# vec_driver

===== src/rtl/vec_driver.sv =====
// vec_driver: drives each written vector onto the DUT pins, samples the loopback after a
// settle time and keeps pass/fail plus a saturating error count. Macro VEC_DRV_SYNC2_EN adds an in_dut synchronizer.
module vec_driver #(
   parameter int SETTLE_CYC = 4,
   parameter int VEC_W      = 6
) (
   input  logic             in_clk,
   input  logic             in_rst_n,
   input  logic [VEC_W-1:0] in_vec,
   input  logic             in_vec_vld,
   input  logic [VEC_W-1:0] in_dut,
   input  logic             in_clr_err,
   output logic [VEC_W-1:0] out_dut,
   output logic             out_busy,
   output logic             out_done,
   output logic             out_pass,
   output logic [7:0]       out_err_cnt,
   output logic             out_ovf
);

`ifdef VEC_DRV_SYNC2_EN
   // two extra settle cycles cover the synchronizer so pins are still sampled SETTLE_CYC after drive
   localparam int SETTLE_TOT = SETTLE_CYC + 2;
`else
   localparam int SETTLE_TOT = SETTLE_CYC;
`endif
   localparam logic [8:0] CNT_LAST = 9'(SETTLE_TOT - 1);

   typedef enum logic [1:0] {IDLE, SETTLE, CHECK} state_t;

   state_t           state_q, state_d;
   logic [8:0]       cnt_q;
   logic [VEC_W-1:0] vec_q;
   logic [VEC_W-1:0] dut_s;
   logic             accept, drop, match;

`ifdef VEC_DRV_SYNC2_EN
   logic [VEC_W-1:0] sync_q1, sync_q2;

   always_ff @(posedge in_clk) begin
      if (!in_rst_n) begin
         sync_q1 <= '0;
         sync_q2 <= '0;
      end else begin
         sync_q1 <= in_dut;
         sync_q2 <= sync_q1;
      end
   end
   assign dut_s = sync_q2;
`else
   assign dut_s = in_dut;
`endif

   always_ff @(posedge in_clk) begin
      if (!in_rst_n) state_q <= IDLE;
      else           state_q <= state_d;
   end

   always_comb begin
      state_d = state_q;
      case (state_q)
         IDLE:    if (in_vec_vld) state_d = SETTLE;
         SETTLE:  if (cnt_q == CNT_LAST) state_d = CHECK;
         CHECK:   state_d = IDLE;
         default: state_d = IDLE;
      endcase
   end

   always_comb begin
      out_busy = (state_q != IDLE);
      accept   = (state_q == IDLE) && in_vec_vld;
      drop     = (state_q != IDLE) && in_vec_vld;
      match    = (dut_s == vec_q);
   end

   always_ff @(posedge in_clk) begin
      if (!in_rst_n) begin
         cnt_q       <= '0;
         vec_q       <= '0;
         out_dut     <= '0;
         out_done    <= 1'b0;
         out_pass    <= 1'b0;
         out_err_cnt <= '0;
         out_ovf     <= 1'b0;
      end else begin
         out_done <= (state_q == CHECK);
         if (accept) begin
            vec_q   <= in_vec;
            out_dut <= in_vec;
            cnt_q   <= '0;
         end else if (state_q == SETTLE) begin
            cnt_q <= cnt_q + 9'd1;
         end
         if (state_q == CHECK) out_pass <= match;
         // host clear wins over a same-edge failure or overflow
         if (in_clr_err) begin
            out_err_cnt <= '0;
            out_ovf     <= 1'b0;
         end else begin
            if ((state_q == CHECK) && !match && (out_err_cnt != 8'hFF))
               out_err_cnt <= out_err_cnt + 8'd1;
            if (drop) out_ovf <= 1'b1;
         end
      end
   end

endmodule


===== config.mk =====
export PLATFORM = sky130hd
export DESIGN_NAME = vec_driver
export DESIGN_NICKNAME = d
export VERILOG_FILES = /design/src/rtl/vec_driver.sv
export SDC_FILE = /design/constraint.sdc
export NUM_CORES = 1
export LEC_CHECK = 0
export CORE_AREA = 2 2 91 49
export DETAILED_ROUTE_END_ITERATION = 16
export DIE_AREA = 0 0 93 51
export GPL_TIMING_DRIVEN = 0
export PLACE_DENSITY = 0.57
export RECOVER_POWER = 50
export REMOVE_ABC_BUFFERS = 1
export SETUP_SLACK_MARGIN = 0.02
export SLEW_MARGIN = 30
export SYNTH_ARGS = -nofsm -noshare
export SYNTH_HDL_FRONTEND = slang
export SYNTH_SLANG_ARGS = --single-unit

===== constraint.sdc =====
create_clock -name in_clk -period 2.4 [get_ports in_clk]
set_input_delay 0.36 -clock in_clk [delete_from_list [all_inputs] [get_ports in_clk]]
set_output_delay 0.36 -clock in_clk [all_outputs]
set_load 0.03 [all_outputs]

# uart_tx_frame_engine

**src/rtl/uart_pkg.sv**
```systemverilog
// Shared constants, state encoding and width helper for the UART transmit frame engine.
package uart_pkg;

   localparam int unsigned PARITY_NONE = 0;
   localparam int unsigned PARITY_EVEN = 1;
   localparam int unsigned PARITY_ODD  = 2;

   localparam logic [2:0] IDLE_ENC      = 3'd0;
   localparam logic [2:0] READ_ENC      = 3'd1;
   localparam logic [2:0] WAIT_DATA_ENC = 3'd2;
   localparam logic [2:0] START_ENC     = 3'd3;
   localparam logic [2:0] DATA_ENC      = 3'd4;
   localparam logic [2:0] PARITY_ENC    = 3'd5;
   localparam logic [2:0] STOP_ENC      = 3'd6;

   typedef enum logic [2:0] {
      StIdle     = IDLE_ENC,
      StRead     = READ_ENC,
      StWaitData = WAIT_DATA_ENC,
      StStart    = START_ENC,
      StData     = DATA_ENC,
      StParity   = PARITY_ENC,
      StStop     = STOP_ENC
   } state_e;

   function automatic int unsigned cnt_width(input int unsigned n);
      return (n > 1) ? $clog2(n) : 1;
   endfunction

endpackage

```
**src/rtl/uart_baud_tick.sv**
```systemverilog
// Bit-period counter: runs 0..CLKS_PER_BIT-1 while enabled and flags the last cycle of each bit.
module uart_baud_tick
   import uart_pkg::*;
#(
   parameter int unsigned CLKS_PER_BIT = 50
) (
   input  logic clk,
   input  logic reset_b,
   input  logic clr,
   input  logic en,
   output logic bit_end
);

   localparam int unsigned     CntW    = cnt_width(CLKS_PER_BIT);
   localparam logic [CntW-1:0] LastCnt = CntW'(CLKS_PER_BIT - 1);

   logic [CntW-1:0] cnt_q, cnt_d;

   assign bit_end = en && (cnt_q == LastCnt);

   always_comb begin
      cnt_d = cnt_q;
      if (clr || bit_end) begin
         cnt_d = '0;
      end else if (en) begin
         cnt_d = cnt_q + 1'b1;
      end
   end

   always_ff @(posedge clk or negedge reset_b) begin
      if (!reset_b) begin
         cnt_q <= '0;
      end else begin
         cnt_q <= cnt_d;
      end
   end

endmodule

```
**src/rtl/uart_tx_frame_engine.sv**
```systemverilog
// UART transmit engine: pops one word from the upstream FIFO and serialises it as
// start, LSB-first data, optional parity and 1-2 stop bits. All outputs are registered.
module uart_tx_frame_engine
   import uart_pkg::*;
#(
   parameter int unsigned DATA_BITS    = 8,
   parameter int unsigned CLKS_PER_BIT = 50,
   parameter int unsigned PARITY_MODE  = 0,
   parameter int unsigned STOP_BITS    = 1
) (
   input  logic                 clk,
   input  logic                 reset_b,
   input  logic                 empty,
   input  logic                 data_valid,
   input  logic [DATA_BITS-1:0] fifo_data,
   output logic                 read_en,
   output logic                 tx,
   output logic                 busy,
   output logic                 frame_done
);

   if (DATA_BITS < 5 || DATA_BITS > 9) begin : g_bad_data_bits
      $fatal(1, "uart_tx_frame_engine: DATA_BITS must be 5..9");
   end
   if (CLKS_PER_BIT < 2) begin : g_bad_clks_per_bit
      $fatal(1, "uart_tx_frame_engine: CLKS_PER_BIT must be >= 2");
   end
   if (PARITY_MODE > PARITY_ODD) begin : g_bad_parity_mode
      $fatal(1, "uart_tx_frame_engine: PARITY_MODE must be 0, 1 or 2");
   end
   if (STOP_BITS < 1 || STOP_BITS > 2) begin : g_bad_stop_bits
      $fatal(1, "uart_tx_frame_engine: STOP_BITS must be 1 or 2");
   end

   localparam int unsigned     IdxW     = cnt_width(DATA_BITS);
   localparam logic [IdxW-1:0] LastBit  = IdxW'(DATA_BITS - 1);
   localparam logic            LastStop = 1'(STOP_BITS - 1);

   state_e                 state_q, state_d;
   logic [DATA_BITS-1:0]   shift_q, shift_d;
   logic [IdxW-1:0]        bit_idx_q, bit_idx_d;
   logic                   stop_idx_q, stop_idx_d;
   logic                   parity_q, parity_d;
   logic                   tx_q, tx_d;
   logic                   read_en_q, read_en_d;
   logic                   busy_q, busy_d;
   logic                   frame_done_q, frame_done_d;
   logic                   tick_en, bit_end;

   assign tick_en = state_q inside {StStart, StData, StParity, StStop};

   uart_baud_tick #(
      .CLKS_PER_BIT (CLKS_PER_BIT)
   ) u_baud_tick (
      .clk     (clk),
      .reset_b (reset_b),
      .clr     (!tick_en),
      .en      (tick_en),
      .bit_end (bit_end)
   );

   // tx_d is the value for the bit being entered, so tx changes on the same edge as the state.
   always_comb begin
      state_d      = state_q;
      shift_d      = shift_q;
      bit_idx_d    = bit_idx_q;
      stop_idx_d   = stop_idx_q;
      parity_d     = parity_q;
      tx_d         = tx_q;
      read_en_d    = 1'b0;
      busy_d       = busy_q;
      frame_done_d = 1'b0;
      case (state_q)
         StIdle: begin
            tx_d   = 1'b1;
            busy_d = 1'b0;
            if (!empty) begin
               state_d   = StRead;
               read_en_d = 1'b1;
               busy_d    = 1'b1;
            end
         end
         StRead: state_d = StWaitData;
         StWaitData: begin
            if (data_valid) begin
               shift_d    = fifo_data;
               parity_d   = (^fifo_data) ^ (PARITY_MODE == PARITY_ODD);
               bit_idx_d  = '0;
               stop_idx_d = 1'b0;
               tx_d       = 1'b0;
               state_d    = StStart;
            end
         end
         StStart: begin
            if (bit_end) begin
               tx_d    = shift_q[0];
               state_d = StData;
            end
         end
         StData: begin
            if (bit_end) begin
               if (bit_idx_q != LastBit) begin
                  bit_idx_d = bit_idx_q + 1'b1;
                  shift_d   = shift_q >> 1;
                  tx_d      = shift_q[1];
               end else if (PARITY_MODE != PARITY_NONE) begin
                  tx_d    = parity_q;
                  state_d = StParity;
               end else begin
                  tx_d    = 1'b1;
                  state_d = StStop;
               end
            end
         end
         StParity: begin
            if (bit_end) begin
               tx_d    = 1'b1;
               state_d = StStop;
            end
         end
         StStop: begin
            if (bit_end) begin
               if (stop_idx_q == LastStop) begin
                  frame_done_d = 1'b1;
                  busy_d       = 1'b0;
                  state_d      = StIdle;
               end else begin
                  stop_idx_d = 1'b1;
               end
            end
         end
         default: begin
            tx_d    = 1'b1;
            busy_d  = 1'b0;
            state_d = StIdle;
         end
      endcase
   end

   always_ff @(posedge clk or negedge reset_b) begin
      if (!reset_b) begin
         state_q      <= StIdle;
         shift_q      <= '0;
         bit_idx_q    <= '0;
         stop_idx_q   <= 1'b0;
         parity_q     <= 1'b0;
         tx_q         <= 1'b1;
         read_en_q    <= 1'b0;
         busy_q       <= 1'b0;
         frame_done_q <= 1'b0;
      end else begin
         state_q      <= state_d;
         shift_q      <= shift_d;
         bit_idx_q    <= bit_idx_d;
         stop_idx_q   <= stop_idx_d;
         parity_q     <= parity_d;
         tx_q         <= tx_d;
         read_en_q    <= read_en_d;
         busy_q       <= busy_d;
         frame_done_q <= frame_done_d;
      end
   end

   assign tx         = tx_q;
   assign read_en    = read_en_q;
   assign busy       = busy_q;
   assign frame_done = frame_done_q;

endmodule
```
**config.mk**
```make
export PLATFORM = sky130hd
export DESIGN_NAME = uart_tx_frame_engine
export DESIGN_NICKNAME = d
export VERILOG_FILES = /design/src/rtl/uart_pkg.sv /design/src/rtl/uart_baud_tick.sv /design/src/rtl/uart_tx_frame_engine.sv
export SDC_FILE = /design/constraint.sdc
export NUM_CORES = 1
export LEC_CHECK = 0
export CAP_MARGIN = 5
export CORE_AREA = 5 5 81 46
export DETAILED_ROUTE_END_ITERATION = 8
export DIE_AREA = 0 0 86 51
export PLACE_DENSITY_LB_ADDON = 0.25
export SLEW_MARGIN = 20
export SYNTH_ARGS = -nofsm -noshare
export SYNTH_HDL_FRONTEND = slang
export SYNTH_SLANG_ARGS = --single-unit
```
**constraint.sdc**
```tcl
create_clock -name clk -period 2.7 [get_ports clk]
set_input_delay 0.54 -clock clk [delete_from_list [all_inputs] [get_ports clk]]
set_output_delay 0.54 -clock clk [all_outputs]
set_load 0.01 [all_outputs]
```
# angle_sweep_ctrl_flat

## src/rtl/angle_sweep_ctrl_if.sv

```systemverilog
// Result handshake bundle between the angle sweep controller and its consumer.
// The controller drives valid/data; the consumer drives ready.
interface angle_sweep_ctrl_if;
    logic        res_valid;
    logic        res_ready;
    logic [31:0] res_cos;
    logic [7:0]  res_index;

    modport master (
        output res_valid,
        output res_cos,
        output res_index,
        input  res_ready
    );

    modport slave (
        input  res_valid,
        input  res_cos,
        input  res_index,
        output res_ready
    );
endinterface

```

## src/rtl/angle_sweep_ctrl.sv

```systemverilog
// Steps a CORDIC angle through NSTEPS points, waits SETTLE cycles per point,
// captures the cosine and hands it downstream over a valid/ready handshake.
module angle_sweep_ctrl #(
    parameter logic [31:0] STEP   = 32'h0595C612,
    parameter int unsigned NSTEPS = 18,
    parameter int unsigned SETTLE = 4
) (
    input  logic                   clk,
    input  logic                   reset_n,
    input  logic                   start,
    input  logic                   abort,
    output logic [31:0]            angle_out,
    input  logic [31:0]            cos_in,
    angle_sweep_ctrl_if.master     res,
    output logic                   busy,
    output logic                   done
);
    localparam logic [7:0] LAST       = 8'(NSTEPS - 1);
    localparam logic [7:0] SETTLE_INI = 8'(SETTLE - 1);

    typedef enum logic [1:0] {
        S_IDLE,
        S_SETTLE,
        S_OUTPUT,
        S_DONE
    } state_t;

    state_t      state;
    state_t      stateNext;
    logic [7:0]  cnt;
    logic [31:0] angle;
    logic [31:0] resCos;
    logic [7:0]  resIndex;
    logic        resValid;
    logic        handshake;
    logic        isLast;

    assign handshake     = resValid & res.res_ready;
    assign isLast        = (resIndex == LAST);
    assign angle_out     = angle;
    assign res.res_valid = resValid;
    assign res.res_cos   = resCos;
    assign res.res_index = resIndex;

    always_ff @(posedge clk or negedge reset_n) begin
        if (!reset_n) begin
            state <= S_IDLE;
        end else begin
            state <= stateNext;
        end
    end

    // abort outranks both start and the handshake
    always_comb begin
        stateNext = state;
        unique case (state)
            S_IDLE: begin
                if (start && !abort) stateNext = S_SETTLE;
            end
            S_SETTLE: begin
                if (abort)          stateNext = S_IDLE;
                else if (cnt == '0) stateNext = S_OUTPUT;
            end
            S_OUTPUT: begin
                if (abort)          stateNext = S_IDLE;
                else if (handshake) stateNext = isLast ? S_DONE : S_SETTLE;
            end
            S_DONE: begin
                stateNext = S_IDLE;
            end
            default: stateNext = S_IDLE;
        endcase
    end

    always_ff @(posedge clk or negedge reset_n) begin
        if (!reset_n) begin
            angle    <= '0;
            resCos   <= '0;
            resIndex <= '0;
            resValid <= 1'b0;
            cnt      <= '0;
            busy     <= 1'b0;
            done     <= 1'b0;
        end else begin
            busy <= (stateNext != S_IDLE);
            done <= (stateNext == S_DONE);
            unique case (state)
                S_IDLE: begin
                    if (start && !abort) begin
                        angle    <= '0;
                        resIndex <= '0;
                        cnt      <= SETTLE_INI;
                    end
                end
                S_SETTLE: begin
                    if (abort) begin
                        resValid <= 1'b0;
                    end else if (cnt == '0) begin
                        resCos   <= cos_in;
                        resValid <= 1'b1;
                    end else begin
                        cnt <= cnt - 8'd1;
                    end
                end
                S_OUTPUT: begin
                    if (abort) begin
                        resValid <= 1'b0;
                    end else if (handshake) begin
                        resValid <= 1'b0;
                        if (!isLast) begin
                            angle    <= angle + STEP;
                            resIndex <= resIndex + 8'd1;
                            cnt      <= SETTLE_INI;
                        end
                    end
                end
                default: begin
                end
            endcase
        end
    end
endmodule

```

## src/flat_wrapper.sv

```systemverilog
// flat-port wrapper written by rule: the top's interface ports become plain ports
module angle_sweep_ctrl_flat 
#(
    parameter logic [31:0] STEP   = 32'h0595C612,
    parameter int unsigned NSTEPS = 18,
    parameter int unsigned SETTLE = 4
)
  (clk, reset_n, start, abort, angle_out, cos_in, busy, done, res_res_valid, res_res_cos, res_res_index, res_res_ready);
  angle_sweep_ctrl_if res_i ();
  input  logic clk;
  input  logic reset_n;
  input  logic start;
  input  logic abort;
  output logic [31:0] angle_out;
  input  logic [31:0] cos_in;
  output logic busy;
  output logic done;
  output wire logic [$bits(res_i.res_valid)-1:0] res_res_valid;
  output wire logic [$bits(res_i.res_cos)-1:0] res_res_cos;
  output wire logic [$bits(res_i.res_index)-1:0] res_res_index;
  input wire logic [$bits(res_i.res_ready)-1:0] res_res_ready;
  assign res_res_valid = res_i.res_valid;
  assign res_res_cos = res_i.res_cos;
  assign res_res_index = res_i.res_index;
  assign res_i.res_ready = res_res_ready;
  angle_sweep_ctrl #(.STEP(STEP), .NSTEPS(NSTEPS), .SETTLE(SETTLE)) u_core (.clk(clk), .reset_n(reset_n), .start(start), .abort(abort), .angle_out(angle_out), .cos_in(cos_in), .res(res_i), .busy(busy), .done(done));
endmodule
```

## config.mk

```make
export PLATFORM = sky130hd
export DESIGN_NAME = angle_sweep_ctrl_flat
export DESIGN_NICKNAME = d
export VERILOG_FILES = /design/src/rtl/angle_sweep_ctrl_if.sv /design/src/rtl/angle_sweep_ctrl.sv /design/src/flat_wrapper.sv
export SDC_FILE = /design/constraint.sdc
export NUM_CORES = 1
export LEC_CHECK = 0
export CAP_MARGIN = 20
export CORE_ASPECT_RATIO = 1.4
export CORE_MARGIN = 4
export CORE_UTILIZATION = 45
export CTS_CLUSTER_SIZE = 14
export DETAILED_ROUTE_END_ITERATION = 10
export PLACE_DENSITY = 0.73
export SYNTH_ARGS = -nofsm -noshare
export SYNTH_HDL_FRONTEND = slang
export SYNTH_SLANG_ARGS = --single-unit
```

## constraint.sdc

```tcl
create_clock -name clk -period 3.1 [get_ports clk]
set_clock_uncertainty 0.2 [all_clocks]
set_input_delay 0.31 -clock clk [delete_from_list [all_inputs] [get_ports clk]]
set_output_delay 0.31 -clock clk [all_outputs]
set_load 0.03 [all_outputs]
```

# fifo_arb2_flat

<file path="src/rtl/fifo_arb2_if.sv">
// Bundle of producer, consumer and FIFO-side signals around fifo_arb2.
// slave is the arbiter's view; master is the surrounding system's view.
interface fifo_arb2_if #(
  parameter int DATA_WIDTH = 32,
  parameter int CNT_WIDTH  = 4
);
  logic                  m0_req;
  logic                  m1_req;
  logic [DATA_WIDTH-1:0] m0_data;
  logic [DATA_WIDTH-1:0] m1_data;
  logic                  m0_gnt;
  logic                  m1_gnt;
  logic                  s_rd_req;
  logic [DATA_WIDTH-1:0] s_data;
  logic                  s_valid;
  logic                  f_wr_en;
  logic                  f_rd_en;
  logic [DATA_WIDTH-1:0] f_d_in;
  logic [DATA_WIDTH-1:0] f_d_out;
  logic                  f_full;
  logic                  f_empty;
  logic                  f_wr_ack;
  logic                  f_wr_err;
  logic                  f_rd_ack;
  logic                  f_rd_err;
  logic [CNT_WIDTH-1:0]  f_data_count;
  logic                  err;
  logic [15:0]           wr_cnt;
  logic [15:0]           rd_cnt;

  modport slave (
    input  m0_req, m1_req, m0_data, m1_data, s_rd_req,
    input  f_d_out, f_full, f_empty, f_wr_ack, f_wr_err, f_rd_ack, f_rd_err, f_data_count,
    output m0_gnt, m1_gnt, s_data, s_valid, f_wr_en, f_rd_en, f_d_in, err, wr_cnt, rd_cnt
  );

  modport master (
    output m0_req, m1_req, m0_data, m1_data, s_rd_req,
    output f_d_out, f_full, f_empty, f_wr_ack, f_wr_err, f_rd_ack, f_rd_err, f_data_count,
    input  m0_gnt, m1_gnt, s_data, s_valid, f_wr_en, f_rd_en, f_d_in, err, wr_cnt, rd_cnt
  );
endinterface

</file>
<file path="src/rtl/fifo_arb2.sv">
// Round-robin two-producer write arbiter and single-consumer read sequencer
// in front of an 8-entry FIFO, with sticky error and traffic counters.
module fifo_arb2 #(
  parameter int DATA_WIDTH = 32,
  parameter int DEPTH      = 8,
  parameter int CNT_WIDTH  = 4
) (
  input  logic           clk,
  input  logic           reset_n,
  fifo_arb2_if.slave     bus
);

  typedef enum logic {PRIO_M0, PRIO_M1} prio_t;

  prio_t                 prio;
  logic [CNT_WIDTH:0]    wr_level;
  logic                  wr_ok;
  logic                  rd_ok;
  logic                  gnt0;
  logic                  gnt1;
  logic [DATA_WIDTH-1:0] wr_word;

  // Occupancy counts the registered write still in flight; in-flight reads
  // are ignored so the full check can only err on the safe side.
  always_comb begin
    wr_level = {1'b0, bus.f_data_count} + {{CNT_WIDTH{1'b0}}, bus.f_wr_en};
    wr_ok    = (wr_level < (CNT_WIDTH+1)'(DEPTH)) && !bus.f_full;
    rd_ok    = ({1'b0, bus.f_data_count} > {{CNT_WIDTH{1'b0}}, bus.f_rd_en}) && !bus.f_empty;
    gnt0     = reset_n && wr_ok && bus.m0_req && (!bus.m1_req || prio == PRIO_M0);
    gnt1     = reset_n && wr_ok && bus.m1_req && (!bus.m0_req || prio == PRIO_M1);
    wr_word  = gnt0 ? bus.m0_data : bus.m1_data;
    bus.m0_gnt = gnt0;
    bus.m1_gnt = gnt1;
  end

  always_ff @(posedge clk or negedge reset_n) begin
    if (!reset_n) begin
      prio        <= PRIO_M0;
      bus.f_wr_en <= 1'b0;
      bus.f_d_in  <= '0;
      bus.f_rd_en <= 1'b0;
      bus.s_valid <= 1'b0;
      bus.s_data  <= '0;
      bus.wr_cnt  <= '0;
      bus.rd_cnt  <= '0;
      bus.err     <= 1'b0;
    end else begin
      bus.f_wr_en <= gnt0 || gnt1;
      if (gnt0 || gnt1) begin
        bus.f_d_in <= wr_word;
        prio       <= gnt0 ? PRIO_M1 : PRIO_M0;
      end
      bus.f_rd_en <= bus.s_rd_req && rd_ok;
      bus.s_valid <= bus.f_rd_ack;
      if (bus.f_rd_ack) bus.s_data <= bus.f_d_out;
      if (bus.f_wr_ack) bus.wr_cnt <= bus.wr_cnt + 16'd1;
      if (bus.f_rd_ack) bus.rd_cnt <= bus.rd_cnt + 16'd1;
      if (bus.f_wr_err || bus.f_rd_err) bus.err <= 1'b1;
    end
  end

endmodule

</file>
<file path="src/flat_wrapper.sv">
// flat-port wrapper written by rule: the top's interface ports become plain ports
module fifo_arb2_flat 
#(
  parameter int DATA_WIDTH = 32,
  parameter int DEPTH      = 8,
  parameter int CNT_WIDTH  = 4
)
  (clk, reset_n, bus_m0_req, bus_m1_req, bus_m0_data, bus_m1_data, bus_s_rd_req, bus_f_d_out, bus_f_full, bus_f_empty, bus_f_wr_ack, bus_f_wr_err, bus_f_rd_ack, bus_f_rd_err, bus_f_data_count, bus_m0_gnt, bus_m1_gnt, bus_s_data, bus_s_valid, bus_f_wr_en, bus_f_rd_en, bus_f_d_in, bus_err, bus_wr_cnt, bus_rd_cnt);
  fifo_arb2_if #(.DATA_WIDTH(DATA_WIDTH), .CNT_WIDTH(CNT_WIDTH)) bus_i ();
  input  logic clk;
  input  logic reset_n;
  input wire logic [$bits(bus_i.m0_req)-1:0] bus_m0_req;
  input wire logic [$bits(bus_i.m1_req)-1:0] bus_m1_req;
  input wire logic [$bits(bus_i.m0_data)-1:0] bus_m0_data;
  input wire logic [$bits(bus_i.m1_data)-1:0] bus_m1_data;
  input wire logic [$bits(bus_i.s_rd_req)-1:0] bus_s_rd_req;
  input wire logic [$bits(bus_i.f_d_out)-1:0] bus_f_d_out;
  input wire logic [$bits(bus_i.f_full)-1:0] bus_f_full;
  input wire logic [$bits(bus_i.f_empty)-1:0] bus_f_empty;
  input wire logic [$bits(bus_i.f_wr_ack)-1:0] bus_f_wr_ack;
  input wire logic [$bits(bus_i.f_wr_err)-1:0] bus_f_wr_err;
  input wire logic [$bits(bus_i.f_rd_ack)-1:0] bus_f_rd_ack;
  input wire logic [$bits(bus_i.f_rd_err)-1:0] bus_f_rd_err;
  input wire logic [$bits(bus_i.f_data_count)-1:0] bus_f_data_count;
  output wire logic [$bits(bus_i.m0_gnt)-1:0] bus_m0_gnt;
  output wire logic [$bits(bus_i.m1_gnt)-1:0] bus_m1_gnt;
  output wire logic [$bits(bus_i.s_data)-1:0] bus_s_data;
  output wire logic [$bits(bus_i.s_valid)-1:0] bus_s_valid;
  output wire logic [$bits(bus_i.f_wr_en)-1:0] bus_f_wr_en;
  output wire logic [$bits(bus_i.f_rd_en)-1:0] bus_f_rd_en;
  output wire logic [$bits(bus_i.f_d_in)-1:0] bus_f_d_in;
  output wire logic [$bits(bus_i.err)-1:0] bus_err;
  output wire logic [$bits(bus_i.wr_cnt)-1:0] bus_wr_cnt;
  output wire logic [$bits(bus_i.rd_cnt)-1:0] bus_rd_cnt;
  assign bus_i.m0_req = bus_m0_req;
  assign bus_i.m1_req = bus_m1_req;
  assign bus_i.m0_data = bus_m0_data;
  assign bus_i.m1_data = bus_m1_data;
  assign bus_i.s_rd_req = bus_s_rd_req;
  assign bus_i.f_d_out = bus_f_d_out;
  assign bus_i.f_full = bus_f_full;
  assign bus_i.f_empty = bus_f_empty;
  assign bus_i.f_wr_ack = bus_f_wr_ack;
  assign bus_i.f_wr_err = bus_f_wr_err;
  assign bus_i.f_rd_ack = bus_f_rd_ack;
  assign bus_i.f_rd_err = bus_f_rd_err;
  assign bus_i.f_data_count = bus_f_data_count;
  assign bus_m0_gnt = bus_i.m0_gnt;
  assign bus_m1_gnt = bus_i.m1_gnt;
  assign bus_s_data = bus_i.s_data;
  assign bus_s_valid = bus_i.s_valid;
  assign bus_f_wr_en = bus_i.f_wr_en;
  assign bus_f_rd_en = bus_i.f_rd_en;
  assign bus_f_d_in = bus_i.f_d_in;
  assign bus_err = bus_i.err;
  assign bus_wr_cnt = bus_i.wr_cnt;
  assign bus_rd_cnt = bus_i.rd_cnt;
  fifo_arb2 #(.DATA_WIDTH(DATA_WIDTH), .DEPTH(DEPTH), .CNT_WIDTH(CNT_WIDTH)) u_core (.clk(clk), .reset_n(reset_n), .bus(bus_i));
endmodule
</file>
<file path="config.mk">
export PLATFORM = sky130hd
export DESIGN_NAME = fifo_arb2_flat
export DESIGN_NICKNAME = d
export VERILOG_FILES = /design/src/rtl/fifo_arb2_if.sv /design/src/rtl/fifo_arb2.sv /design/src/flat_wrapper.sv
export SDC_FILE = /design/constraint.sdc
export NUM_CORES = 1
export LEC_CHECK = 0
export ABC_AREA = 1
export CAP_MARGIN = 20
export CORE_MARGIN = 3
export CORE_UTILIZATION = 45
export CTS_BUF_LIST = sky130_fd_sc_hd__clkbuf_16
export DETAILED_ROUTE_END_ITERATION = 10
export GPL_ROUTABILITY_DRIVEN = 0
export PLACE_DENSITY = 0.92
export SLEW_MARGIN = 0
export SYNTH_ARGS = -nofsm -noshare
export SYNTH_HDL_FRONTEND = slang
export SYNTH_SLANG_ARGS = --single-unit
</file>
<file path="constraint.sdc">
create_clock -name clk -period 2.5 [get_ports clk]
set_input_delay 0.625 -clock clk [delete_from_list [all_inputs] [get_ports clk]]
set_output_delay 0.625 -clock clk [all_outputs]
set_load 0.005 [all_outputs]
</file>
**fifo_arb2_flat: routed clock nets over the placement**

Scale: 2 px per micron.
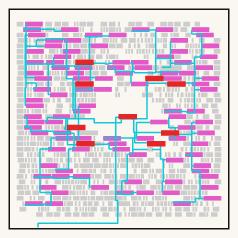
[clock wires] cyan | length: 1220 microns
[clock-net drivers] red | count: 9
[flip-flops] magenta | count: 101
flops lie: all over the die

==> summary.txt, fifo_arb2_flat <==
fresh numbers from the pnr run: met3 wire length=about 860 microns, YS chip area=4780 sq um, Sink Count=between 100 and 150, syn_area_per_cell=around 8 sq um, Synth cell types=25, GRT overflow=0, critical path depth=6, setup violators final=0, # H-tree levels=3, Worst Setup EP=bus_m0_gnt, Tot Pwr=about 5 mW, worst-skew pair later-pin latency=0.34 ns, final worst slack=between 0.1 and 0.15 ns, status=finished, final reports clean, tool warnings=26
## fifo_arb2_flat: registers in the layout (all words and copies together) (netlist names)
name,cells
u_core.bus.rd_cnt,16
u_core.bus.s_valid,1
u_core.bus.f_d_in,32
u_core.bus.f_rd_en,1
u_core.bus.err,1
u_core.bus.s_data,32
u_core.prio,1
u_core.bus.wr_cnt,16
u_core.bus.f_wr_en,1
## fifo_arb2_flat: final cells by class
class	count	area [sq um]	area share (%)
inverters	100	375	5.05
clock inverters	7	103	1.38
flip-flops and latches	101	2530	34.0
well taps	133	166	2.24
clock buffers	9	225	3.03
repair buffers	227	2250	30.3
multi-input cells	391	1780	24.0
## fifo_arb2_flat: power by group
group | total [mW] | internal, mW | switching [mW]
Sequential | 2.14 | 1.91 | 0.236
Combinational | 1.30 | 0.801 | 0.495
Clock | 1.53 | 0.891 | 0.638
## fifo_arb2_flat: cells by family after synthesis
kind of cell,after synthesis,share of synthesized area [%]
xor+xnor,21,3.85
flops,101,52.9
buf+inv,123,9.97
compound gates,5,0.812
fa+ha+maj,3,0.785
simple gates,361,31.5
mux,1,0.236
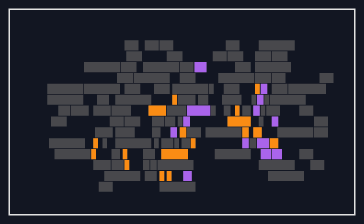
**Above:** uart_tx_frame_engine (gate families picked out).
Scale: 4 px per micron.
[nor cells] orange | cells: 17
[aoi and oai cells] purple | cells: 13

**uart_tx_frame_engine: supply network**

Scale: 6 px per micron. Pins as bars on the die edge.
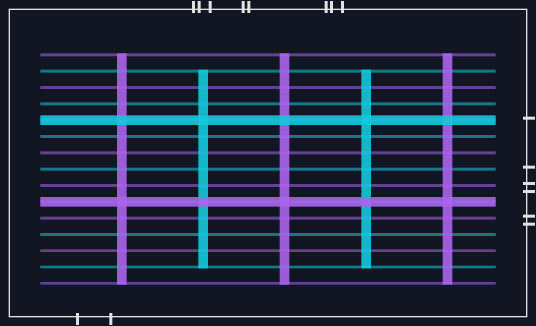
[VSS] purple
[VDD] cyan
met4 straps: 5
rows: 14
Placeable Area: 2890 sq um
Peak VDD IR: 0.345 mV
die height: 51 microns
die width: 86 microns

==> summary.txt, uart_tx_frame_engine <==
fresh numbers from the pnr run: Final Cell Area=~1500 sq um, CTS clk-pin slew, worst paths=about 0.090 ns, Flop pwr share=roughly 52%, Sink Count=24, Slew Viols, Final=0, final worst-path cycle share=between 70% and 80%, area fraction in xor and xnor cells=~3.5%, worst hold start=u_baud_tick.cnt_q[0], number of routed nets with antenna violations=0, area fraction in mux cells=roughly 15%, met3 Track Usage GR=4.17%, worst r2r dst=shift_q[3], number of post-CTS setup repair buffers=0, Filler cells=274, tool warnings=27, main flop type=dfrtp_1, status=finished, final reports clean, Power Sequential=between 0.5 and 0.6 mW, worst-skew pair later-pin latency=between 0.2 and 0.3 ns, GRT Overall Usage=approximately an eighth, routed length on met1=between 1 and 1.5 mm, total CTS buffers=3, DP Area=around 1400 sq um, Internal=slightly below 0.8 mW, RSZ-0062 raised after global routing=false, Max stage delay cell, worst path=dfrtp_1
-- uart_tx_frame_engine: critical path, delay by kind of cell, from the launching register on --
kind	cells	cell delay, ns
simple gates	1	0.45
flops	1	0.56
buf+inv	1	0.14
mux	2	0.65
-- uart_tx_frame_engine: logic make-up after synthesis --
| family | count (synthesis) |
|---|---|
| AOI/OAI and AO/OA | 18 |
| xor gates and xnor gates | 5 |
| adders and majority gates | 4 |
| buffers and inverters | 7 |
| DFF | 24 |
| muxes | 16 |
| and+or+nand+nor | 33 |
-- uart_tx_frame_engine: per-stage QoR --
stage	std cells	worst slack, ns	power [mW]	util, %
after global placement	159	0.702	0.879	49.2
after global routing	163	0.652	1.22	51.1
after floorplan	107	0.966	0.797	-
after CTS	163	0.785	1.14	51.1
after detailed placement	159	0.674	0.894	49.2
final	163	0.772	1.14	51.1
-- uart_tx_frame_engine: area by class of cell --
cell class,count,share of cell area (%)
clock buffer,4,3.73
timing repair buffer,16,10.7
sequential,24,40.8
inverter,3,0.763
tap,40,3.39
multi-input combinational,76,40.7
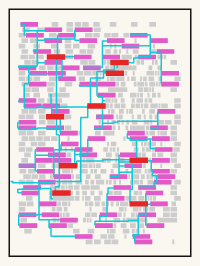
**Above:** angle_sweep_ctrl_flat (routed clock nets over the placement).
Scale: 2 px per micron.
[clock-net drivers] red | count: 9
[flip-flops] magenta | count: 84
[clock wires] cyan | length: 1070 microns
flops lie: all over the die
clock network power: 1.32 mW
clock network power share: 27.8%
worst-skew pair later-pin latency: 0.34 ns

==> summary.txt, angle_sweep_ctrl_flat <==
fresh numbers from the pnr run: Power Sequential=around 1.6 mW, met3 Track Usage GR=6.74%, Placement Setup Slack=about 0.34 ns, die width=~90 microns, clock buffer count=10, Slew Viols, Final=0, met2 wire length=roughly 5.6 mm, register area=2100 sq um, GRT overflow=0, WHS=0.182 ns, max incr delay on CP=around 0.46 ns, sequential share of cell area=a little over a third, first-pass GRT wire length=17.1 mm, multi-input logic area=approximately 2000 sq um, Area Growth Syn to Fin=37.9%, status=finished, final reports clean, yosys stat cell total=~400, ANT cells=0, Flop pwr share=about a third
angle_sweep_ctrl_flat: flip-flops by register name, summed over array words and instances (netlist names):
register / count
u_core.res.res_index: 8
u_core.done: 1
u_core.busy: 1
u_core.res.res_valid: 1
u_core.state: 2
u_core.res.res_cos: 32
u_core.angle_out: 31
u_core.cnt: 8
angle_sweep_ctrl_flat: synth_stat cells, types with 3 or more instances:
master     n
nor2_1    48
nand2b_1   3
a21o_1     3
mux2_2    34
a31o_2     3
nand3_1   11
nand2_1   28
nand3b_1   3
ha_1       8
a22o_1     3
a31oi_1    6
a21boi_0   3
inv_1     11
xnor2_1   15
o211ai_1   4
buf_6      3
or3_1      9
xor2_1    13
nor2b_1    4
nor4_1     8
nor3_1     7
clkbuf_1   8
dfrtp_1   84
nand4_1    6
a21oi_1   12
o21ai_0   22
angle_sweep_ctrl_flat: critical path: cells and delay by family (launching register included):
family / cells / cell delay [ns]
adders and majority gates: 1 / 0.17
and+or+nand+nor: 3 / 0.88
muxes: 1 / 0.26
DFF: 1 / 0.46
AOI/OAI and AO/OA: 2 / 0.48
**vec_driver: routed clock nets over the placement**

Scale: 4 px per micron.
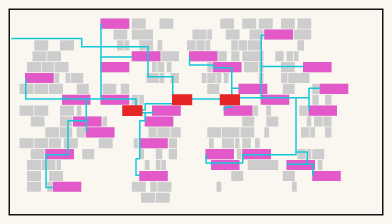
[flip-flops] magenta | count: 28
[clock-net drivers] red | count: 3
[clock wires] cyan | length: 345 microns
routed clock nets: 4

==> summary.txt, vec_driver <==
fresh numbers from the pnr run: status=finished, final reports clean, Placeable Area=~4100 sq um, Slew HR=28.4%, die height=slightly above 50 microns, root buffer cell=clkbuf_8, Initial DRC Count=35, Combinational Power Share=12.7%, Post-Synth Simple-Gate Area=between 20% and 30%, Commonest cells post-synth=dfxtp_1, nor2_1, nand2_1, number of non-clock buffers in the layout=33, first-pass GRT wire length=4.95 mm, post-synthesis cell count=143, CP Capture Type=flip-flop, Peak VDD IR=0.237 mV, Yosys top cell area share=41.6%, NonClk Buf Share=roughly a fifth, syn_area_per_cell=between 9 and 10 sq um, Sw Share=a little under a quarter, Filler cells=just over 400, Top Consumer=sequential cells, worst-skew pair later-pin latency=0.27 ns, Initial Util=between 30 and 40%
vec_driver: final timing paths:
kind                            cells after the start  startpoint              to  slack [ns]
worst min register to register                      1  state_q[1]      state_q[0]        0.46
worst max-delay path                                6   in_dut[4]  out_err_cnt[6]        0.33
worst min-delay path                                1  state_q[1]      state_q[0]        0.46
worst max register to register                      4  state_q[1]  out_err_cnt[6]        0.59
vec_driver: placed cells by master, fill, tap and decap left out, types with 5 or more instances in the layout:
master / Yosys / final
dfxtp_1: 28 / 28
mux2i_1: 7 / 7
clkdlybuf4s50_1: 0 / 28
nor2_1: 24 / 25
nand4_1: 5 / 5
xnor2_1: 5 / 5
a21oi_1: 6 / 6
xor2_1: 7 / 7
and3_1: 5 / 5
nand2_1: 10 / 10
dlygate4sd3_1: 0 / 5
vec_driver: per-stage QoR:
step           hold slack [ns]  total power, mW  setup slack [ns]
2_1_floorplan            0.422            0.552             0.703
3_3_place_gp             0.451            0.602             0.252
3_5_place_dp             0.458            0.605             0.190
4_1_cts                  0.465            0.855             0.464
5_1_grt                  0.491            0.879             0.244
6_report                 0.462            0.835             0.333

# board_debouncer

**board_debouncer: routed metal, one color a layer**

Scale: 4 px per micron.
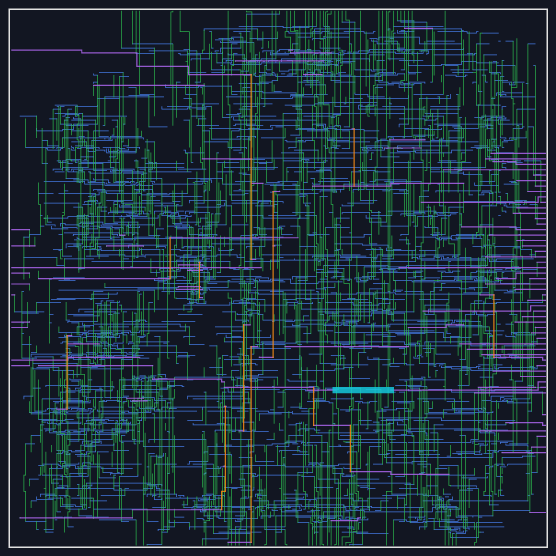

==> config.mk <==
export PLATFORM = sky130hd
export DESIGN_NAME = board_debouncer
export DESIGN_NICKNAME = d
export VERILOG_FILES = /design/src/rtl/board_debouncer.sv
export SDC_FILE = /design/constraint.sdc
export NUM_CORES = 1
export LEC_CHECK = 0
export CAP_MARGIN = 20
export CORE_MARGIN = 2
export CORE_UTILIZATION = 63
export CTS_CLUSTER_SIZE = 25
export DETAILED_ROUTE_END_ITERATION = 16
export DONT_BUFFER_PORTS = 1
export PLACE_DENSITY_LB_ADDON = 0.15
export SETUP_SLACK_MARGIN = 0.4
export SYNTH_ARGS = -nofsm -noshare
export SYNTH_HDL_FRONTEND = slang
export SYNTH_SLANG_ARGS = --single-unit
==> constraint.sdc <==
create_clock -name clock -period 2.3 [get_ports clock]
set_input_delay 0.575 -clock clock [delete_from_list [all_inputs] [get_ports clock]]
set_output_delay 0.575 -clock clock [all_outputs]
set_load 0.01 [all_outputs]
==> src/rtl/board_debouncer.sv <==
// Debounces the 32-square reed-sensor board and the move button, then emits a move strobe with lifted/placed masks.
// BOARD_DEBOUNCE_FAST_SIM_EN forces the stable counts to 4 (board) and 8 (button) for fast simulation.
module board_debouncer #(
    parameter int STABLE_CYCLES = 1000000,
    parameter int BTN_CYCLES    = 2000000,
    parameter int CNT_W         = 24
) (
    input  logic        clock,
    input  logic        reset,
    input  logic [31:0] sensorIn,
    input  logic        buttonIn,
    output logic [31:0] boardOut,
    output logic        boardValid,
    output logic        buttonLevel,
    output logic        moveStrobe,
    output logic [31:0] liftedMask,
    output logic [31:0] placedMask,
    output logic [1:0]  debugState
);

`ifdef BOARD_DEBOUNCE_FAST_SIM_EN
    localparam int BOARD_EFF = 4;
    localparam int BTN_EFF   = 8;
`else
    localparam int BOARD_EFF = STABLE_CYCLES;
    localparam int BTN_EFF   = BTN_CYCLES;
`endif

    localparam logic [CNT_W-1:0] BOARD_MAX = CNT_W'(BOARD_EFF - 1);
    localparam logic [CNT_W-1:0] BTN_MAX   = CNT_W'(BTN_EFF - 1);

    typedef enum logic [1:0] {
        WAIT_BOARD = 2'd0,
        ARMED      = 2'd1,
        HELD       = 2'd2
    } state_e;

    logic [31:0]      sens_s1_q, sens_s2_q;
    logic             btn_s1_q, btn_s2_q;

    logic [31:0]      board_cand_q, board_cand_d;
    logic [CNT_W-1:0] board_cnt_q, board_cnt_d;
    logic [31:0]      board_q, board_d;
    logic             valid_q, valid_d;

    logic             btn_cand_q, btn_cand_d;
    logic [CNT_W-1:0] btn_cnt_q, btn_cnt_d;
    logic             btn_level_q, btn_level_d;
    logic             btn_prev_q;
    logic             btn_released_q, btn_released_d;

    state_e           state_q, state_d;
    logic [31:0]      baseline_q, baseline_d;
    logic             strobe_q, strobe_d;
    logic [31:0]      lifted_q, lifted_d;
    logic [31:0]      placed_q, placed_d;
    logic             press;

    always_ff @(posedge clock or negedge reset) begin
        if (!reset) begin
            sens_s1_q <= '0;
            sens_s2_q <= '0;
            btn_s1_q  <= 1'b0;
            btn_s2_q  <= 1'b0;
        end else begin
            sens_s1_q <= sensorIn;
            sens_s2_q <= sens_s1_q;
            btn_s1_q  <= buttonIn;
            btn_s2_q  <= btn_s1_q;
        end
    end

    // Board: any sample differing from the candidate restarts the count; commit once it saturates.
    always_comb begin
        board_cand_d = board_cand_q;
        board_cnt_d  = board_cnt_q;
        board_d      = board_q;
        valid_d      = valid_q;
        if (sens_s2_q != board_cand_q) begin
            board_cand_d = sens_s2_q;
            board_cnt_d  = '0;
        end else if (board_cnt_q != BOARD_MAX) begin
            board_cnt_d = board_cnt_q + CNT_W'(1);
        end else begin
            board_d = board_cand_q;
            valid_d = 1'b1;
        end
    end

    // A held button only becomes pressable after a debounced low has been seen since reset.
    always_comb begin
        btn_cand_d     = btn_cand_q;
        btn_cnt_d      = btn_cnt_q;
        btn_level_d    = btn_level_q;
        btn_released_d = btn_released_q;
        if (btn_s2_q != btn_cand_q) begin
            btn_cand_d = btn_s2_q;
            btn_cnt_d  = '0;
        end else if (btn_cnt_q != BTN_MAX) begin
            btn_cnt_d = btn_cnt_q + CNT_W'(1);
        end else begin
            btn_level_d = btn_cand_q;
            if (!btn_cand_q) begin
                btn_released_d = 1'b1;
            end
        end
    end

    assign press = btn_level_q & ~btn_prev_q & btn_released_q;

    always_comb begin
        state_d    = state_q;
        baseline_d = baseline_q;
        strobe_d   = 1'b0;
        lifted_d   = lifted_q;
        placed_d   = placed_q;
        case (state_q)
            WAIT_BOARD: begin
                if (valid_q) begin
                    state_d    = ARMED;
                    baseline_d = board_q;
                end
            end
            ARMED: begin
                if (press) begin
                    strobe_d   = 1'b1;
                    lifted_d   = baseline_q & ~board_q;
                    placed_d   = ~baseline_q & board_q;
                    baseline_d = board_q;
                    state_d    = HELD;
                end
            end
            HELD: begin
                if (!btn_level_q) begin
                    state_d = ARMED;
                end
            end
            default: state_d = WAIT_BOARD;
        endcase
    end

    always_ff @(posedge clock or negedge reset) begin
        if (!reset) begin
            board_cand_q   <= '0;
            board_cnt_q    <= '0;
            board_q        <= '0;
            valid_q        <= 1'b0;
            btn_cand_q     <= 1'b0;
            btn_cnt_q      <= '0;
            btn_level_q    <= 1'b0;
            btn_prev_q     <= 1'b0;
            btn_released_q <= 1'b0;
            state_q        <= WAIT_BOARD;
            baseline_q     <= '0;
            strobe_q       <= 1'b0;
            lifted_q       <= '0;
            placed_q       <= '0;
        end else begin
            board_cand_q   <= board_cand_d;
            board_cnt_q    <= board_cnt_d;
            board_q        <= board_d;
            valid_q        <= valid_d;
            btn_cand_q     <= btn_cand_d;
            btn_cnt_q      <= btn_cnt_d;
            btn_level_q    <= btn_level_d;
            btn_prev_q     <= btn_level_q;
            btn_released_q <= btn_released_d;
            state_q        <= state_d;
            baseline_q     <= baseline_d;
            strobe_q       <= strobe_d;
            lifted_q       <= lifted_d;
            placed_q       <= placed_d;
        end
    end

    assign boardOut    = board_q;
    assign boardValid  = valid_q;
    assign buttonLevel = btn_level_q;
    assign moveStrobe  = strobe_q;
    assign liftedMask  = lifted_q;
    assign placedMask  = placed_q;
    assign debugState  = state_q;

endmodule

# wb_burst_master

### src/rtl/wb_burst_master.sv
// wb_burst_master
//   Wishbone burst master feeding the SDRAM controller's Wishbone slave.
//   Takes one command at a time (we, byte address, beats-1) and runs it as a
//   single Wishbone cycle: incrementing burst (cti 010 ... 111) or a classic
//   single beat (cti 000). Write data arrives on a valid/ready stream through
//   a one-entry hold register; read data leaves on a valid-only stream.
//
// Optional feature macro: WBM_TIMEOUT_EN
//   defined   -> ack watchdog; after TO_CYC strobed cycles without ack the
//                cycle is abandoned, err is set (sticky until next command)
//   undefined -> waits for ack forever, err is constant 0
//
// Ports
//   sys_clk, RESETN                 clock, async active-low reset
//   cmd_valid/cmd_ready             command handshake
//   cmd_we, cmd_addr, cmd_len       command fields (beats = cmd_len + 1)
//   wdat_valid/wdat_ready, wdat     write-data stream
//   rdat_valid, rdat                read-data stream (no backpressure)
//   wb_*                            Wishbone master signals
//   busy, done, err                 status: level, 1-cycle pulse, sticky
module wb_burst_master #(
    parameter int AW     = 32,
    parameter int DW     = 32,
    parameter int BLW    = 8,
    parameter int TO_CYC = 255
) (
    input  logic            sys_clk,
    input  logic            RESETN,
    input  logic            cmd_valid,
    output logic            cmd_ready,
    input  logic            cmd_we,
    input  logic [AW-1:0]   cmd_addr,
    input  logic [BLW-1:0]  cmd_len,
    input  logic            wdat_valid,
    output logic            wdat_ready,
    input  logic [DW-1:0]   wdat,
    output logic            rdat_valid,
    output logic [DW-1:0]   rdat,
    output logic            wb_cyc_o,
    output logic            wb_stb_o,
    output logic            wb_we_o,
    output logic [AW-1:0]   wb_addr_o,
    output logic [DW-1:0]   wb_dat_o,
    output logic [DW/8-1:0] wb_sel_o,
    output logic [2:0]      wb_cti_o,
    input  logic            wb_ack_i,
    input  logic [DW-1:0]   wb_dat_i,
    output logic            busy,
    output logic            done,
    output logic            err
);

    localparam logic [AW-1:0]  STEP  = AW'(DW / 8);
    localparam logic [BLW-1:0] CNT1  = BLW'(1);
    localparam logic [BLW:0]   FET1  = (BLW + 1)'(1);

    typedef enum logic [1:0] {S_IDLE, S_BURST, S_END} state_t;

    state_t          r_state;
    state_t          w_next;

    logic            r_we;
    logic [AW-1:0]   r_addr;
    logic [BLW-1:0]  r_len;
    logic [BLW-1:0]  r_cnt;        // beats remaining minus one
    logic [BLW:0]    r_fetched;    // write words pulled from the stream
    logic            r_hold_full;
    logic [DW-1:0]   r_hold;
    logic [DW-1:0]   r_rdat;
    logic            r_rdat_valid;

    logic            w_accept;
    logic            w_ack;
    logic            w_last;
    logic            w_wtake;
    logic            w_timeout;

    assign w_accept = cmd_valid & cmd_ready;
    assign w_ack    = wb_cyc_o & wb_stb_o & wb_ack_i;
    assign w_last   = w_ack & (r_cnt == '0);

    // Hold register refills in the same cycle its word is acked, so a
    // continuous stream with back-to-back acks sustains one beat per cycle.
    assign wdat_ready = (r_state == S_BURST) & r_we &
                        (r_fetched <= {1'b0, r_len}) &
                        (~r_hold_full | w_ack);
    assign w_wtake    = wdat_valid & wdat_ready;

    assign wb_addr_o  = r_addr;
    assign wb_dat_o   = r_hold;
    assign rdat       = r_rdat;
    assign rdat_valid = r_rdat_valid;

    // ---------------- FSM: state register ----------------
    always_ff @(posedge sys_clk or negedge RESETN) begin
        if (!RESETN) r_state <= S_IDLE;
        else         r_state <= w_next;
    end

    // ---------------- FSM: next state ----------------
    always_comb begin
        w_next = r_state;
        case (r_state)
            S_IDLE:  if (cmd_valid) w_next = S_BURST;
            S_BURST: if (w_last || w_timeout) w_next = S_END;
            S_END:   w_next = S_IDLE;
            default: w_next = S_IDLE;
        endcase
    end

    // ---------------- FSM: outputs ----------------
    always_comb begin
        cmd_ready = 1'b0;
        busy      = 1'b0;
        done      = 1'b0;
        wb_cyc_o  = 1'b0;
        wb_stb_o  = 1'b0;
        wb_we_o   = 1'b0;
        wb_sel_o  = '0;
        wb_cti_o  = 3'b000;
        case (r_state)
            S_IDLE: cmd_ready = 1'b1;
            S_BURST: begin
                busy     = 1'b1;
                wb_cyc_o = 1'b1;
                wb_we_o  = r_we;
                // writes only strobe when a word is actually held
                wb_stb_o = r_we ? r_hold_full : 1'b1;
                wb_sel_o = '1;
                if (r_len != '0)
                    wb_cti_o = (r_cnt == '0) ? 3'b111 : 3'b010;
            end
            S_END: begin
                busy = 1'b1;
                done = 1'b1;
            end
            default: ;
        endcase
    end

    // ---------------- datapath ----------------
    always_ff @(posedge sys_clk or negedge RESETN) begin
        if (!RESETN) begin
            r_we         <= 1'b0;
            r_addr       <= '0;
            r_len        <= '0;
            r_cnt        <= '0;
            r_fetched    <= '0;
            r_hold_full  <= 1'b0;
            r_hold       <= '0;
            r_rdat       <= '0;
            r_rdat_valid <= 1'b0;
        end else begin
            r_rdat_valid <= 1'b0;
            if (w_accept) begin
                r_we        <= cmd_we;
                r_addr      <= cmd_addr;
                r_len       <= cmd_len;
                r_cnt       <= cmd_len;
                r_fetched   <= '0;
                r_hold_full <= 1'b0;
            end else begin
                if (w_ack) begin
                    r_addr <= r_addr + STEP;
                    r_cnt  <= r_cnt - CNT1;
                    if (!r_we) begin
                        r_rdat       <= wb_dat_i;
                        r_rdat_valid <= 1'b1;
                    end
                end
                if (w_wtake) begin
                    r_hold      <= wdat;
                    r_hold_full <= 1'b1;
                    r_fetched   <= r_fetched + FET1;
                end else if (w_ack) begin
                    r_hold_full <= 1'b0;
                end
            end
        end
    end

`ifdef WBM_TIMEOUT_EN
    // Extra bit so the post-trip increment cannot wrap back into range.
    localparam int TOW = $clog2(TO_CYC + 1) + 1;

    logic [TOW-1:0] r_to_cnt;
    logic           r_err;

    always_ff @(posedge sys_clk or negedge RESETN) begin
        if (!RESETN) begin
            r_to_cnt <= '0;
            r_err    <= 1'b0;
        end else if (w_accept) begin
            r_to_cnt <= '0;
            r_err    <= 1'b0;
        end else begin
            if (w_timeout)
                r_err <= 1'b1;
            if (wb_stb_o && !wb_ack_i)
                r_to_cnt <= r_to_cnt + TOW'(1);
            else if (wb_stb_o && wb_ack_i)
                r_to_cnt <= '0;
        end
    end

    assign w_timeout = (r_state == S_BURST) && (r_to_cnt == TOW'(TO_CYC));
    assign err       = r_err;
`else
    assign w_timeout = 1'b0;
    // TO_CYC only matters with the watchdog; this folds to constant 0.
    assign err       = (TO_CYC < 0);
`endif

endmodule
### config.mk
export PLATFORM = sky130hd
export DESIGN_NAME = wb_burst_master
export DESIGN_NICKNAME = d
export VERILOG_FILES = /design/src/rtl/wb_burst_master.sv
export SDC_FILE = /design/constraint.sdc
export NUM_CORES = 1
export LEC_CHECK = 0
export CORE_AREA = 2 2 125 127
export DETAILED_ROUTE_END_ITERATION = 10
export DIE_AREA = 0 0 127 129
export MAX_ROUTING_LAYER = met4
export PLACE_DENSITY = 0.77
export SLEW_MARGIN = 25
export SYNTH_ARGS = -nofsm -noshare
export SYNTH_HDL_FRONTEND = slang
export SYNTH_SLANG_ARGS = --single-unit
### constraint.sdc
create_clock -name sys_clk -period 2.18 [get_ports sys_clk]
set_clock_uncertainty 0.1 [all_clocks]
set_input_delay 0.436 -clock sys_clk [delete_from_list [all_inputs] [get_ports sys_clk]]
set_output_delay 0.436 -clock sys_clk [all_outputs]
set_load 0.005 [all_outputs]
# product_bcd_converter

`src/rtl/product_bcd_converter.sv`:
```
// rtl/product_bcd_converter.sv - signed product to sign + packed BCD via sequential double-dabble
module product_bcd_converter #(
  parameter int WIDTH  = 16,
  parameter int DIGITS = 5
) (
  input  logic                  clk,
  input  logic                  reset,
  input  logic                  in_valid,
  input  logic [WIDTH-1:0]      product,
  output logic                  busy,
  output logic                  out_valid,
  output logic                  sign,
  output logic [4*DIGITS-1:0]   bcd
);

  localparam int CW = (WIDTH > 1) ? $clog2(WIDTH) : 1;
  localparam int BW = 4 * DIGITS;

  typedef enum logic [1:0] {
    IDLE    = 2'd0,
    CONVERT = 2'd1,
    DONE    = 2'd2
  } state_t;

  state_t            state;
  logic [BW-1:0]     work;
  logic [BW-1:0]     work_adj;
  logic [WIDTH-1:0]  mag;
  logic [CW-1:0]     cnt;
  logic              neg;

  // Add-3 correction on every nibble that would overflow past 9 after the shift.
  always_comb begin
    work_adj = work;
    for (int i = 0; i < DIGITS; i++) begin
      if (work[4*i +: 4] >= 4'd5)
        work_adj[4*i +: 4] = work[4*i +: 4] + 4'd3;
    end
  end

  assign busy      = (state == CONVERT);
  assign out_valid = (state == DONE);

  // The captured sign is held in neg and published with bcd so the display
  // never shows a new sign next to an old magnitude.
  always_ff @(posedge clk or posedge reset) begin
    if (reset) begin
      state <= IDLE;
      work  <= '0;
      mag   <= '0;
      cnt   <= '0;
      neg   <= 1'b0;
      sign  <= 1'b0;
      bcd   <= '0;
    end else begin
      case (state)
        IDLE: begin
          if (in_valid) begin
            neg   <= product[WIDTH-1];
            mag   <= product[WIDTH-1] ? (WIDTH'(0) - product) : product;
            work  <= '0;
            cnt   <= '0;
            state <= CONVERT;
          end
        end
        CONVERT: begin
          {work, mag} <= {work_adj[BW-2:0], mag, 1'b0};
          cnt         <= cnt + CW'(1);
          if (cnt == CW'(WIDTH - 1)) begin
            bcd   <= {work_adj[BW-2:0], mag[WIDTH-1]};
            sign  <= neg;
            state <= DONE;
          end
        end
        DONE: begin
          if (!in_valid)
            state <= IDLE;
        end
        default: state <= IDLE;
      endcase
    end
  end

endmodule

```
`config.mk`:
```
export PLATFORM = sky130hd
export DESIGN_NAME = product_bcd_converter
export DESIGN_NICKNAME = d
export VERILOG_FILES = /design/src/rtl/product_bcd_converter.sv
export SDC_FILE = /design/constraint.sdc
export NUM_CORES = 1
export LEC_CHECK = 0
export CORE_UTILIZATION = 50
export CTS_CLUSTER_DIAMETER = 30
export DETAILED_ROUTE_END_ITERATION = 16
export DONT_BUFFER_PORTS = 1
export PLACE_DENSITY = 0.7
export SKIP_CTS_REPAIR_TIMING = 1
export SLEW_MARGIN = 20
export SYNTH_ARGS = -nofsm -noshare
export SYNTH_HDL_FRONTEND = slang
export SYNTH_SLANG_ARGS = --single-unit
```
`constraint.sdc`:
```
create_clock -name clk -period 2.2 [get_ports clk]
set_input_delay 0.55 -clock clk [delete_from_list [all_inputs] [get_ports clk]]
set_output_delay 0.55 -clock clk [all_outputs]
set_load 0.1 [all_outputs]
```
# fetch_stage_flat

<file path="src/rtl/fetch_pkg.sv">
// fetch_pkg: widths, special instruction encodings and the IF/ID bundle shared by the fetch stage.
package fetch_pkg;
   localparam int PC_W = 16;
   localparam int INSTR_W = 16;
   localparam logic [INSTR_W-1:0] NOP = 16'h0000;
   localparam logic [INSTR_W-1:0] HALT = 16'hF000;
   typedef struct packed {
      logic [INSTR_W-1:0] instr;
      logic [PC_W-1:0] pc_next;
      logic valid;
   } ifid_t;
   localparam ifid_t BUBBLE = '{instr: NOP, pc_next: '0, valid: 1'b0};
endpackage

</file>
<file path="src/rtl/fetch_if.sv">
// fetch_if: instruction memory read bus; master is the fetch stage, slave is the memory.
interface fetch_if;
   logic [fetch_pkg::PC_W-1:0] imem_addr;
   logic [fetch_pkg::INSTR_W-1:0] imem_instr;
   modport master(output imem_addr, input imem_instr);
   modport slave(input imem_addr, output imem_instr);
endinterface

</file>
<file path="src/rtl/ifid_reg.sv">
// ifid_reg: IF/ID pipeline register with hold and bubble-load; bubble wins over hold.
module ifid_reg
   import fetch_pkg::*;
(
   input logic clk,
   input logic rst,
   input logic hold,
   input logic bubble,
   input ifid_t d,
   output ifid_t q
);
   always_ff @(posedge clk or posedge rst)
      if (rst) q <= BUBBLE;
      else if (bubble) q <= BUBBLE;
      else if (!hold) q <= d;
endmodule

</file>
<file path="src/rtl/fetch_stage.sv">
// fetch_stage: PC register driving instruction memory, captured into IF/ID one cycle later.
// Define FETCH_HALT_EN to freeze fetch once a HALT instruction is captured.
module fetch_stage
   import fetch_pkg::*;
#(
   parameter logic [PC_W-1:0] RESET_PC = 16'h0000,
   parameter logic [PC_W-1:0] PC_STEP = 16'd2
) (
   input logic clk,
   input logic rst,
   input logic stall,
   input logic flush,
   input logic redirect_valid,
   input logic [PC_W-1:0] redirect_pc,
   fetch_if.master imem,
   output logic [INSTR_W-1:0] ifid_instr,
   output logic [PC_W-1:0] ifid_pc_next,
   output logic ifid_valid,
   output logic halted
);
   logic [PC_W-1:0] pc, pc_inc, pc_d;
   logic unused_bit;
   ifid_t ifid_d, ifid_q;
   assign unused_bit = redirect_pc[0];
   assign imem.imem_addr = pc;
   assign pc_inc = pc + PC_STEP;
   always_comb begin
      pc_d = redirect_valid ? {redirect_pc[PC_W-1:1], 1'b0} : (stall || halted) ? pc : pc_inc;
      ifid_d = '{instr: imem.imem_instr, pc_next: pc_inc, valid: 1'b1};
   end
   always_ff @(posedge clk or posedge rst)
      if (rst) pc <= RESET_PC;
      else pc <= pc_d;
`ifdef FETCH_HALT_EN
   // halted rises on the same edge that captures HALT into IF/ID
   always_ff @(posedge clk or posedge rst)
      if (rst) halted <= 1'b0;
      else if (redirect_valid) halted <= 1'b0;
      else if (!stall && !flush && !halted && imem.imem_instr == HALT) halted <= 1'b1;
`else
   assign halted = 1'b0;
`endif
   ifid_reg u_ifid (
      .clk(clk),
      .rst(rst),
      .hold(stall),
      .bubble(redirect_valid || flush || halted),
      .d(ifid_d),
      .q(ifid_q)
   );
   assign ifid_instr = ifid_q.instr;
   assign ifid_pc_next = ifid_q.pc_next;
   assign ifid_valid = ifid_q.valid;
endmodule

</file>
<file path="src/flat_wrapper.sv">
// flat-port wrapper written by rule: the top's interface ports become plain ports
module fetch_stage_flat import fetch_pkg::*;
#(
   parameter logic [PC_W-1:0] RESET_PC = 16'h0000,
   parameter logic [PC_W-1:0] PC_STEP = 16'd2
)
  (clk, rst, stall, flush, redirect_valid, redirect_pc, ifid_instr, ifid_pc_next, ifid_valid, halted, imem_imem_addr, imem_imem_instr);
  fetch_if imem_i ();
  input logic clk;
  input logic rst;
  input logic stall;
  input logic flush;
  input logic redirect_valid;
  input logic [PC_W-1:0] redirect_pc;
  output logic [INSTR_W-1:0] ifid_instr;
  output logic [PC_W-1:0] ifid_pc_next;
  output logic ifid_valid;
  output logic halted;
  output wire logic [$bits(imem_i.imem_addr)-1:0] imem_imem_addr;
  input wire logic [$bits(imem_i.imem_instr)-1:0] imem_imem_instr;
  assign imem_imem_addr = imem_i.imem_addr;
  assign imem_i.imem_instr = imem_imem_instr;
  fetch_stage #(.RESET_PC(RESET_PC), .PC_STEP(PC_STEP)) u_core (.clk(clk), .rst(rst), .stall(stall), .flush(flush), .redirect_valid(redirect_valid), .redirect_pc(redirect_pc), .imem(imem_i), .ifid_instr(ifid_instr), .ifid_pc_next(ifid_pc_next), .ifid_valid(ifid_valid), .halted(halted));
endmodule
</file>
<file path="config.mk">
export PLATFORM = sky130hd
export DESIGN_NAME = fetch_stage_flat
export DESIGN_NICKNAME = d
export VERILOG_FILES = /design/src/rtl/fetch_pkg.sv /design/src/rtl/fetch_if.sv /design/src/rtl/ifid_reg.sv /design/src/rtl/fetch_stage.sv /design/src/flat_wrapper.sv
export SDC_FILE = /design/constraint.sdc
export NUM_CORES = 1
export LEC_CHECK = 0
export ABC_AREA = 1
export CAP_MARGIN = 25
export CORE_AREA = 4 4 77 79
export DETAILED_ROUTE_END_ITERATION = 8
export DIE_AREA = 0 0 81 83
export MAX_ROUTING_LAYER = met4
export PLACE_DENSITY = 0.91
export SLEW_MARGIN = 30
export SYNTH_ARGS = -nofsm -noshare
export SYNTH_HDL_FRONTEND = slang
export SYNTH_SLANG_ARGS = --single-unit
</file>
<file path="constraint.sdc">
create_clock -name clk -period 1.8 [get_ports clk]
set_input_delay 0.54 -clock clk [delete_from_list [all_inputs] [get_ports clk]]
set_output_delay 0.54 -clock clk [all_outputs]
set_load 0.03 [all_outputs]
</file>
**fetch_stage_flat: routed metal, one color a layer**

Scale: 6 px per micron.
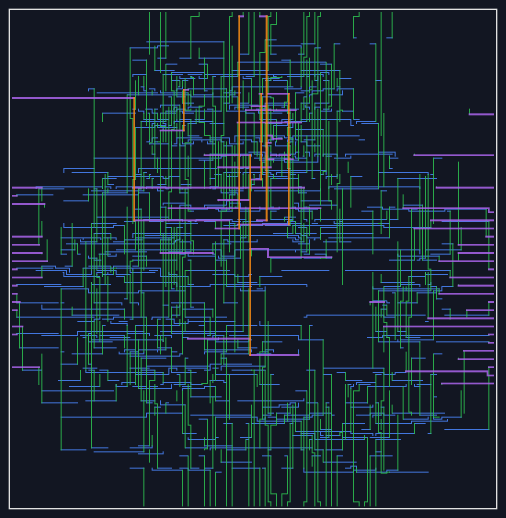
[M4] orange | wire length: 166 microns
[M3] purple | wire length: 441 microns
[M1] blue | wire length: 2550 microns
[M2] green | wire length: 3040 microns

==> summary.txt, fetch_stage_flat <==
fresh numbers from the pnr run: Top non-seq family=simple AND/OR/NAND/NOR gates, Post-Synth Simple-Gate Area=between 20% and 30%, GRT Overall Usage=between 20 and 25%, yosys stat cell total=approximately 260, sequential share of cell area=a little over a third, die width=a little over 80 microns, Comb area share=between 20% and 30%, first-pass GRT wire length=approximately 11 mm, Hold Crit Class=reg2reg, YS chip area=between 2000 and 2500 sq um, CP Class=reg2out, CP Capture Type=output pin, number of enable flip-flop cells=0, number of routed nets with antenna violations=0, critical path depth=1, Fmax=around 590 MHz, Worst Reg-to-Reg Cells=8, Worst Setup EP=imem_imem_addr[11], status=finished, final reports clean, yosys adder share=less than 1%, Initial DRC Count=between 100 and 150, main flop type=dfrtp_1, die area=between 6000 and 7000 sq um, Max stage delay cell, worst path=dfrtp_1, inverter count=31, # H-tree levels=2, Worst Hold Endpoint=u_core.u_ifid.q[14], Critical Path Fanout Max=5, # port buffers=just over 80
[fetch_stage_flat: per-layer routing]
metal / vias up / part of all wire [%] / track usage, %
li1: 1003 / - / -
met2: 85 / 49 / 33.0
met5: - / 0 / -
met4: 0 / 2.7 / 6.76
met3: 16 / 7.1 / 4.45
met1: 995 / 41 / 24.9
[fetch_stage_flat: repair_timing]
item / in CTS / in global routing
resized: 47 / 0
hold buffers: 0 / 0
endpoints found under the setup margin: 47 / 0
[fetch_stage_flat: flip-flops by register name, indices dropped and copies added (netlist names)]
signal,flops
u_core.u_ifid.q,32
u_core.imem.imem_addr,15
[fetch_stage_flat: through the flow]
step	hold slack, ns	setup slack [ns]	cells	cell area (sq um)
after floorplan	0.655	0.144	257	2270
after global placement	0.463	0.0321	415	3270
after detailed placement	0.467	-0.00522	415	3270
after CTS	0.482	0.0997	423	3330
after global routing	0.515	0.0495	423	3330
final	0.476	0.102	423	3330
**product_bcd_converter: gate families picked out**

Scale: 3 px per micron.
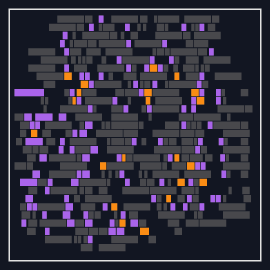
[nor cells] orange | cells: 21
[aoi and oai cells] purple | cells: 105 | where: all over the die

**product_bcd_converter: clock nets**

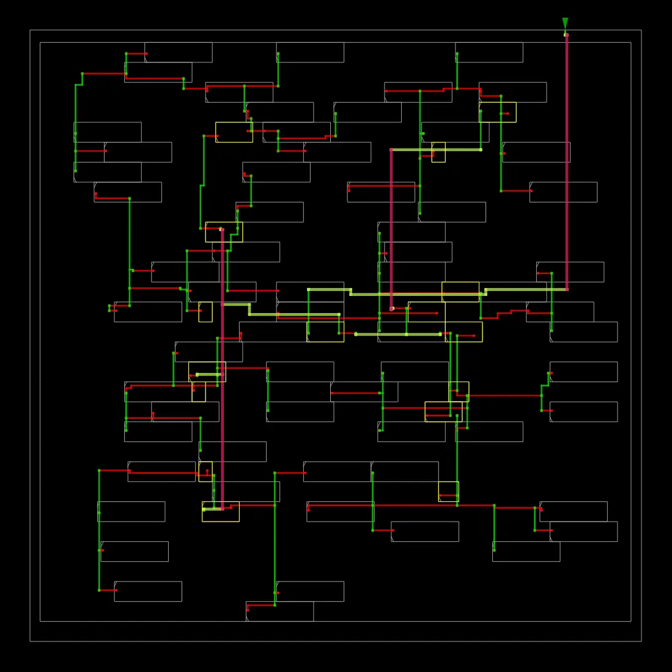
Layout Skew: 0.00439 ns
total CTS buffers: 9
clock buffer count: 10
worst-skew pair later-pin latency: 0.34 ns

==> summary.txt, product_bcd_converter <==
fresh numbers from the pnr run: Hold Fails Final Rpt=0, Worst Path Required=1.65 ns, Final HPWL DP=approximately 4.4 mm, Worst Setup Start Kind=flip-flop, Placeable Area=6350 sq um, synth warn=0, placed insts=roughly 430, root buffer cell=clkbuf_8, register area=roughly 1600 sq um, status=finished, final reports clean, Critical Path Fanout Max=21, tool warnings=32, final worst slack=0.241 ns, CTS tree=built, post-route setup TNS=0 ns, Initial Util=between 50% and 60%, Post-Syn Area=between 3000 and 4000 sq um, Yosys reg bits=between 60 and 70, syn nets=roughly 380, Comb area share=a little over two fifths, WHS=approximately 0.16 ns, Yosys top cell area share=about half, CP Class=reg2out, Slew Viols, Final=0, Placement Setup Slack=between 0.15 and 0.2 ns, Seq share, synth=approximately 48%
[product_bcd_converter: sequential cells by signal, indices dropped and copies added (netlist names)]
register  count
work         20
sign          1
state         2
mag          16
bcd          20
neg           1
cnt           4
[product_bcd_converter: cell families after synthesis]
family,share of synthesized area [%]
AOI/OAI and AO/OA,19.2
and+or+nand+nor,16.2
DFF,48.5
buffers and inverters,4.35
xor gates and xnor gates,4.77
adders and majority gates,4.54
muxes,2.39
[product_bcd_converter: routing by layer]
| metal | share of wire (%) | track usage, % |
|---|---|---|
| met1 | 44 | 25.9 |
| met2 | 50 | 35.2 |
| met3 | 4.1 | 3.68 |
| met4 | 1.4 | 8.62 |
| met5 | 0 | 0 |
[product_bcd_converter: critical path, delay by kind of cell, from the launching register on]
family                 cells  cell delay (ns)
DFF                        1             0.46
buffers and inverters      2             0.41
and+or+nand+nor            1             0.19
[product_bcd_converter: worst max path at each step]
stage                     startpoint        end  slack (ns)  cells past startpoint
final                       state[1]       busy        0.24                      3
after detailed placement  product[0]    mag[14]        0.15                      6
after global placement    product[0]    mag[14]        0.21                      6
after CTS                   state[1]       busy        0.23                      3
after floorplan             state[0]  out_valid       -0.19                      2
after global routing        state[1]       busy        0.16                      3
**board_debouncer: clock nets**

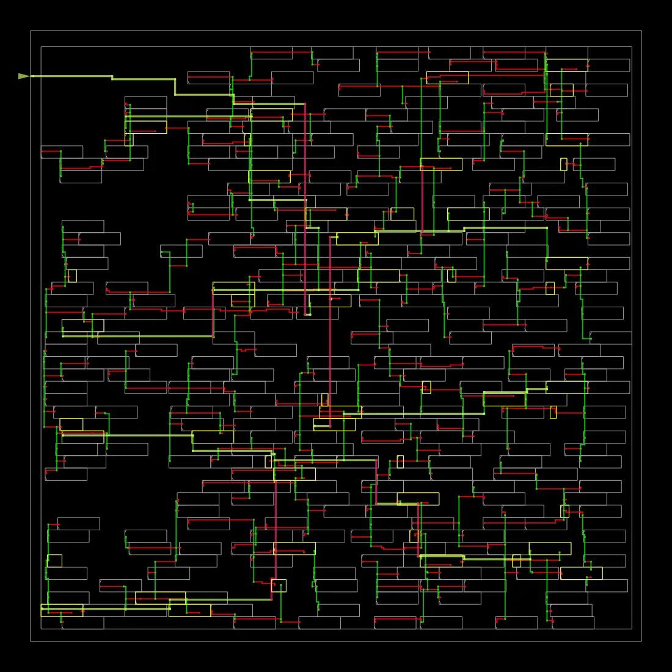
clock buffer count: 39
Sink Count: 282
Seq cells: 282
Layout Skew: 0.0133 ns

**board_debouncer: routed clock nets over the placement**

Scale: 2 px per micron.
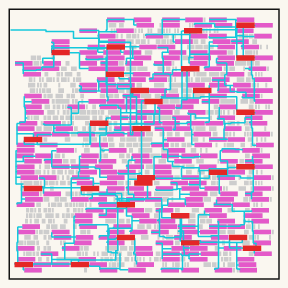
[clock-net drivers] red | count: 28
[clock wires] cyan | length: 2950 microns
[flip-flops] magenta | count: 282
routed clock nets: 29
flops lie: all over the die

## Picture notes: 'routed metal, one color a layer' of board_debouncer
[M5] cyan | wire length: 13.8 microns
[M4] orange | wire length: 278 microns
[M2] green | wire length: 10100 microns
[M3] purple | wire length: 1250 microns
[M1] blue | wire length: 8740 microns
vias: 6184
wire per inst: 18.6 microns

==> summary.txt, board_debouncer <==
fresh numbers from the pnr run: failing checks=negative hold slack, Final GP Congestion=roughly 0.8, status=finished with violations, Worst Reg-to-Reg Cells=8, sequential share of cell area=58.5%, via-per-instance ratio=~5.6, final core occ=slightly above 70%, worst r2r dst=boardOut[27], Fmax=roughly 450 MHz, Hold Fails Final Rpt=282, most numerous logic cells after layout=dfrtp_1, nand2_1, nand3b_1, Hold Crit Class=in2async, NonClk Buf Share=under 10%, placed insts=between 1000 and 1500, ANT cells=1, WHS=-0.254 ns, Final HPWL DP=around 13 mm, ratio of cells with drive above 1 in the final layout=roughly a fifth, final worst-path cycle share=a little over nine tenths, MI comb cells=~520, syn_area_per_cell=12.3 sq um, top cell category=flip-flops and latches, yosys adder share=0.235%, Placement Setup Slack=-0.0267 ns
-- board_debouncer: critical path: cells and delay by family (launching register included) --
family                 cells  cell delay [ns]
multiplexers               1             0.34
XOR/XNOR                   1             0.21
buffers and inverters      3             0.44
AND/OR/NAND/NOR            3             0.72
flip-flops                 1             0.41
-- board_debouncer: layer usage --
metal,vias to the layer above,part of all wire (%)
li1,2853,-
met1,3155,43
met2,146,50
met3,28,6.1
met4,2,1.4
met5,-,0.064
-- board_debouncer: timing repair --
| action | CTS | global route |
|---|---|---|
| pin swaps | 0 | 2 |
| resized | 2 | 52 |
| setup endpoints to repair | 57 | 123 |
| buffers inserted | 3 | 4 |
| hold endpoints to repair | 282 | 282 |
| cloned | 1 | 1 |
-- board_debouncer: cell usage after synthesis, types with 4 or more instances --
library cell,instances
and4_1,4
inv_1,7
nand3b_1,65
xnor2_1,28
a21oi_1,11
nand3_1,18
clkbuf_1,55
dfrtp_1,282
nand2_1,147
or3_1,8
xor2_1,44
nor2_1,53
mux2_2,61
nor4_1,16
and3_1,5
nand4_1,12
nor3_1,10
o21ai_0,8
**wb_burst_master: routed metal, one color a layer**

Scale: 4 px per micron.
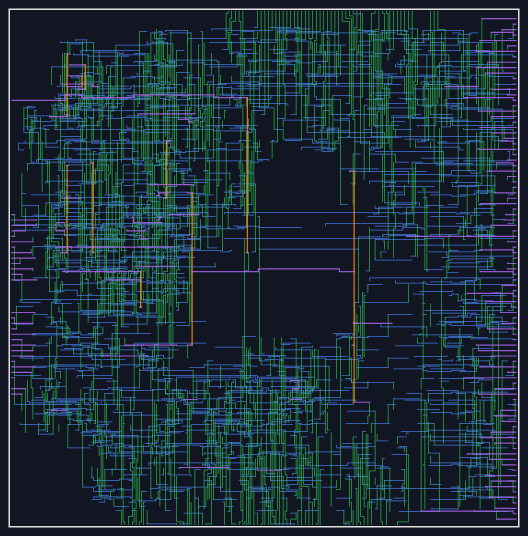
[M3] purple | wire length: 934 microns
[M1] blue | wire length: 7720 microns
[M2] green | wire length: 9300 microns
[M4] orange | wire length: 226 microns

**wb_burst_master: clock nets**

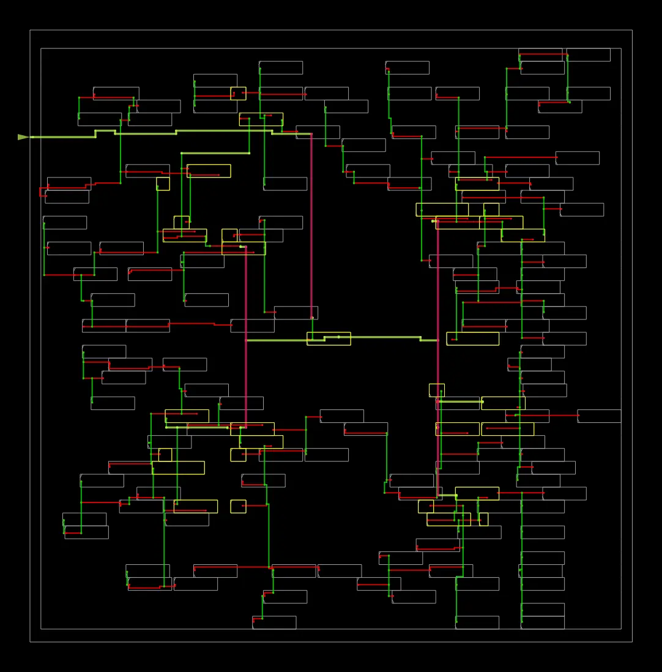
Sink Count: 126
Seq cells: 126
clock buffer count: 17
worst-skew pair later-pin latency: 0.41 ns

==> summary.txt, wb_burst_master <==
fresh numbers from the pnr run: MaxCap Viol Count=0, DRC=0, placed insts=987, CTS clk-pin slew, worst paths=~0.06 ns, Hold Fails Final Rpt=0, Rows=45, RSZ-0062 raised after global routing=true, setup violators final=~44, final worst slack=-0.396 ns, Worst Reg-to-Reg Cells=10, Max clock buf depth=2, critical path depth=10, failing checks=negative setup slack, post-synthesis cell count=540, pin count of the biggest net entering global routing=72, status=finished with violations
wb_burst_master: cell type report:
type	instances	area, sq um
Fill cell	1061	4950
Clock inverter	15	210
Timing Repair Buffer	302	2940
Clock buffer	17	425
Tap cell	188	235
Multi-Input combinational cell	364	2970
Sequential cell	126	3150
Inverter	24	90.1
wb_burst_master: path summary, 6_finish.rpt:
kind	to	slack, ns
max	wb_dat_o[24]	-0.40
min	wb_addr_o[0]	0.38
max reg2reg	wb_dat_o[24]	-0.40
min reg2reg	wb_addr_o[0]	0.38
max in group asynchronous	r_fetched[4]	1.13
min in group asynchronous	rdat[16]	0.48
wb_burst_master: repair_timing:
item                                    4_1_cts  5_1_grt
gates cloned                                  1        3
hold buffers                                  1        0
endpoints found under the setup margin       61       87
endpoints found under the hold margin       126        0
pin swaps                                    17        9
buffers inserted                              8        5
resized                                      58       27
wb_burst_master: state kept, by name (all words and copies together), names as in the netlist, 2 cells and up:
name       cells
r_cnt          8
r_fetched      9
r_len          8
r_state        2
rdat          32
wb_addr_o     32
wb_dat_o      32

==> gallery <==
Supply network.
image #1
Scale: 3 px per micron. Pins as bars on the die edge.
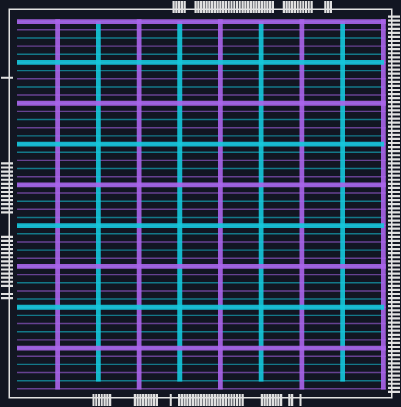
image #2
Scale: 4 px per micron. Pins as bars on the die edge.
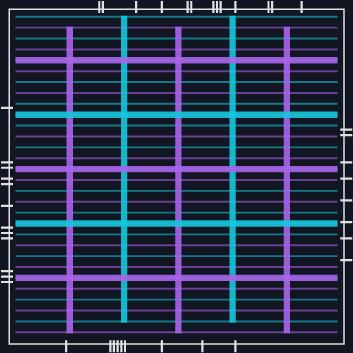
image #3
Scale: 4 px per micron. Pins as bars on the die edge.
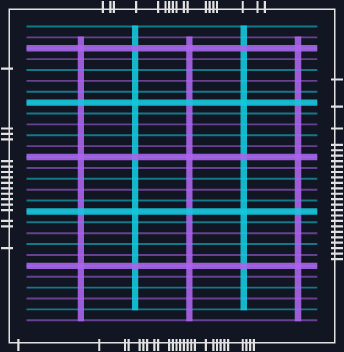
image #4
Scale: 3 px per micron. Pins as bars on the die edge.
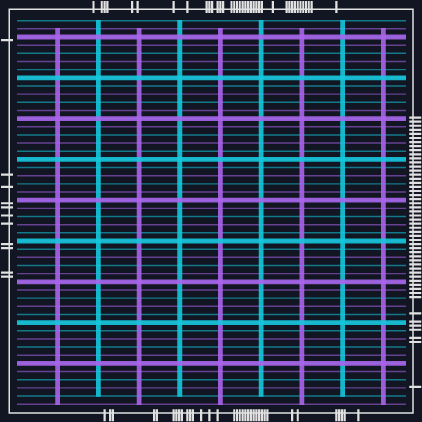
- most pins: image #1
- fewest pins: image #2
Image #3 is fetch_stage_flat.
Image #1 is wb_burst_master.
Image #4 is board_debouncer.
Image #2 is product_bcd_converter.


# issueque_int_flat

**issueque_int_flat: clock nets**

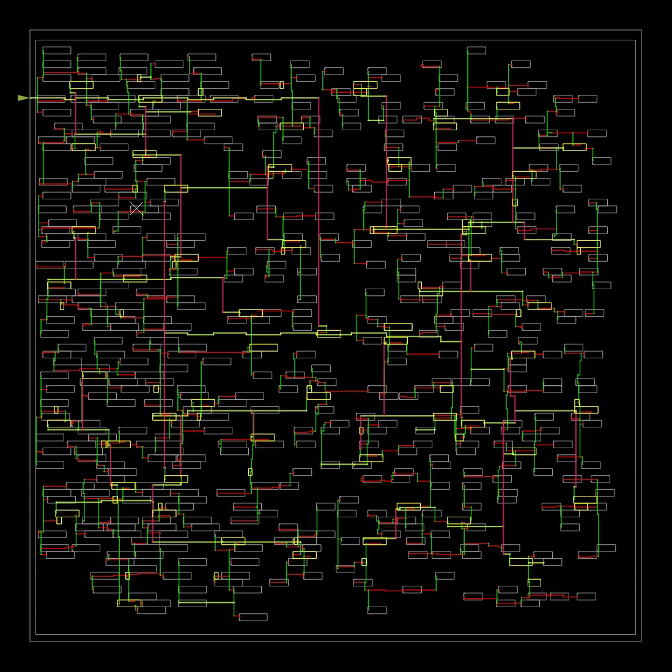

`src/rtl/issueque_int_if.sv`:
```
// Dispatch, CDB snoop, flush and issue handshake bundle for the integer issue queue.
// master = dispatch/CDB/ALU side, slave = the queue itself.
interface issueque_int_if #(
  parameter int TAG_W  = 6,
  parameter int DATA_W = 32
);
  logic              dispatch_en;
  logic              dispatch_ready;
  logic [31:0]       dispatch_inst;
  logic [TAG_W-1:0]  dispatch_rdtag;
  logic [DATA_W-1:0] dispatch_rsdata;
  logic [TAG_W-1:0]  dispatch_rstag;
  logic              dispatch_rsvalid;
  logic [DATA_W-1:0] dispatch_rtdata;
  logic [TAG_W-1:0]  dispatch_rttag;
  logic              dispatch_rtvalid;
  logic [TAG_W-1:0]  cdb_tag;
  logic [DATA_W-1:0] cdb_data;
  logic              cdb_valid;
  logic              flush;
  logic              issue_valid;
  logic              issue_ready;
  logic [31:0]       issue_inst;
  logic [TAG_W-1:0]  issue_rdtag;
  logic [DATA_W-1:0] issue_rsdata;
  logic [DATA_W-1:0] issue_rtdata;

  modport master (
    output dispatch_en, dispatch_inst, dispatch_rdtag,
           dispatch_rsdata, dispatch_rstag, dispatch_rsvalid,
           dispatch_rtdata, dispatch_rttag, dispatch_rtvalid,
           cdb_tag, cdb_data, cdb_valid, flush, issue_ready,
    input  dispatch_ready, issue_valid, issue_inst, issue_rdtag,
           issue_rsdata, issue_rtdata
  );

  modport slave (
    input  dispatch_en, dispatch_inst, dispatch_rdtag,
           dispatch_rsdata, dispatch_rstag, dispatch_rsvalid,
           dispatch_rtdata, dispatch_rttag, dispatch_rtvalid,
           cdb_tag, cdb_data, cdb_valid, flush, issue_ready,
    output dispatch_ready, issue_valid, issue_inst, issue_rdtag,
           issue_rsdata, issue_rtdata
  );
endinterface

```
`src/rtl/issueque_int.sv`:
```
// Age-ordered integer issue queue: collapses on issue, wakes operands from the CDB,
// and issues the oldest ready entry, holding its choice stable under ALU backpressure.
module issueque_int #(
  parameter int DEPTH  = 4,
  parameter int TAG_W  = 6,
  parameter int DATA_W = 32
) (
  input logic           clk,
  input logic           rst,
  issueque_int_if.slave q
);
  localparam int CW = $clog2(DEPTH + 1);
  localparam int IW = $clog2(DEPTH);

  logic [31:0]       inst_q    [DEPTH];
  logic [TAG_W-1:0]  rd_q      [DEPTH];
  logic [DATA_W-1:0] rs_data_q [DEPTH];
  logic [TAG_W-1:0]  rs_tag_q  [DEPTH];
  logic [DATA_W-1:0] rt_data_q [DEPTH];
  logic [TAG_W-1:0]  rt_tag_q  [DEPTH];
  logic [DEPTH-1:0]  rs_vld_q, rt_vld_q;
  logic [CW-1:0]     count_q;
  logic              hold_q;
  logic [IW-1:0]     hold_idx_q;

  logic [31:0]       inst_n    [DEPTH];
  logic [TAG_W-1:0]  rd_n      [DEPTH];
  logic [DATA_W-1:0] rs_data_n [DEPTH];
  logic [TAG_W-1:0]  rs_tag_n  [DEPTH];
  logic [DATA_W-1:0] rt_data_n [DEPTH];
  logic [TAG_W-1:0]  rt_tag_n  [DEPTH];
  logic [DEPTH-1:0]  rs_vld_n, rt_vld_n;

  logic [DATA_W-1:0] rs_data_s [DEPTH];
  logic [DATA_W-1:0] rt_data_s [DEPTH];
  logic [DEPTH-1:0]  rs_vld_s, rt_vld_s;
  logic [DEPTH-1:0]  ent_vld, rdy;

  logic              sel_found;
  logic [IW-1:0]     sel_idx;
  logic              xfer, wr;
  logic [CW-1:0]     count_after, count_n;
  logic [IW-1:0]     src;
  logic              wr_rs_hit, wr_rt_hit;

  // CDB snoop applied to stored entries; readiness uses registered bits only
  always_comb begin
    for (int i = 0; i < DEPTH; i++) begin
      ent_vld[i]   = i < int'(count_q);
      rdy[i]       = ent_vld[i] & rs_vld_q[i] & rt_vld_q[i];
      rs_vld_s[i]  = rs_vld_q[i];
      rs_data_s[i] = rs_data_q[i];
      rt_vld_s[i]  = rt_vld_q[i];
      rt_data_s[i] = rt_data_q[i];
      if (!rs_vld_q[i] && q.cdb_valid && q.cdb_tag == rs_tag_q[i]) begin
        rs_vld_s[i]  = 1'b1;
        rs_data_s[i] = q.cdb_data;
      end
      if (!rt_vld_q[i] && q.cdb_valid && q.cdb_tag == rt_tag_q[i]) begin
        rt_vld_s[i]  = 1'b1;
        rt_data_s[i] = q.cdb_data;
      end
    end
  end

  // A choice presented under backpressure is pinned until it transfers
  always_comb begin
    sel_found = 1'b0;
    sel_idx   = '0;
    if (hold_q) begin
      sel_found = 1'b1;
      sel_idx   = hold_idx_q;
    end else begin
      for (int i = DEPTH - 1; i >= 0; i--) begin
        if (rdy[i]) begin
          sel_found = 1'b1;
          sel_idx   = IW'(i);
        end
      end
    end
  end

  assign q.dispatch_ready = ~rst & (count_q < CW'(DEPTH));
  assign q.issue_valid    = sel_found & ~rst;
  assign q.issue_inst     = q.issue_valid ? inst_q[sel_idx]    : '0;
  assign q.issue_rdtag    = q.issue_valid ? rd_q[sel_idx]      : '0;
  assign q.issue_rsdata   = q.issue_valid ? rs_data_q[sel_idx] : '0;
  assign q.issue_rtdata   = q.issue_valid ? rt_data_q[sel_idx] : '0;

  assign xfer        = q.issue_valid & q.issue_ready;
  assign wr          = q.dispatch_en & q.dispatch_ready;
  assign count_after = count_q - CW'(xfer);
  assign count_n     = count_after + CW'(wr);
  assign wr_rs_hit   = ~q.dispatch_rsvalid & q.cdb_valid & (q.cdb_tag == q.dispatch_rstag);
  assign wr_rt_hit   = ~q.dispatch_rtvalid & q.cdb_valid & (q.cdb_tag == q.dispatch_rttag);

  // Collapse above the issued slot, then append the new op at the new tail
  always_comb begin
    src = '0;
    for (int i = 0; i < DEPTH; i++) begin
      src = (xfer && i >= int'(sel_idx) && i < DEPTH - 1) ? IW'(i + 1) : IW'(i);
      inst_n[i]    = inst_q[src];
      rd_n[i]      = rd_q[src];
      rs_tag_n[i]  = rs_tag_q[src];
      rt_tag_n[i]  = rt_tag_q[src];
      rs_data_n[i] = rs_data_s[src];
      rt_data_n[i] = rt_data_s[src];
      rs_vld_n[i]  = rs_vld_s[src];
      rt_vld_n[i]  = rt_vld_s[src];
      if (wr && i == int'(count_after)) begin
        inst_n[i]    = q.dispatch_inst;
        rd_n[i]      = q.dispatch_rdtag;
        rs_tag_n[i]  = q.dispatch_rstag;
        rt_tag_n[i]  = q.dispatch_rttag;
        rs_data_n[i] = wr_rs_hit ? q.cdb_data : q.dispatch_rsdata;
        rt_data_n[i] = wr_rt_hit ? q.cdb_data : q.dispatch_rtdata;
        rs_vld_n[i]  = q.dispatch_rsvalid | wr_rs_hit;
        rt_vld_n[i]  = q.dispatch_rtvalid | wr_rt_hit;
      end
      if (i >= int'(count_n)) begin
        rs_vld_n[i] = 1'b0;
        rt_vld_n[i] = 1'b0;
      end
    end
  end

  always_ff @(posedge clk) begin
    if (rst || q.flush) begin
      count_q    <= '0;
      rs_vld_q   <= '0;
      rt_vld_q   <= '0;
      hold_q     <= 1'b0;
      hold_idx_q <= '0;
    end else begin
      count_q    <= count_n;
      rs_vld_q   <= rs_vld_n;
      rt_vld_q   <= rt_vld_n;
      hold_q     <= q.issue_valid & ~q.issue_ready;
      hold_idx_q <= sel_idx;
    end
  end

  // Payload needs no reset; validity is carried by count and the operand bits
  always_ff @(posedge clk) begin
    inst_q    <= inst_n;
    rd_q      <= rd_n;
    rs_tag_q  <= rs_tag_n;
    rt_tag_q  <= rt_tag_n;
    rs_data_q <= rs_data_n;
    rt_data_q <= rt_data_n;
  end
endmodule

```
`src/flat_wrapper.sv`:
```
// flat-port wrapper written by rule: the top's interface ports become plain ports
module issueque_int_flat 
#(
  parameter int DEPTH  = 4,
  parameter int TAG_W  = 6,
  parameter int DATA_W = 32
)
  (clk, rst, q_dispatch_en, q_dispatch_inst, q_dispatch_rdtag, q_dispatch_rsdata, q_dispatch_rstag, q_dispatch_rsvalid, q_dispatch_rtdata, q_dispatch_rttag, q_dispatch_rtvalid, q_cdb_tag, q_cdb_data, q_cdb_valid, q_flush, q_issue_ready, q_dispatch_ready, q_issue_valid, q_issue_inst, q_issue_rdtag, q_issue_rsdata, q_issue_rtdata);
  issueque_int_if #(.TAG_W(TAG_W), .DATA_W(DATA_W)) q_i ();
  input logic clk;
  input logic rst;
  input wire logic [$bits(q_i.dispatch_en)-1:0] q_dispatch_en;
  input wire logic [$bits(q_i.dispatch_inst)-1:0] q_dispatch_inst;
  input wire logic [$bits(q_i.dispatch_rdtag)-1:0] q_dispatch_rdtag;
  input wire logic [$bits(q_i.dispatch_rsdata)-1:0] q_dispatch_rsdata;
  input wire logic [$bits(q_i.dispatch_rstag)-1:0] q_dispatch_rstag;
  input wire logic [$bits(q_i.dispatch_rsvalid)-1:0] q_dispatch_rsvalid;
  input wire logic [$bits(q_i.dispatch_rtdata)-1:0] q_dispatch_rtdata;
  input wire logic [$bits(q_i.dispatch_rttag)-1:0] q_dispatch_rttag;
  input wire logic [$bits(q_i.dispatch_rtvalid)-1:0] q_dispatch_rtvalid;
  input wire logic [$bits(q_i.cdb_tag)-1:0] q_cdb_tag;
  input wire logic [$bits(q_i.cdb_data)-1:0] q_cdb_data;
  input wire logic [$bits(q_i.cdb_valid)-1:0] q_cdb_valid;
  input wire logic [$bits(q_i.flush)-1:0] q_flush;
  input wire logic [$bits(q_i.issue_ready)-1:0] q_issue_ready;
  output wire logic [$bits(q_i.dispatch_ready)-1:0] q_dispatch_ready;
  output wire logic [$bits(q_i.issue_valid)-1:0] q_issue_valid;
  output wire logic [$bits(q_i.issue_inst)-1:0] q_issue_inst;
  output wire logic [$bits(q_i.issue_rdtag)-1:0] q_issue_rdtag;
  output wire logic [$bits(q_i.issue_rsdata)-1:0] q_issue_rsdata;
  output wire logic [$bits(q_i.issue_rtdata)-1:0] q_issue_rtdata;
  assign q_i.dispatch_en = q_dispatch_en;
  assign q_i.dispatch_inst = q_dispatch_inst;
  assign q_i.dispatch_rdtag = q_dispatch_rdtag;
  assign q_i.dispatch_rsdata = q_dispatch_rsdata;
  assign q_i.dispatch_rstag = q_dispatch_rstag;
  assign q_i.dispatch_rsvalid = q_dispatch_rsvalid;
  assign q_i.dispatch_rtdata = q_dispatch_rtdata;
  assign q_i.dispatch_rttag = q_dispatch_rttag;
  assign q_i.dispatch_rtvalid = q_dispatch_rtvalid;
  assign q_i.cdb_tag = q_cdb_tag;
  assign q_i.cdb_data = q_cdb_data;
  assign q_i.cdb_valid = q_cdb_valid;
  assign q_i.flush = q_flush;
  assign q_i.issue_ready = q_issue_ready;
  assign q_dispatch_ready = q_i.dispatch_ready;
  assign q_issue_valid = q_i.issue_valid;
  assign q_issue_inst = q_i.issue_inst;
  assign q_issue_rdtag = q_i.issue_rdtag;
  assign q_issue_rsdata = q_i.issue_rsdata;
  assign q_issue_rtdata = q_i.issue_rtdata;
  issueque_int #(.DEPTH(DEPTH), .TAG_W(TAG_W), .DATA_W(DATA_W)) u_core (.clk(clk), .rst(rst), .q(q_i));
endmodule
```
`config.mk`:
```
export PLATFORM = sky130hd
export DESIGN_NAME = issueque_int_flat
export DESIGN_NICKNAME = d
export VERILOG_FILES = /design/src/rtl/issueque_int_if.sv /design/src/rtl/issueque_int.sv /design/src/flat_wrapper.sv
export SDC_FILE = /design/constraint.sdc
export NUM_CORES = 1
export LEC_CHECK = 0
export ABC_AREA = 1
export CAP_MARGIN = 15
export CORE_MARGIN = 2
export CORE_UTILIZATION = 50
export DETAILED_ROUTE_END_ITERATION = 6
export GPL_TIMING_DRIVEN = 0
export PLACE_DENSITY = 0.72
export REMOVE_ABC_BUFFERS = 1
export SYNTH_ARGS = -nofsm -noshare
export SYNTH_HDL_FRONTEND = slang
export SYNTH_SLANG_ARGS = --single-unit
```
`constraint.sdc`:
```
create_clock -name clk -period 6.5 [get_ports clk]
set_input_delay 1.95 -clock clk [delete_from_list [all_inputs] [get_ports clk]]
set_output_delay 1.95 -clock clk [all_outputs]
set_load 0.05 [all_outputs]
```
# operand_fetch

File: config.mk
export PLATFORM = sky130hd
export DESIGN_NAME = operand_fetch
export DESIGN_NICKNAME = d
export VERILOG_FILES = /design/src/rtl/operand_fetch.sv
export SDC_FILE = /design/constraint.sdc
export NUM_CORES = 1
export LEC_CHECK = 0
export ABC_CLOCK_PERIOD_IN_PS = 5300
export CORE_MARGIN = 4
export CORE_UTILIZATION = 35
export DETAILED_ROUTE_END_ITERATION = 8
export HOLD_SLACK_MARGIN = 0.05
export PLACE_DENSITY = 0.64
export SYNTH_ARGS = -nofsm -noshare
export SYNTH_HDL_FRONTEND = slang
export SYNTH_SLANG_ARGS = --single-unit
File: constraint.sdc
create_clock -name clk -period 5.3 [get_ports clk]
set_clock_uncertainty 0.1 [all_clocks]
set_input_delay 1.325 -clock clk [delete_from_list [all_inputs] [get_ports clk]]
set_output_delay 1.325 -clock clk [all_outputs]
set_load 0.05 [all_outputs]
File: src/rtl/operand_fetch.sv
// ============================================================================
// Module      : operand_fetch
// Description : Register-read stage of the in-order pipeline. Drives the
//               regfile read ports, bypasses EX/MEM/WB results, tracks
//               in-flight writes per register, stalls decode on RAW hazards
//               and registers resolved operands into a valid/ready slot.
// Revision    : 1.0 - initial release
// ============================================================================
`default_nettype none

module operand_fetch #(
  parameter int XLEN  = 32,
  parameter int CNT_W = 2
) (
  input  logic            clk,
  input  logic            rst_n,
  input  logic            flush_i,
  input  logic            id_valid_i,
  output logic            id_ready_o,
  input  logic [4:0]      id_rs1_i,
  input  logic [4:0]      id_rs2_i,
  input  logic            id_use_rs1_i,
  input  logic            id_use_rs2_i,
  input  logic [4:0]      id_rd_i,
  input  logic            id_rd_we_i,
  output logic [4:0]      rf_ad1_o,
  output logic [4:0]      rf_ad2_o,
  input  logic [XLEN-1:0] rf_rd1_i,
  input  logic [XLEN-1:0] rf_rd2_i,
  input  logic            ex_we_i,
  input  logic [4:0]      ex_rd_i,
  input  logic            ex_dv_i,
  input  logic [XLEN-1:0] ex_data_i,
  input  logic            mem_we_i,
  input  logic [4:0]      mem_rd_i,
  input  logic            mem_dv_i,
  input  logic [XLEN-1:0] mem_data_i,
  input  logic            wb_we_i,
  input  logic [4:0]      wb_rd_i,
  input  logic [XLEN-1:0] wb_data_i,
  output logic            of_valid_o,
  input  logic            of_ready_i,
  output logic [XLEN-1:0] of_rs1_val_o,
  output logic [XLEN-1:0] of_rs2_val_o,
  output logic [4:0]      of_rd_o,
  output logic            of_rd_we_o
);

  localparam logic [CNT_W-1:0] c_cnt_max  = '1;
  localparam logic [CNT_W-1:0] c_cnt_one  = CNT_W'(1);
  localparam logic [CNT_W-1:0] c_cnt_zero = '0;

  // Output slot
  logic            of_valid_q;
  logic [XLEN-1:0] of_rs1_val_q;
  logic [XLEN-1:0] of_rs2_val_q;
  logic [4:0]      of_rd_q;
  logic            of_rd_we_q;

  // Per-register pending-write counters (entry 0 never counts)
  logic [31:0][CNT_W-1:0] pend_q;
  logic [31:0][CNT_W-1:0] pend_d;

  // Source resolution, index 0 = rs1, index 1 = rs2
  logic [1:0][4:0]      src_rs;
  logic [1:0]           src_use;
  logic [1:0][XLEN-1:0] src_rf;
  logic [1:0][XLEN-1:0] res_val;
  logic [1:0]           res_haz;

  logic        slot_free;
  logic        hazard;
  logic        struct_stall;
  logic        issue;
  logic [31:0] inc_v;
  logic [31:0] dec_v;

  assign rf_ad1_o = id_rs1_i;
  assign rf_ad2_o = id_rs2_i;

  assign src_rs  = {id_rs2_i, id_rs1_i};
  assign src_use = {id_use_rs2_i, id_use_rs1_i};
  assign src_rf  = {rf_rd2_i, rf_rd1_i};

  // Pick the youngest in-flight writer per source; a writer whose data is not
  // ready yet (still in the OF slot, or a load) forces a stall, as does a
  // pending write that has moved past the stages we can see.
  always_comb begin
    res_val = '0;
    res_haz = '0;
    for (int s = 0; s < 2; s++) begin
      if (src_use[s] && (src_rs[s] != 5'd0)) begin
        if (of_valid_q && of_rd_we_q && (of_rd_q == src_rs[s])) begin
          res_haz[s] = 1'b1;
        end else if (ex_we_i && (ex_rd_i == src_rs[s])) begin
          if (ex_dv_i) res_val[s] = ex_data_i;
          else         res_haz[s] = 1'b1;
        end else if (mem_we_i && (mem_rd_i == src_rs[s])) begin
          if (mem_dv_i) res_val[s] = mem_data_i;
          else          res_haz[s] = 1'b1;
        end else if (wb_we_i && (wb_rd_i == src_rs[s])) begin
          res_val[s] = wb_data_i;
        end else if (pend_q[src_rs[s]] != c_cnt_zero) begin
          res_haz[s] = 1'b1;
        end else begin
          res_val[s] = src_rf[s];
        end
      end
    end
  end

  assign hazard       = |res_haz;
  assign struct_stall = id_rd_we_i && (id_rd_i != 5'd0) && (pend_q[id_rd_i] == c_cnt_max);
  assign slot_free    = !of_valid_q || of_ready_i;
  assign id_ready_o   = slot_free && !hazard && !struct_stall && !flush_i;
  assign issue        = id_valid_i && id_ready_o;

  assign inc_v = (issue && id_rd_we_i && (id_rd_i != 5'd0)) ? (32'd1 << id_rd_i) : 32'd0;
  assign dec_v = (wb_we_i && (wb_rd_i != 5'd0)) ? (32'd1 << wb_rd_i) : 32'd0;

  // Scoreboard next state: issue counts up, retire counts down (saturating),
  // simultaneous issue and retire on the same register cancel out.
  always_comb begin
    pend_d = pend_q;
    if (flush_i) begin
      pend_d = '0;
    end else begin
      for (int r = 1; r < 32; r++) begin
        if (inc_v[r] && !dec_v[r]) begin
          pend_d[r] = pend_q[r] + c_cnt_one;
        end else if (dec_v[r] && !inc_v[r] && (pend_q[r] != c_cnt_zero)) begin
          pend_d[r] = pend_q[r] - c_cnt_one;
        end
      end
    end
  end

  // Scoreboard registers
  always_ff @(posedge clk) begin
    if (!rst_n) pend_q <= '0;
    else        pend_q <= pend_d;
  end

  // OF slot: load on issue, hold under backpressure, drain when EX takes it
  always_ff @(posedge clk) begin
    if (!rst_n) begin
      of_valid_q   <= 1'b0;
      of_rs1_val_q <= '0;
      of_rs2_val_q <= '0;
      of_rd_q      <= 5'd0;
      of_rd_we_q   <= 1'b0;
    end else if (flush_i) begin
      of_valid_q   <= 1'b0;
    end else if (issue) begin
      of_valid_q   <= 1'b1;
      of_rs1_val_q <= res_val[0];
      of_rs2_val_q <= res_val[1];
      of_rd_q      <= id_rd_i;
      of_rd_we_q   <= id_rd_we_i;
    end else if (of_ready_i) begin
      of_valid_q   <= 1'b0;
    end
  end

  assign of_valid_o   = of_valid_q;
  assign of_rs1_val_o = of_rs1_val_q;
  assign of_rs2_val_o = of_rs2_val_q;
  assign of_rd_o      = of_rd_q;
  assign of_rd_we_o   = of_rd_we_q;

endmodule

`default_nettype wire
# vga_timing_gen_flat

File: src/rtl/vga_timing_gen_if.sv
// rtl/vga_timing_gen_if.sv - video bus between the timing generator and the game logic / capture side
//
// Purpose: carries the raster position, blanking and registered sync/colour
// outputs of vga_timing_gen together with the colour returned by game logic.
//
// Signals:
//   rgb_in      colour from game logic for the current hpos/vpos (combinational)
//   clk_div     pixel-rate strobe, 50% duty, outputs stable at its rising edge
//   pix_en      one-clk pulse per pixel; counters/outputs advance on this edge
//   hpos, vpos  raster position
//   display_on  high inside the visible area
//   frame_start one-clk pulse on the pix_en cycle at (0,0)
//   frame_cnt   completed-frame counter
//   hsync/vsync registered syncs, aligned with rgb
//   rgb         registered, blanked colour
//
// Modports: master = timing generator, slave = game logic / capture.

interface vga_timing_gen_if;
  logic [2:0]  rgb_in;
  logic        clk_div;
  logic        pix_en;
  logic [9:0]  hpos;
  logic [9:0]  vpos;
  logic        display_on;
  logic        frame_start;
  logic [15:0] frame_cnt;
  logic        hsync;
  logic        vsync;
  logic [2:0]  rgb;

  modport master (
    input  rgb_in,
    output clk_div, pix_en, hpos, vpos, display_on, frame_start,
           frame_cnt, hsync, vsync, rgb
  );

  modport slave (
    output rgb_in,
    input  clk_div, pix_en, hpos, vpos, display_on, frame_start,
           frame_cnt, hsync, vsync, rgb
  );
endinterface

File: src/rtl/vga_timing_gen.sv
// rtl/vga_timing_gen.sv - pixel divider, raster counters and registered VGA output stage
//
// Purpose: divides the system clock down to the pixel rate, runs the
// horizontal/vertical raster counters, hands hpos/vpos/display_on to the game
// logic and registers the returned colour together with hsync/vsync so all
// three video outputs carry the same one-pixel latency.
//
// Ports:
//   clk    system clock
//   reset  synchronous, active-high; has priority over pix_en
//   vga    vga_timing_gen_if.master (see interface for the signal list)

module vga_timing_gen #(
  parameter int H_DISPLAY = 640,
  parameter int H_FRONT   = 16,
  parameter int H_SYNC    = 96,
  parameter int H_BACK    = 48,
  parameter int V_DISPLAY = 480,
  parameter int V_FRONT   = 10,
  parameter int V_SYNC    = 2,
  parameter int V_BACK    = 33,
  parameter int CLK_DIV   = 2,
  parameter int SYNC_POL  = 0
) (
  input  logic             clk,
  input  logic             reset,
  vga_timing_gen_if.master vga
);

  localparam int H_TOTAL = H_DISPLAY + H_FRONT + H_SYNC + H_BACK;
  localparam int V_TOTAL = V_DISPLAY + V_FRONT + V_SYNC + V_BACK;
  localparam int DIV_W   = (CLK_DIV > 2) ? $clog2(CLK_DIV) : 1;

  localparam logic [DIV_W-1:0] DIV_LAST = DIV_W'(CLK_DIV - 1);
  localparam logic [DIV_W-1:0] DIV_HALF = DIV_W'(CLK_DIV / 2);

  localparam logic [9:0] H_LAST   = 10'(H_TOTAL - 1);
  localparam logic [9:0] V_LAST   = 10'(V_TOTAL - 1);
  localparam logic [9:0] H_VIS    = 10'(H_DISPLAY);
  localparam logic [9:0] V_VIS    = 10'(V_DISPLAY);
  localparam logic [9:0] HS_FIRST = 10'(H_DISPLAY + H_FRONT);
  localparam logic [9:0] HS_LAST  = 10'(H_DISPLAY + H_FRONT + H_SYNC - 1);
  localparam logic [9:0] VS_FIRST = 10'(V_DISPLAY + V_FRONT);
  localparam logic [9:0] VS_LAST  = 10'(V_DISPLAY + V_FRONT + V_SYNC - 1);

  localparam logic SYNC_ACT = (SYNC_POL != 0);

  // Counters are 10 bits wide and the divider must split evenly into a
  // 50% duty strobe, so reject anything else at elaboration.
  if (CLK_DIV < 2 || (CLK_DIV % 2) != 0) begin : g_bad_clk_div
    $error("vga_timing_gen: CLK_DIV must be even and >= 2");
  end
  if (H_TOTAL > 1024 || V_TOTAL > 1024) begin : g_bad_totals
    $error("vga_timing_gen: H_TOTAL and V_TOTAL must not exceed 1024");
  end

  logic [DIV_W-1:0] div_cnt;
  logic [DIV_W-1:0] div_nxt;
  logic             pix_en;
  logic             clk_div_q;

  logic [9:0]  hpos_q;
  logic [9:0]  vpos_q;
  logic [15:0] frame_cnt_q;
  logic        display_on;
  logic        hsync_d;
  logic        vsync_d;
  logic        hsync_q;
  logic        vsync_q;
  logic [2:0]  rgb_q;

  assign pix_en  = (div_cnt == DIV_LAST);
  assign div_nxt = pix_en ? '0 : div_cnt + DIV_W'(1);

  // clk_div is decoded from the next divider value so it falls on the same
  // edge that updates the outputs and rises half a pixel later, giving the
  // capture side a full half-period of setup.
  always_ff @(posedge clk) begin
    if (reset) begin
      div_cnt   <= '0;
      clk_div_q <= 1'b0;
    end else begin
      div_cnt   <= div_nxt;
      clk_div_q <= (div_nxt >= DIV_HALF);
    end
  end

  assign display_on = (hpos_q < H_VIS) && (vpos_q < V_VIS);
  assign hsync_d    = ((hpos_q >= HS_FIRST) && (hpos_q <= HS_LAST)) ? SYNC_ACT : ~SYNC_ACT;
  assign vsync_d    = ((vpos_q >= VS_FIRST) && (vpos_q <= VS_LAST)) ? SYNC_ACT : ~SYNC_ACT;

  // Raster counters and output registers share the pix_en edge; the output
  // registers capture the decode of the current position, so sync and colour
  // trail hpos/vpos by exactly one pixel and stay mutually aligned.
  always_ff @(posedge clk) begin
    if (reset) begin
      hpos_q      <= '0;
      vpos_q      <= '0;
      frame_cnt_q <= '0;
      rgb_q       <= 3'b000;
      hsync_q     <= ~SYNC_ACT;
      vsync_q     <= ~SYNC_ACT;
    end else if (pix_en) begin
      if (hpos_q == H_LAST) begin
        hpos_q <= '0;
        if (vpos_q == V_LAST) begin
          vpos_q      <= '0;
          frame_cnt_q <= frame_cnt_q + 16'd1;
        end else begin
          vpos_q <= vpos_q + 10'd1;
        end
      end else begin
        hpos_q <= hpos_q + 10'd1;
      end
      rgb_q   <= display_on ? vga.rgb_in : 3'b000;
      hsync_q <= hsync_d;
      vsync_q <= vsync_d;
    end
  end

  assign vga.clk_div     = clk_div_q;
  assign vga.pix_en      = pix_en;
  assign vga.hpos        = hpos_q;
  assign vga.vpos        = vpos_q;
  assign vga.display_on  = display_on;
  assign vga.frame_start = pix_en && (hpos_q == 10'd0) && (vpos_q == 10'd0);
  assign vga.frame_cnt   = frame_cnt_q;
  assign vga.hsync       = hsync_q;
  assign vga.vsync       = vsync_q;
  assign vga.rgb         = rgb_q;

endmodule

File: src/flat_wrapper.sv
// flat-port wrapper written by rule: the top's interface ports become plain ports
module vga_timing_gen_flat 
#(
  parameter int H_DISPLAY = 640,
  parameter int H_FRONT   = 16,
  parameter int H_SYNC    = 96,
  parameter int H_BACK    = 48,
  parameter int V_DISPLAY = 480,
  parameter int V_FRONT   = 10,
  parameter int V_SYNC    = 2,
  parameter int V_BACK    = 33,
  parameter int CLK_DIV   = 2,
  parameter int SYNC_POL  = 0
)
  (clk, reset, vga_rgb_in, vga_clk_div, vga_pix_en, vga_hpos, vga_vpos, vga_display_on, vga_frame_start, vga_frame_cnt, vga_hsync, vga_vsync, vga_rgb);
  vga_timing_gen_if vga_i ();
  input  logic clk;
  input  logic reset;
  input wire logic [$bits(vga_i.rgb_in)-1:0] vga_rgb_in;
  output wire logic [$bits(vga_i.clk_div)-1:0] vga_clk_div;
  output wire logic [$bits(vga_i.pix_en)-1:0] vga_pix_en;
  output wire logic [$bits(vga_i.hpos)-1:0] vga_hpos;
  output wire logic [$bits(vga_i.vpos)-1:0] vga_vpos;
  output wire logic [$bits(vga_i.display_on)-1:0] vga_display_on;
  output wire logic [$bits(vga_i.frame_start)-1:0] vga_frame_start;
  output wire logic [$bits(vga_i.frame_cnt)-1:0] vga_frame_cnt;
  output wire logic [$bits(vga_i.hsync)-1:0] vga_hsync;
  output wire logic [$bits(vga_i.vsync)-1:0] vga_vsync;
  output wire logic [$bits(vga_i.rgb)-1:0] vga_rgb;
  assign vga_i.rgb_in = vga_rgb_in;
  assign vga_clk_div = vga_i.clk_div;
  assign vga_pix_en = vga_i.pix_en;
  assign vga_hpos = vga_i.hpos;
  assign vga_vpos = vga_i.vpos;
  assign vga_display_on = vga_i.display_on;
  assign vga_frame_start = vga_i.frame_start;
  assign vga_frame_cnt = vga_i.frame_cnt;
  assign vga_hsync = vga_i.hsync;
  assign vga_vsync = vga_i.vsync;
  assign vga_rgb = vga_i.rgb;
  vga_timing_gen #(.H_DISPLAY(H_DISPLAY), .H_FRONT(H_FRONT), .H_SYNC(H_SYNC), .H_BACK(H_BACK), .V_DISPLAY(V_DISPLAY), .V_FRONT(V_FRONT), .V_SYNC(V_SYNC), .V_BACK(V_BACK), .CLK_DIV(CLK_DIV), .SYNC_POL(SYNC_POL)) u_core (.clk(clk), .reset(reset), .vga(vga_i));
endmodule
File: config.mk
export PLATFORM = sky130hd
export DESIGN_NAME = vga_timing_gen_flat
export DESIGN_NICKNAME = d
export VERILOG_FILES = /design/src/rtl/vga_timing_gen_if.sv /design/src/rtl/vga_timing_gen.sv /design/src/flat_wrapper.sv
export SDC_FILE = /design/constraint.sdc
export NUM_CORES = 1
export LEC_CHECK = 0
export CORE_MARGIN = 1.5
export CORE_UTILIZATION = 45
export DETAILED_ROUTE_END_ITERATION = 10
export MAX_ROUTING_LAYER = met4
export PLACE_DENSITY = 0.84
export SYNTH_ARGS = -nofsm -noshare
export SYNTH_HDL_FRONTEND = slang
export SYNTH_SLANG_ARGS = --single-unit
File: constraint.sdc
create_clock -name clk -period 1.9 [get_ports clk]
set_input_delay 0.475 -clock clk [delete_from_list [all_inputs] [get_ports clk]]
set_output_delay 0.475 -clock clk [all_outputs]
set_load 0.05 [all_outputs]
**issueque_int_flat: routed metal, one color a layer**

Scale: 2 px per micron.
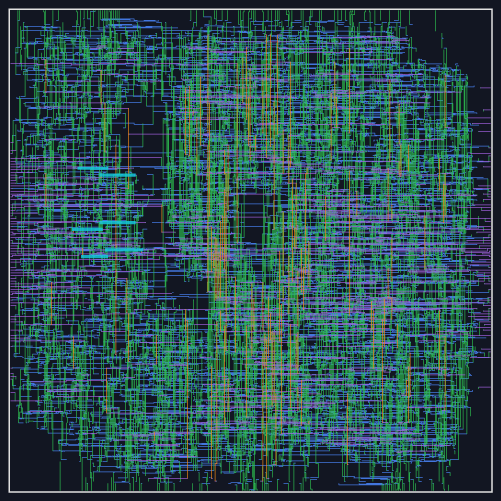
[M3] purple | wire length: 10200 microns
[M5] cyan | wire length: 90.2 microns
[M4] orange | wire length: 3680 microns
[M1] blue | wire length: 37.8 mm
[M2] green | wire length: 43.9 mm
GRT Overall Usage: 32.6%
wire per inst: 19.0 microns
vias: 28300

About 'clock nets' of issueque_int_flat:
total CTS buffers: 53
Layout Skew: 0.0119 ns

==> summary.txt, issueque_int_flat <==
fresh numbers from the pnr run: failing checks=design-rule violations, top cell category=logic gates, Yosys reg bits=around 470, initial antenna violation count=9, number of non-clock buffers in the layout=325, status=finished with violations, met2 Use GR=a little over half, Final GP Congestion=approximately 0.83, Worst Setup SP=rst, Placement Setup Slack=-0.125 ns, top cells by area=edfxtp_1, dfxtp_1, nand2_1, register area=between 10000 and 15000 sq um, Async SR Flop Fraction=0%, die height=between 200 and 250 microns, DRC=1, root buffer cell=clkbuf_16, leakage=around 15 nW, MaxCap Viol Count=0, Top non-seq family=simple AND/OR/NAND/NOR gates, worst-skew pair later-pin latency=around 0.6 ns, post-synthesis cell count=roughly 4200, Final clock-cell share=under 10%, Rows=~86, Post-Syn Area=between 20000 and 30000 sq um, Max clock buf depth=3, Non-Filler Instances=5031
## issueque_int_flat: flip-flops by register name, indices dropped and copies added (netlist names)
signal / cells
u_core.rs_vld_q: 4
u_core.count_q: 3
u_core.rt_data_q: 128
u_core.hold_q: 1
u_core.hold_idx_q: 2
u_core.rt_tag_q: 24
u_core.rs_tag_q: 24
u_core.inst_q: 128
u_core.rs_data_q: 128
u_core.rt_vld_q: 4
u_core.rd_q: 24
## issueque_int_flat: critical path, delay by kind of cell
family | cells | cell delay, ns
AND/OR/NAND/NOR | 1 | 0.23
buffers and inverters | 5 | 1.99
AND-OR/OR-AND | 1 | 0.31
## issueque_int_flat: power by group
group	switching (mW)	leakage, nW	internal [mW]	total, mW
registers	0.133	4.21	3.44	3.57
clock network	1.25	0.811	1.64	2.89
logic	0.807	10.4	0.560	1.37
## issueque_int_flat: path summary, 6_finish.rpt
kind	depth (start not counted)	endpoint	slack (ns)
setup reg to reg	18	u_core.inst_q[96]	1.52
hold / removal	2	u_core.rd_q[23]	0.55
setup / recovery	7	q_issue_rsdata[31]	0.01
hold reg to reg	2	u_core.rd_q[23]	0.55
**vga_timing_gen_flat: routed clock nets over the placement**

Scale: 4 px per micron.
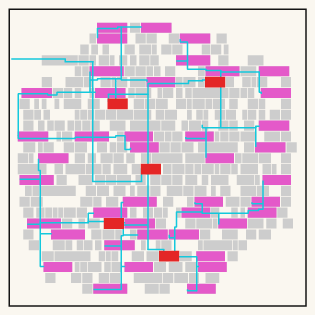
[clock wires] cyan | length: 532 microns
[clock-net drivers] red | count: 5
[flip-flops] magenta | count: 42
flops lie: all over the die
routed clock nets: 6
Layout Skew: 0.0119 ns
worst-skew pair later-pin latency: 0.30 ns
clock network power share: 35.0%

==> summary.txt, vga_timing_gen_flat <==
fresh numbers from the pnr run: status=finished with violations, failing checks=negative setup slack, worst r2r dst=u_core.vga.frame_cnt[5], GRT overflow=0, final worst slack=-0.328 ns, Fmax=449 MHz, r2r setup slk=0.02 ns, Worst Path Arrival=1.75 ns, WHS=just under 0.5 ns, die width=between 70 and 80 microns, tool warnings=32, Worst Path Required=roughly 1.4 ns, GRT Overall Usage=around 25%, Yosys reg bits=42, I/O pins=around 50, Hold Fails Final Rpt=0, Worst Setup SP=u_core.vga.hpos[0], PwrDens=a little under 500 nW/um^2, setup violators final=1, post-cts sizing count=5, multi-input logic area=1460 sq um, Sink Count=between 40 and 50, Initial DRC Count=roughly 190, Critical Path Fanout Max=2
-- vga_timing_gen_flat: cell families after synthesis --
| kind of cell | count (synthesis) | share of synthesized area, % |
|---|---|---|
| simple gates | 125 | 34.0 |
| compound gates | 48 | 13.4 |
| flops | 42 | 37.3 |
| buf+inv | 22 | 5.72 |
| xor+xnor | 11 | 4.27 |
| fa+ha+maj | 6 | 3.33 |
| mux | 4 | 2.00 |
-- vga_timing_gen_flat: where the power goes --
part / leakage [nW] / internal (mW) / switching [mW]
logic: 0.857 / 0.0602 / 0.0943
clock network: 0.0426 / 0.253 / 0.305
registers: 0.355 / 0.877 / 0.00658
total: 1.26 / 1.19 / 0.406
-- vga_timing_gen_flat: cells in the mapped netlist, types with 6 or more instances --
master / count
dfxtp_1: 42
nand3_1: 21
nor2_1: 17
o31ai_1: 9
xor2_1: 7
inv_1: 8
a21oi_1: 21
nor4_1: 7
nand4_1: 8
o21ai_0: 7
ha_1: 6
clkbuf_1: 7
nand2_1: 11
nor3_1: 11
or4_1: 10
-- vga_timing_gen_flat: per-layer routing --
layer / vias to the layer above / track usage, %
li1: 1155 / -
met1: 1142 / 30.2
met2: 91 / 39.2
met3: 12 / 4.53
met4: 0 / 10.3
met5: - / -
**operand_fetch: gate families picked out**

Scale: 1.5 px per micron.
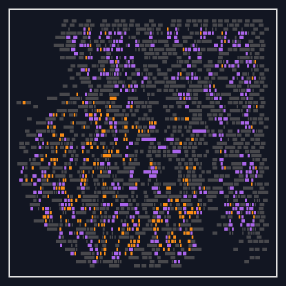
[nor cells] orange | cells: 240
[aoi and oai cells] purple | cells: 391 | where: all over the die
Non-Filler Instances: 2041
Comb area share: 47.2%
Commonest Layout Cell: clkdlybuf4s50_1

**operand_fetch: supply network**

Scale: 2 px per micron. Pins as bars on the die edge.
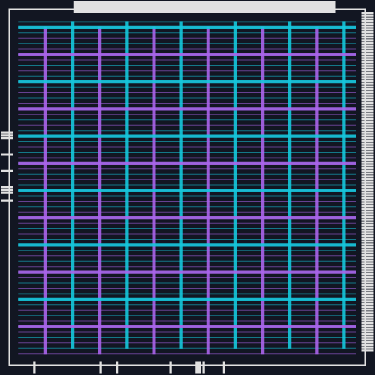
[VSS] purple
[VDD] cyan
rows: 61
signal pins: 285
die height: 177 microns
Placeable Area: 28000 sq um
Peak VDD IR: 0.175 mV

==> summary.txt, operand_fetch <==
fresh numbers from the pnr run: status=finished, final reports clean, post-synthesis cell count=1388, tool warnings=26, inverter count=18, setup violators final=0, Max clock buf depth=2, Worst Hold Endpoint=of_rs1_val_o[6], Synth cell types=72, max incr delay on CP=approximately 0.60 ns, wire per inst=24.1 microns, Final HPWL DP=~37 mm, delay-heaviest family, CP=simple AND/OR/NAND/NOR gates, r2r startpoint=pend_q[46], worst-margin pin slew=between 1 and 1.5 ns, WHS=approximately 0.36 ns, Final Cell Area=between 10000 and 15000 sq um, Max stage delay cell, worst path=or4_1, PwrDens=roughly 220 nW/um^2, met3 wire length=4.56 mm, NonClk Buf Share=around a quarter, register area=~2700 sq um, # H-tree levels=4, CP most frequent cell=buf_12, worst hold start=of_rs1_val_o[6], ratio of cells with drive above 1 in the final layout=between 10 and 15%, final core occ=between 50 and 60%, placed insts=between 2000 and 2500, CP Class=in2out, vias=~13000
## operand_fetch: Yosys cell counts, types with 11 or more instances
cell type,count,area share (%)
nand2_1,181,6.8
dfxtp_1,133,27
a21oi_1,132,6.6
nor2_1,127,4.8
clkbuf_1,91,3.4
nand3_1,66,3.3
o21ai_0,57,2.8
nor3_1,53,2.6
a221oi_1,48,4.2
a22o_1,34,3.0
a22oi_1,33,2.5
o2bb2ai_1,33,2.9
nor4_1,32,2.0
a211oi_1,31,2.3
buf_2,25,1.2
xor2_1,23,2.0
o31a_1,20,1.7
xnor2_1,18,1.6
o22ai_1,16,1.0
nand2b_1,15,0.94
inv_1,14,0.52
nand3b_1,13,0.97
nor3b_1,12,0.90
o21a_1,12,0.90
and3_1,11,0.69
buf_4,11,0.82
## operand_fetch: cell families (layout without fill, tap and decap cells)
family,count (synthesis),after routing,synth area share (%)
AND/OR/NAND/NOR,563,563,27.0
other,0,2,0
AND-OR/OR-AND,485,485,34.0
flip-flops,133,133,26.5
XOR/XNOR,41,41,3.58
multiplexers,8,8,1.80
buffers and inverters,158,431,7.11


==> gallery <==
Routed clock nets over the placement.
(a)
Scale: 3 px per micron.
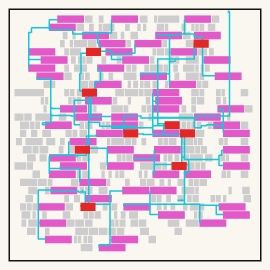
(b)
Scale: 1.5 px per micron.
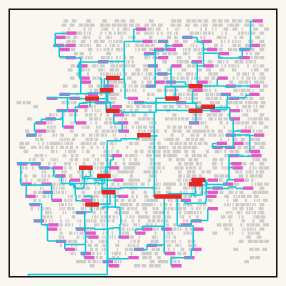
(c)
Scale: 2 px per micron.
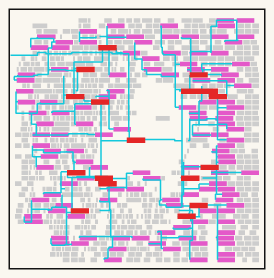
(d)
Scale: 1 px per micron.
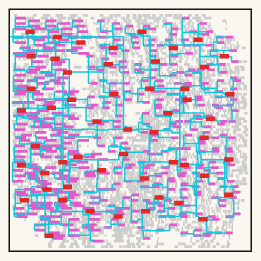
(e)
Scale: 3 px per micron.
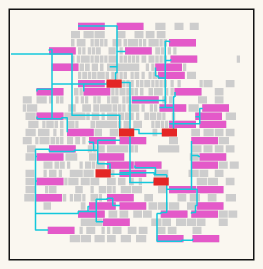
(f)
Scale: 4 px per micron.
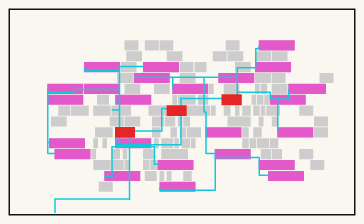
- (b) = operand_fetch
- (a) = product_bcd_converter
- (d) = issueque_int_flat
- (e) = fetch_stage_flat
- (c) = wb_burst_master
- (f) = uart_tx_frame_engine
The one with the most sequential cells is (d).
The one with the smallest die is (f).


==> gallery <==
Routed metal, one color a layer.
panel A
Scale: 6 px per micron.
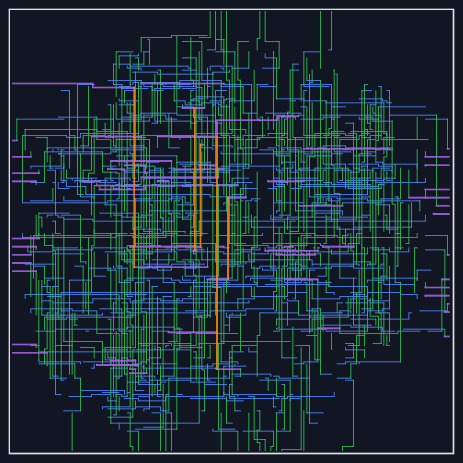
panel B
Scale: 8 px per micron.
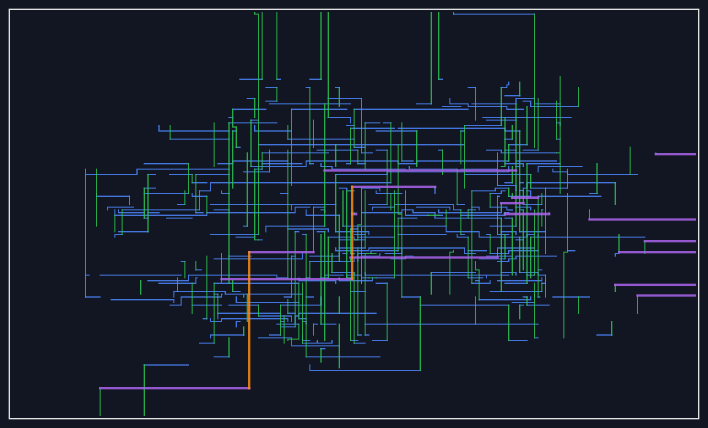
panel C
Scale: 4 px per micron.
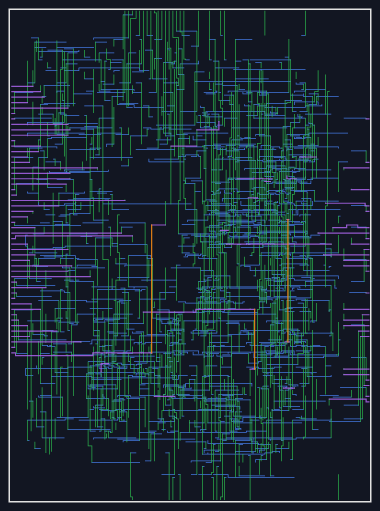
panel D
Scale: 6 px per micron.
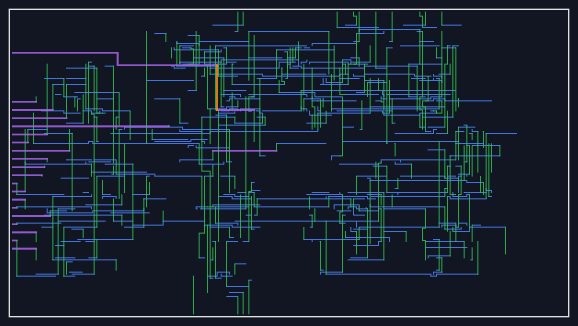
panel E
Scale: 6 px per micron.
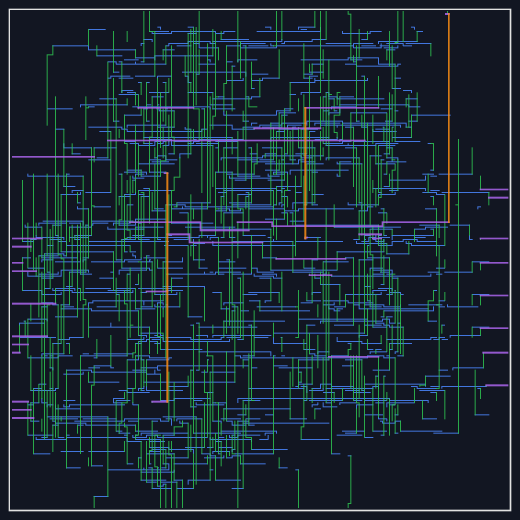
panel F
Scale: 4 px per micron.
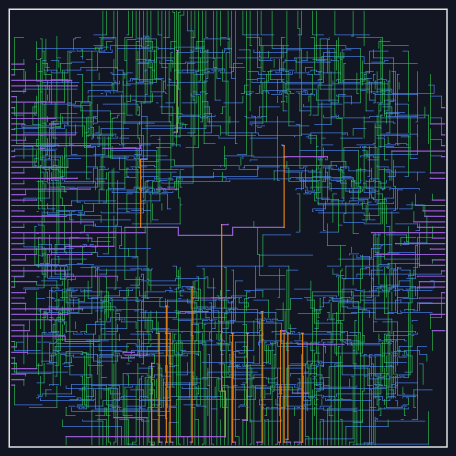
vga_timing_gen_flat -> panel A
fifo_arb2_flat -> panel F
product_bcd_converter -> panel E
vec_driver -> panel D
uart_tx_frame_engine -> panel B
angle_sweep_ctrl_flat -> panel C
- most wire: panel F

Key to panel B:
[M3] purple | wire length: 158 microns
[M4] orange | wire length: 28.6 microns
[M1] blue | wire length: 1210 microns
[M2] green | wire length: 955 microns

Power figures rest on the tool's default switching activity, not on a simulated workload.
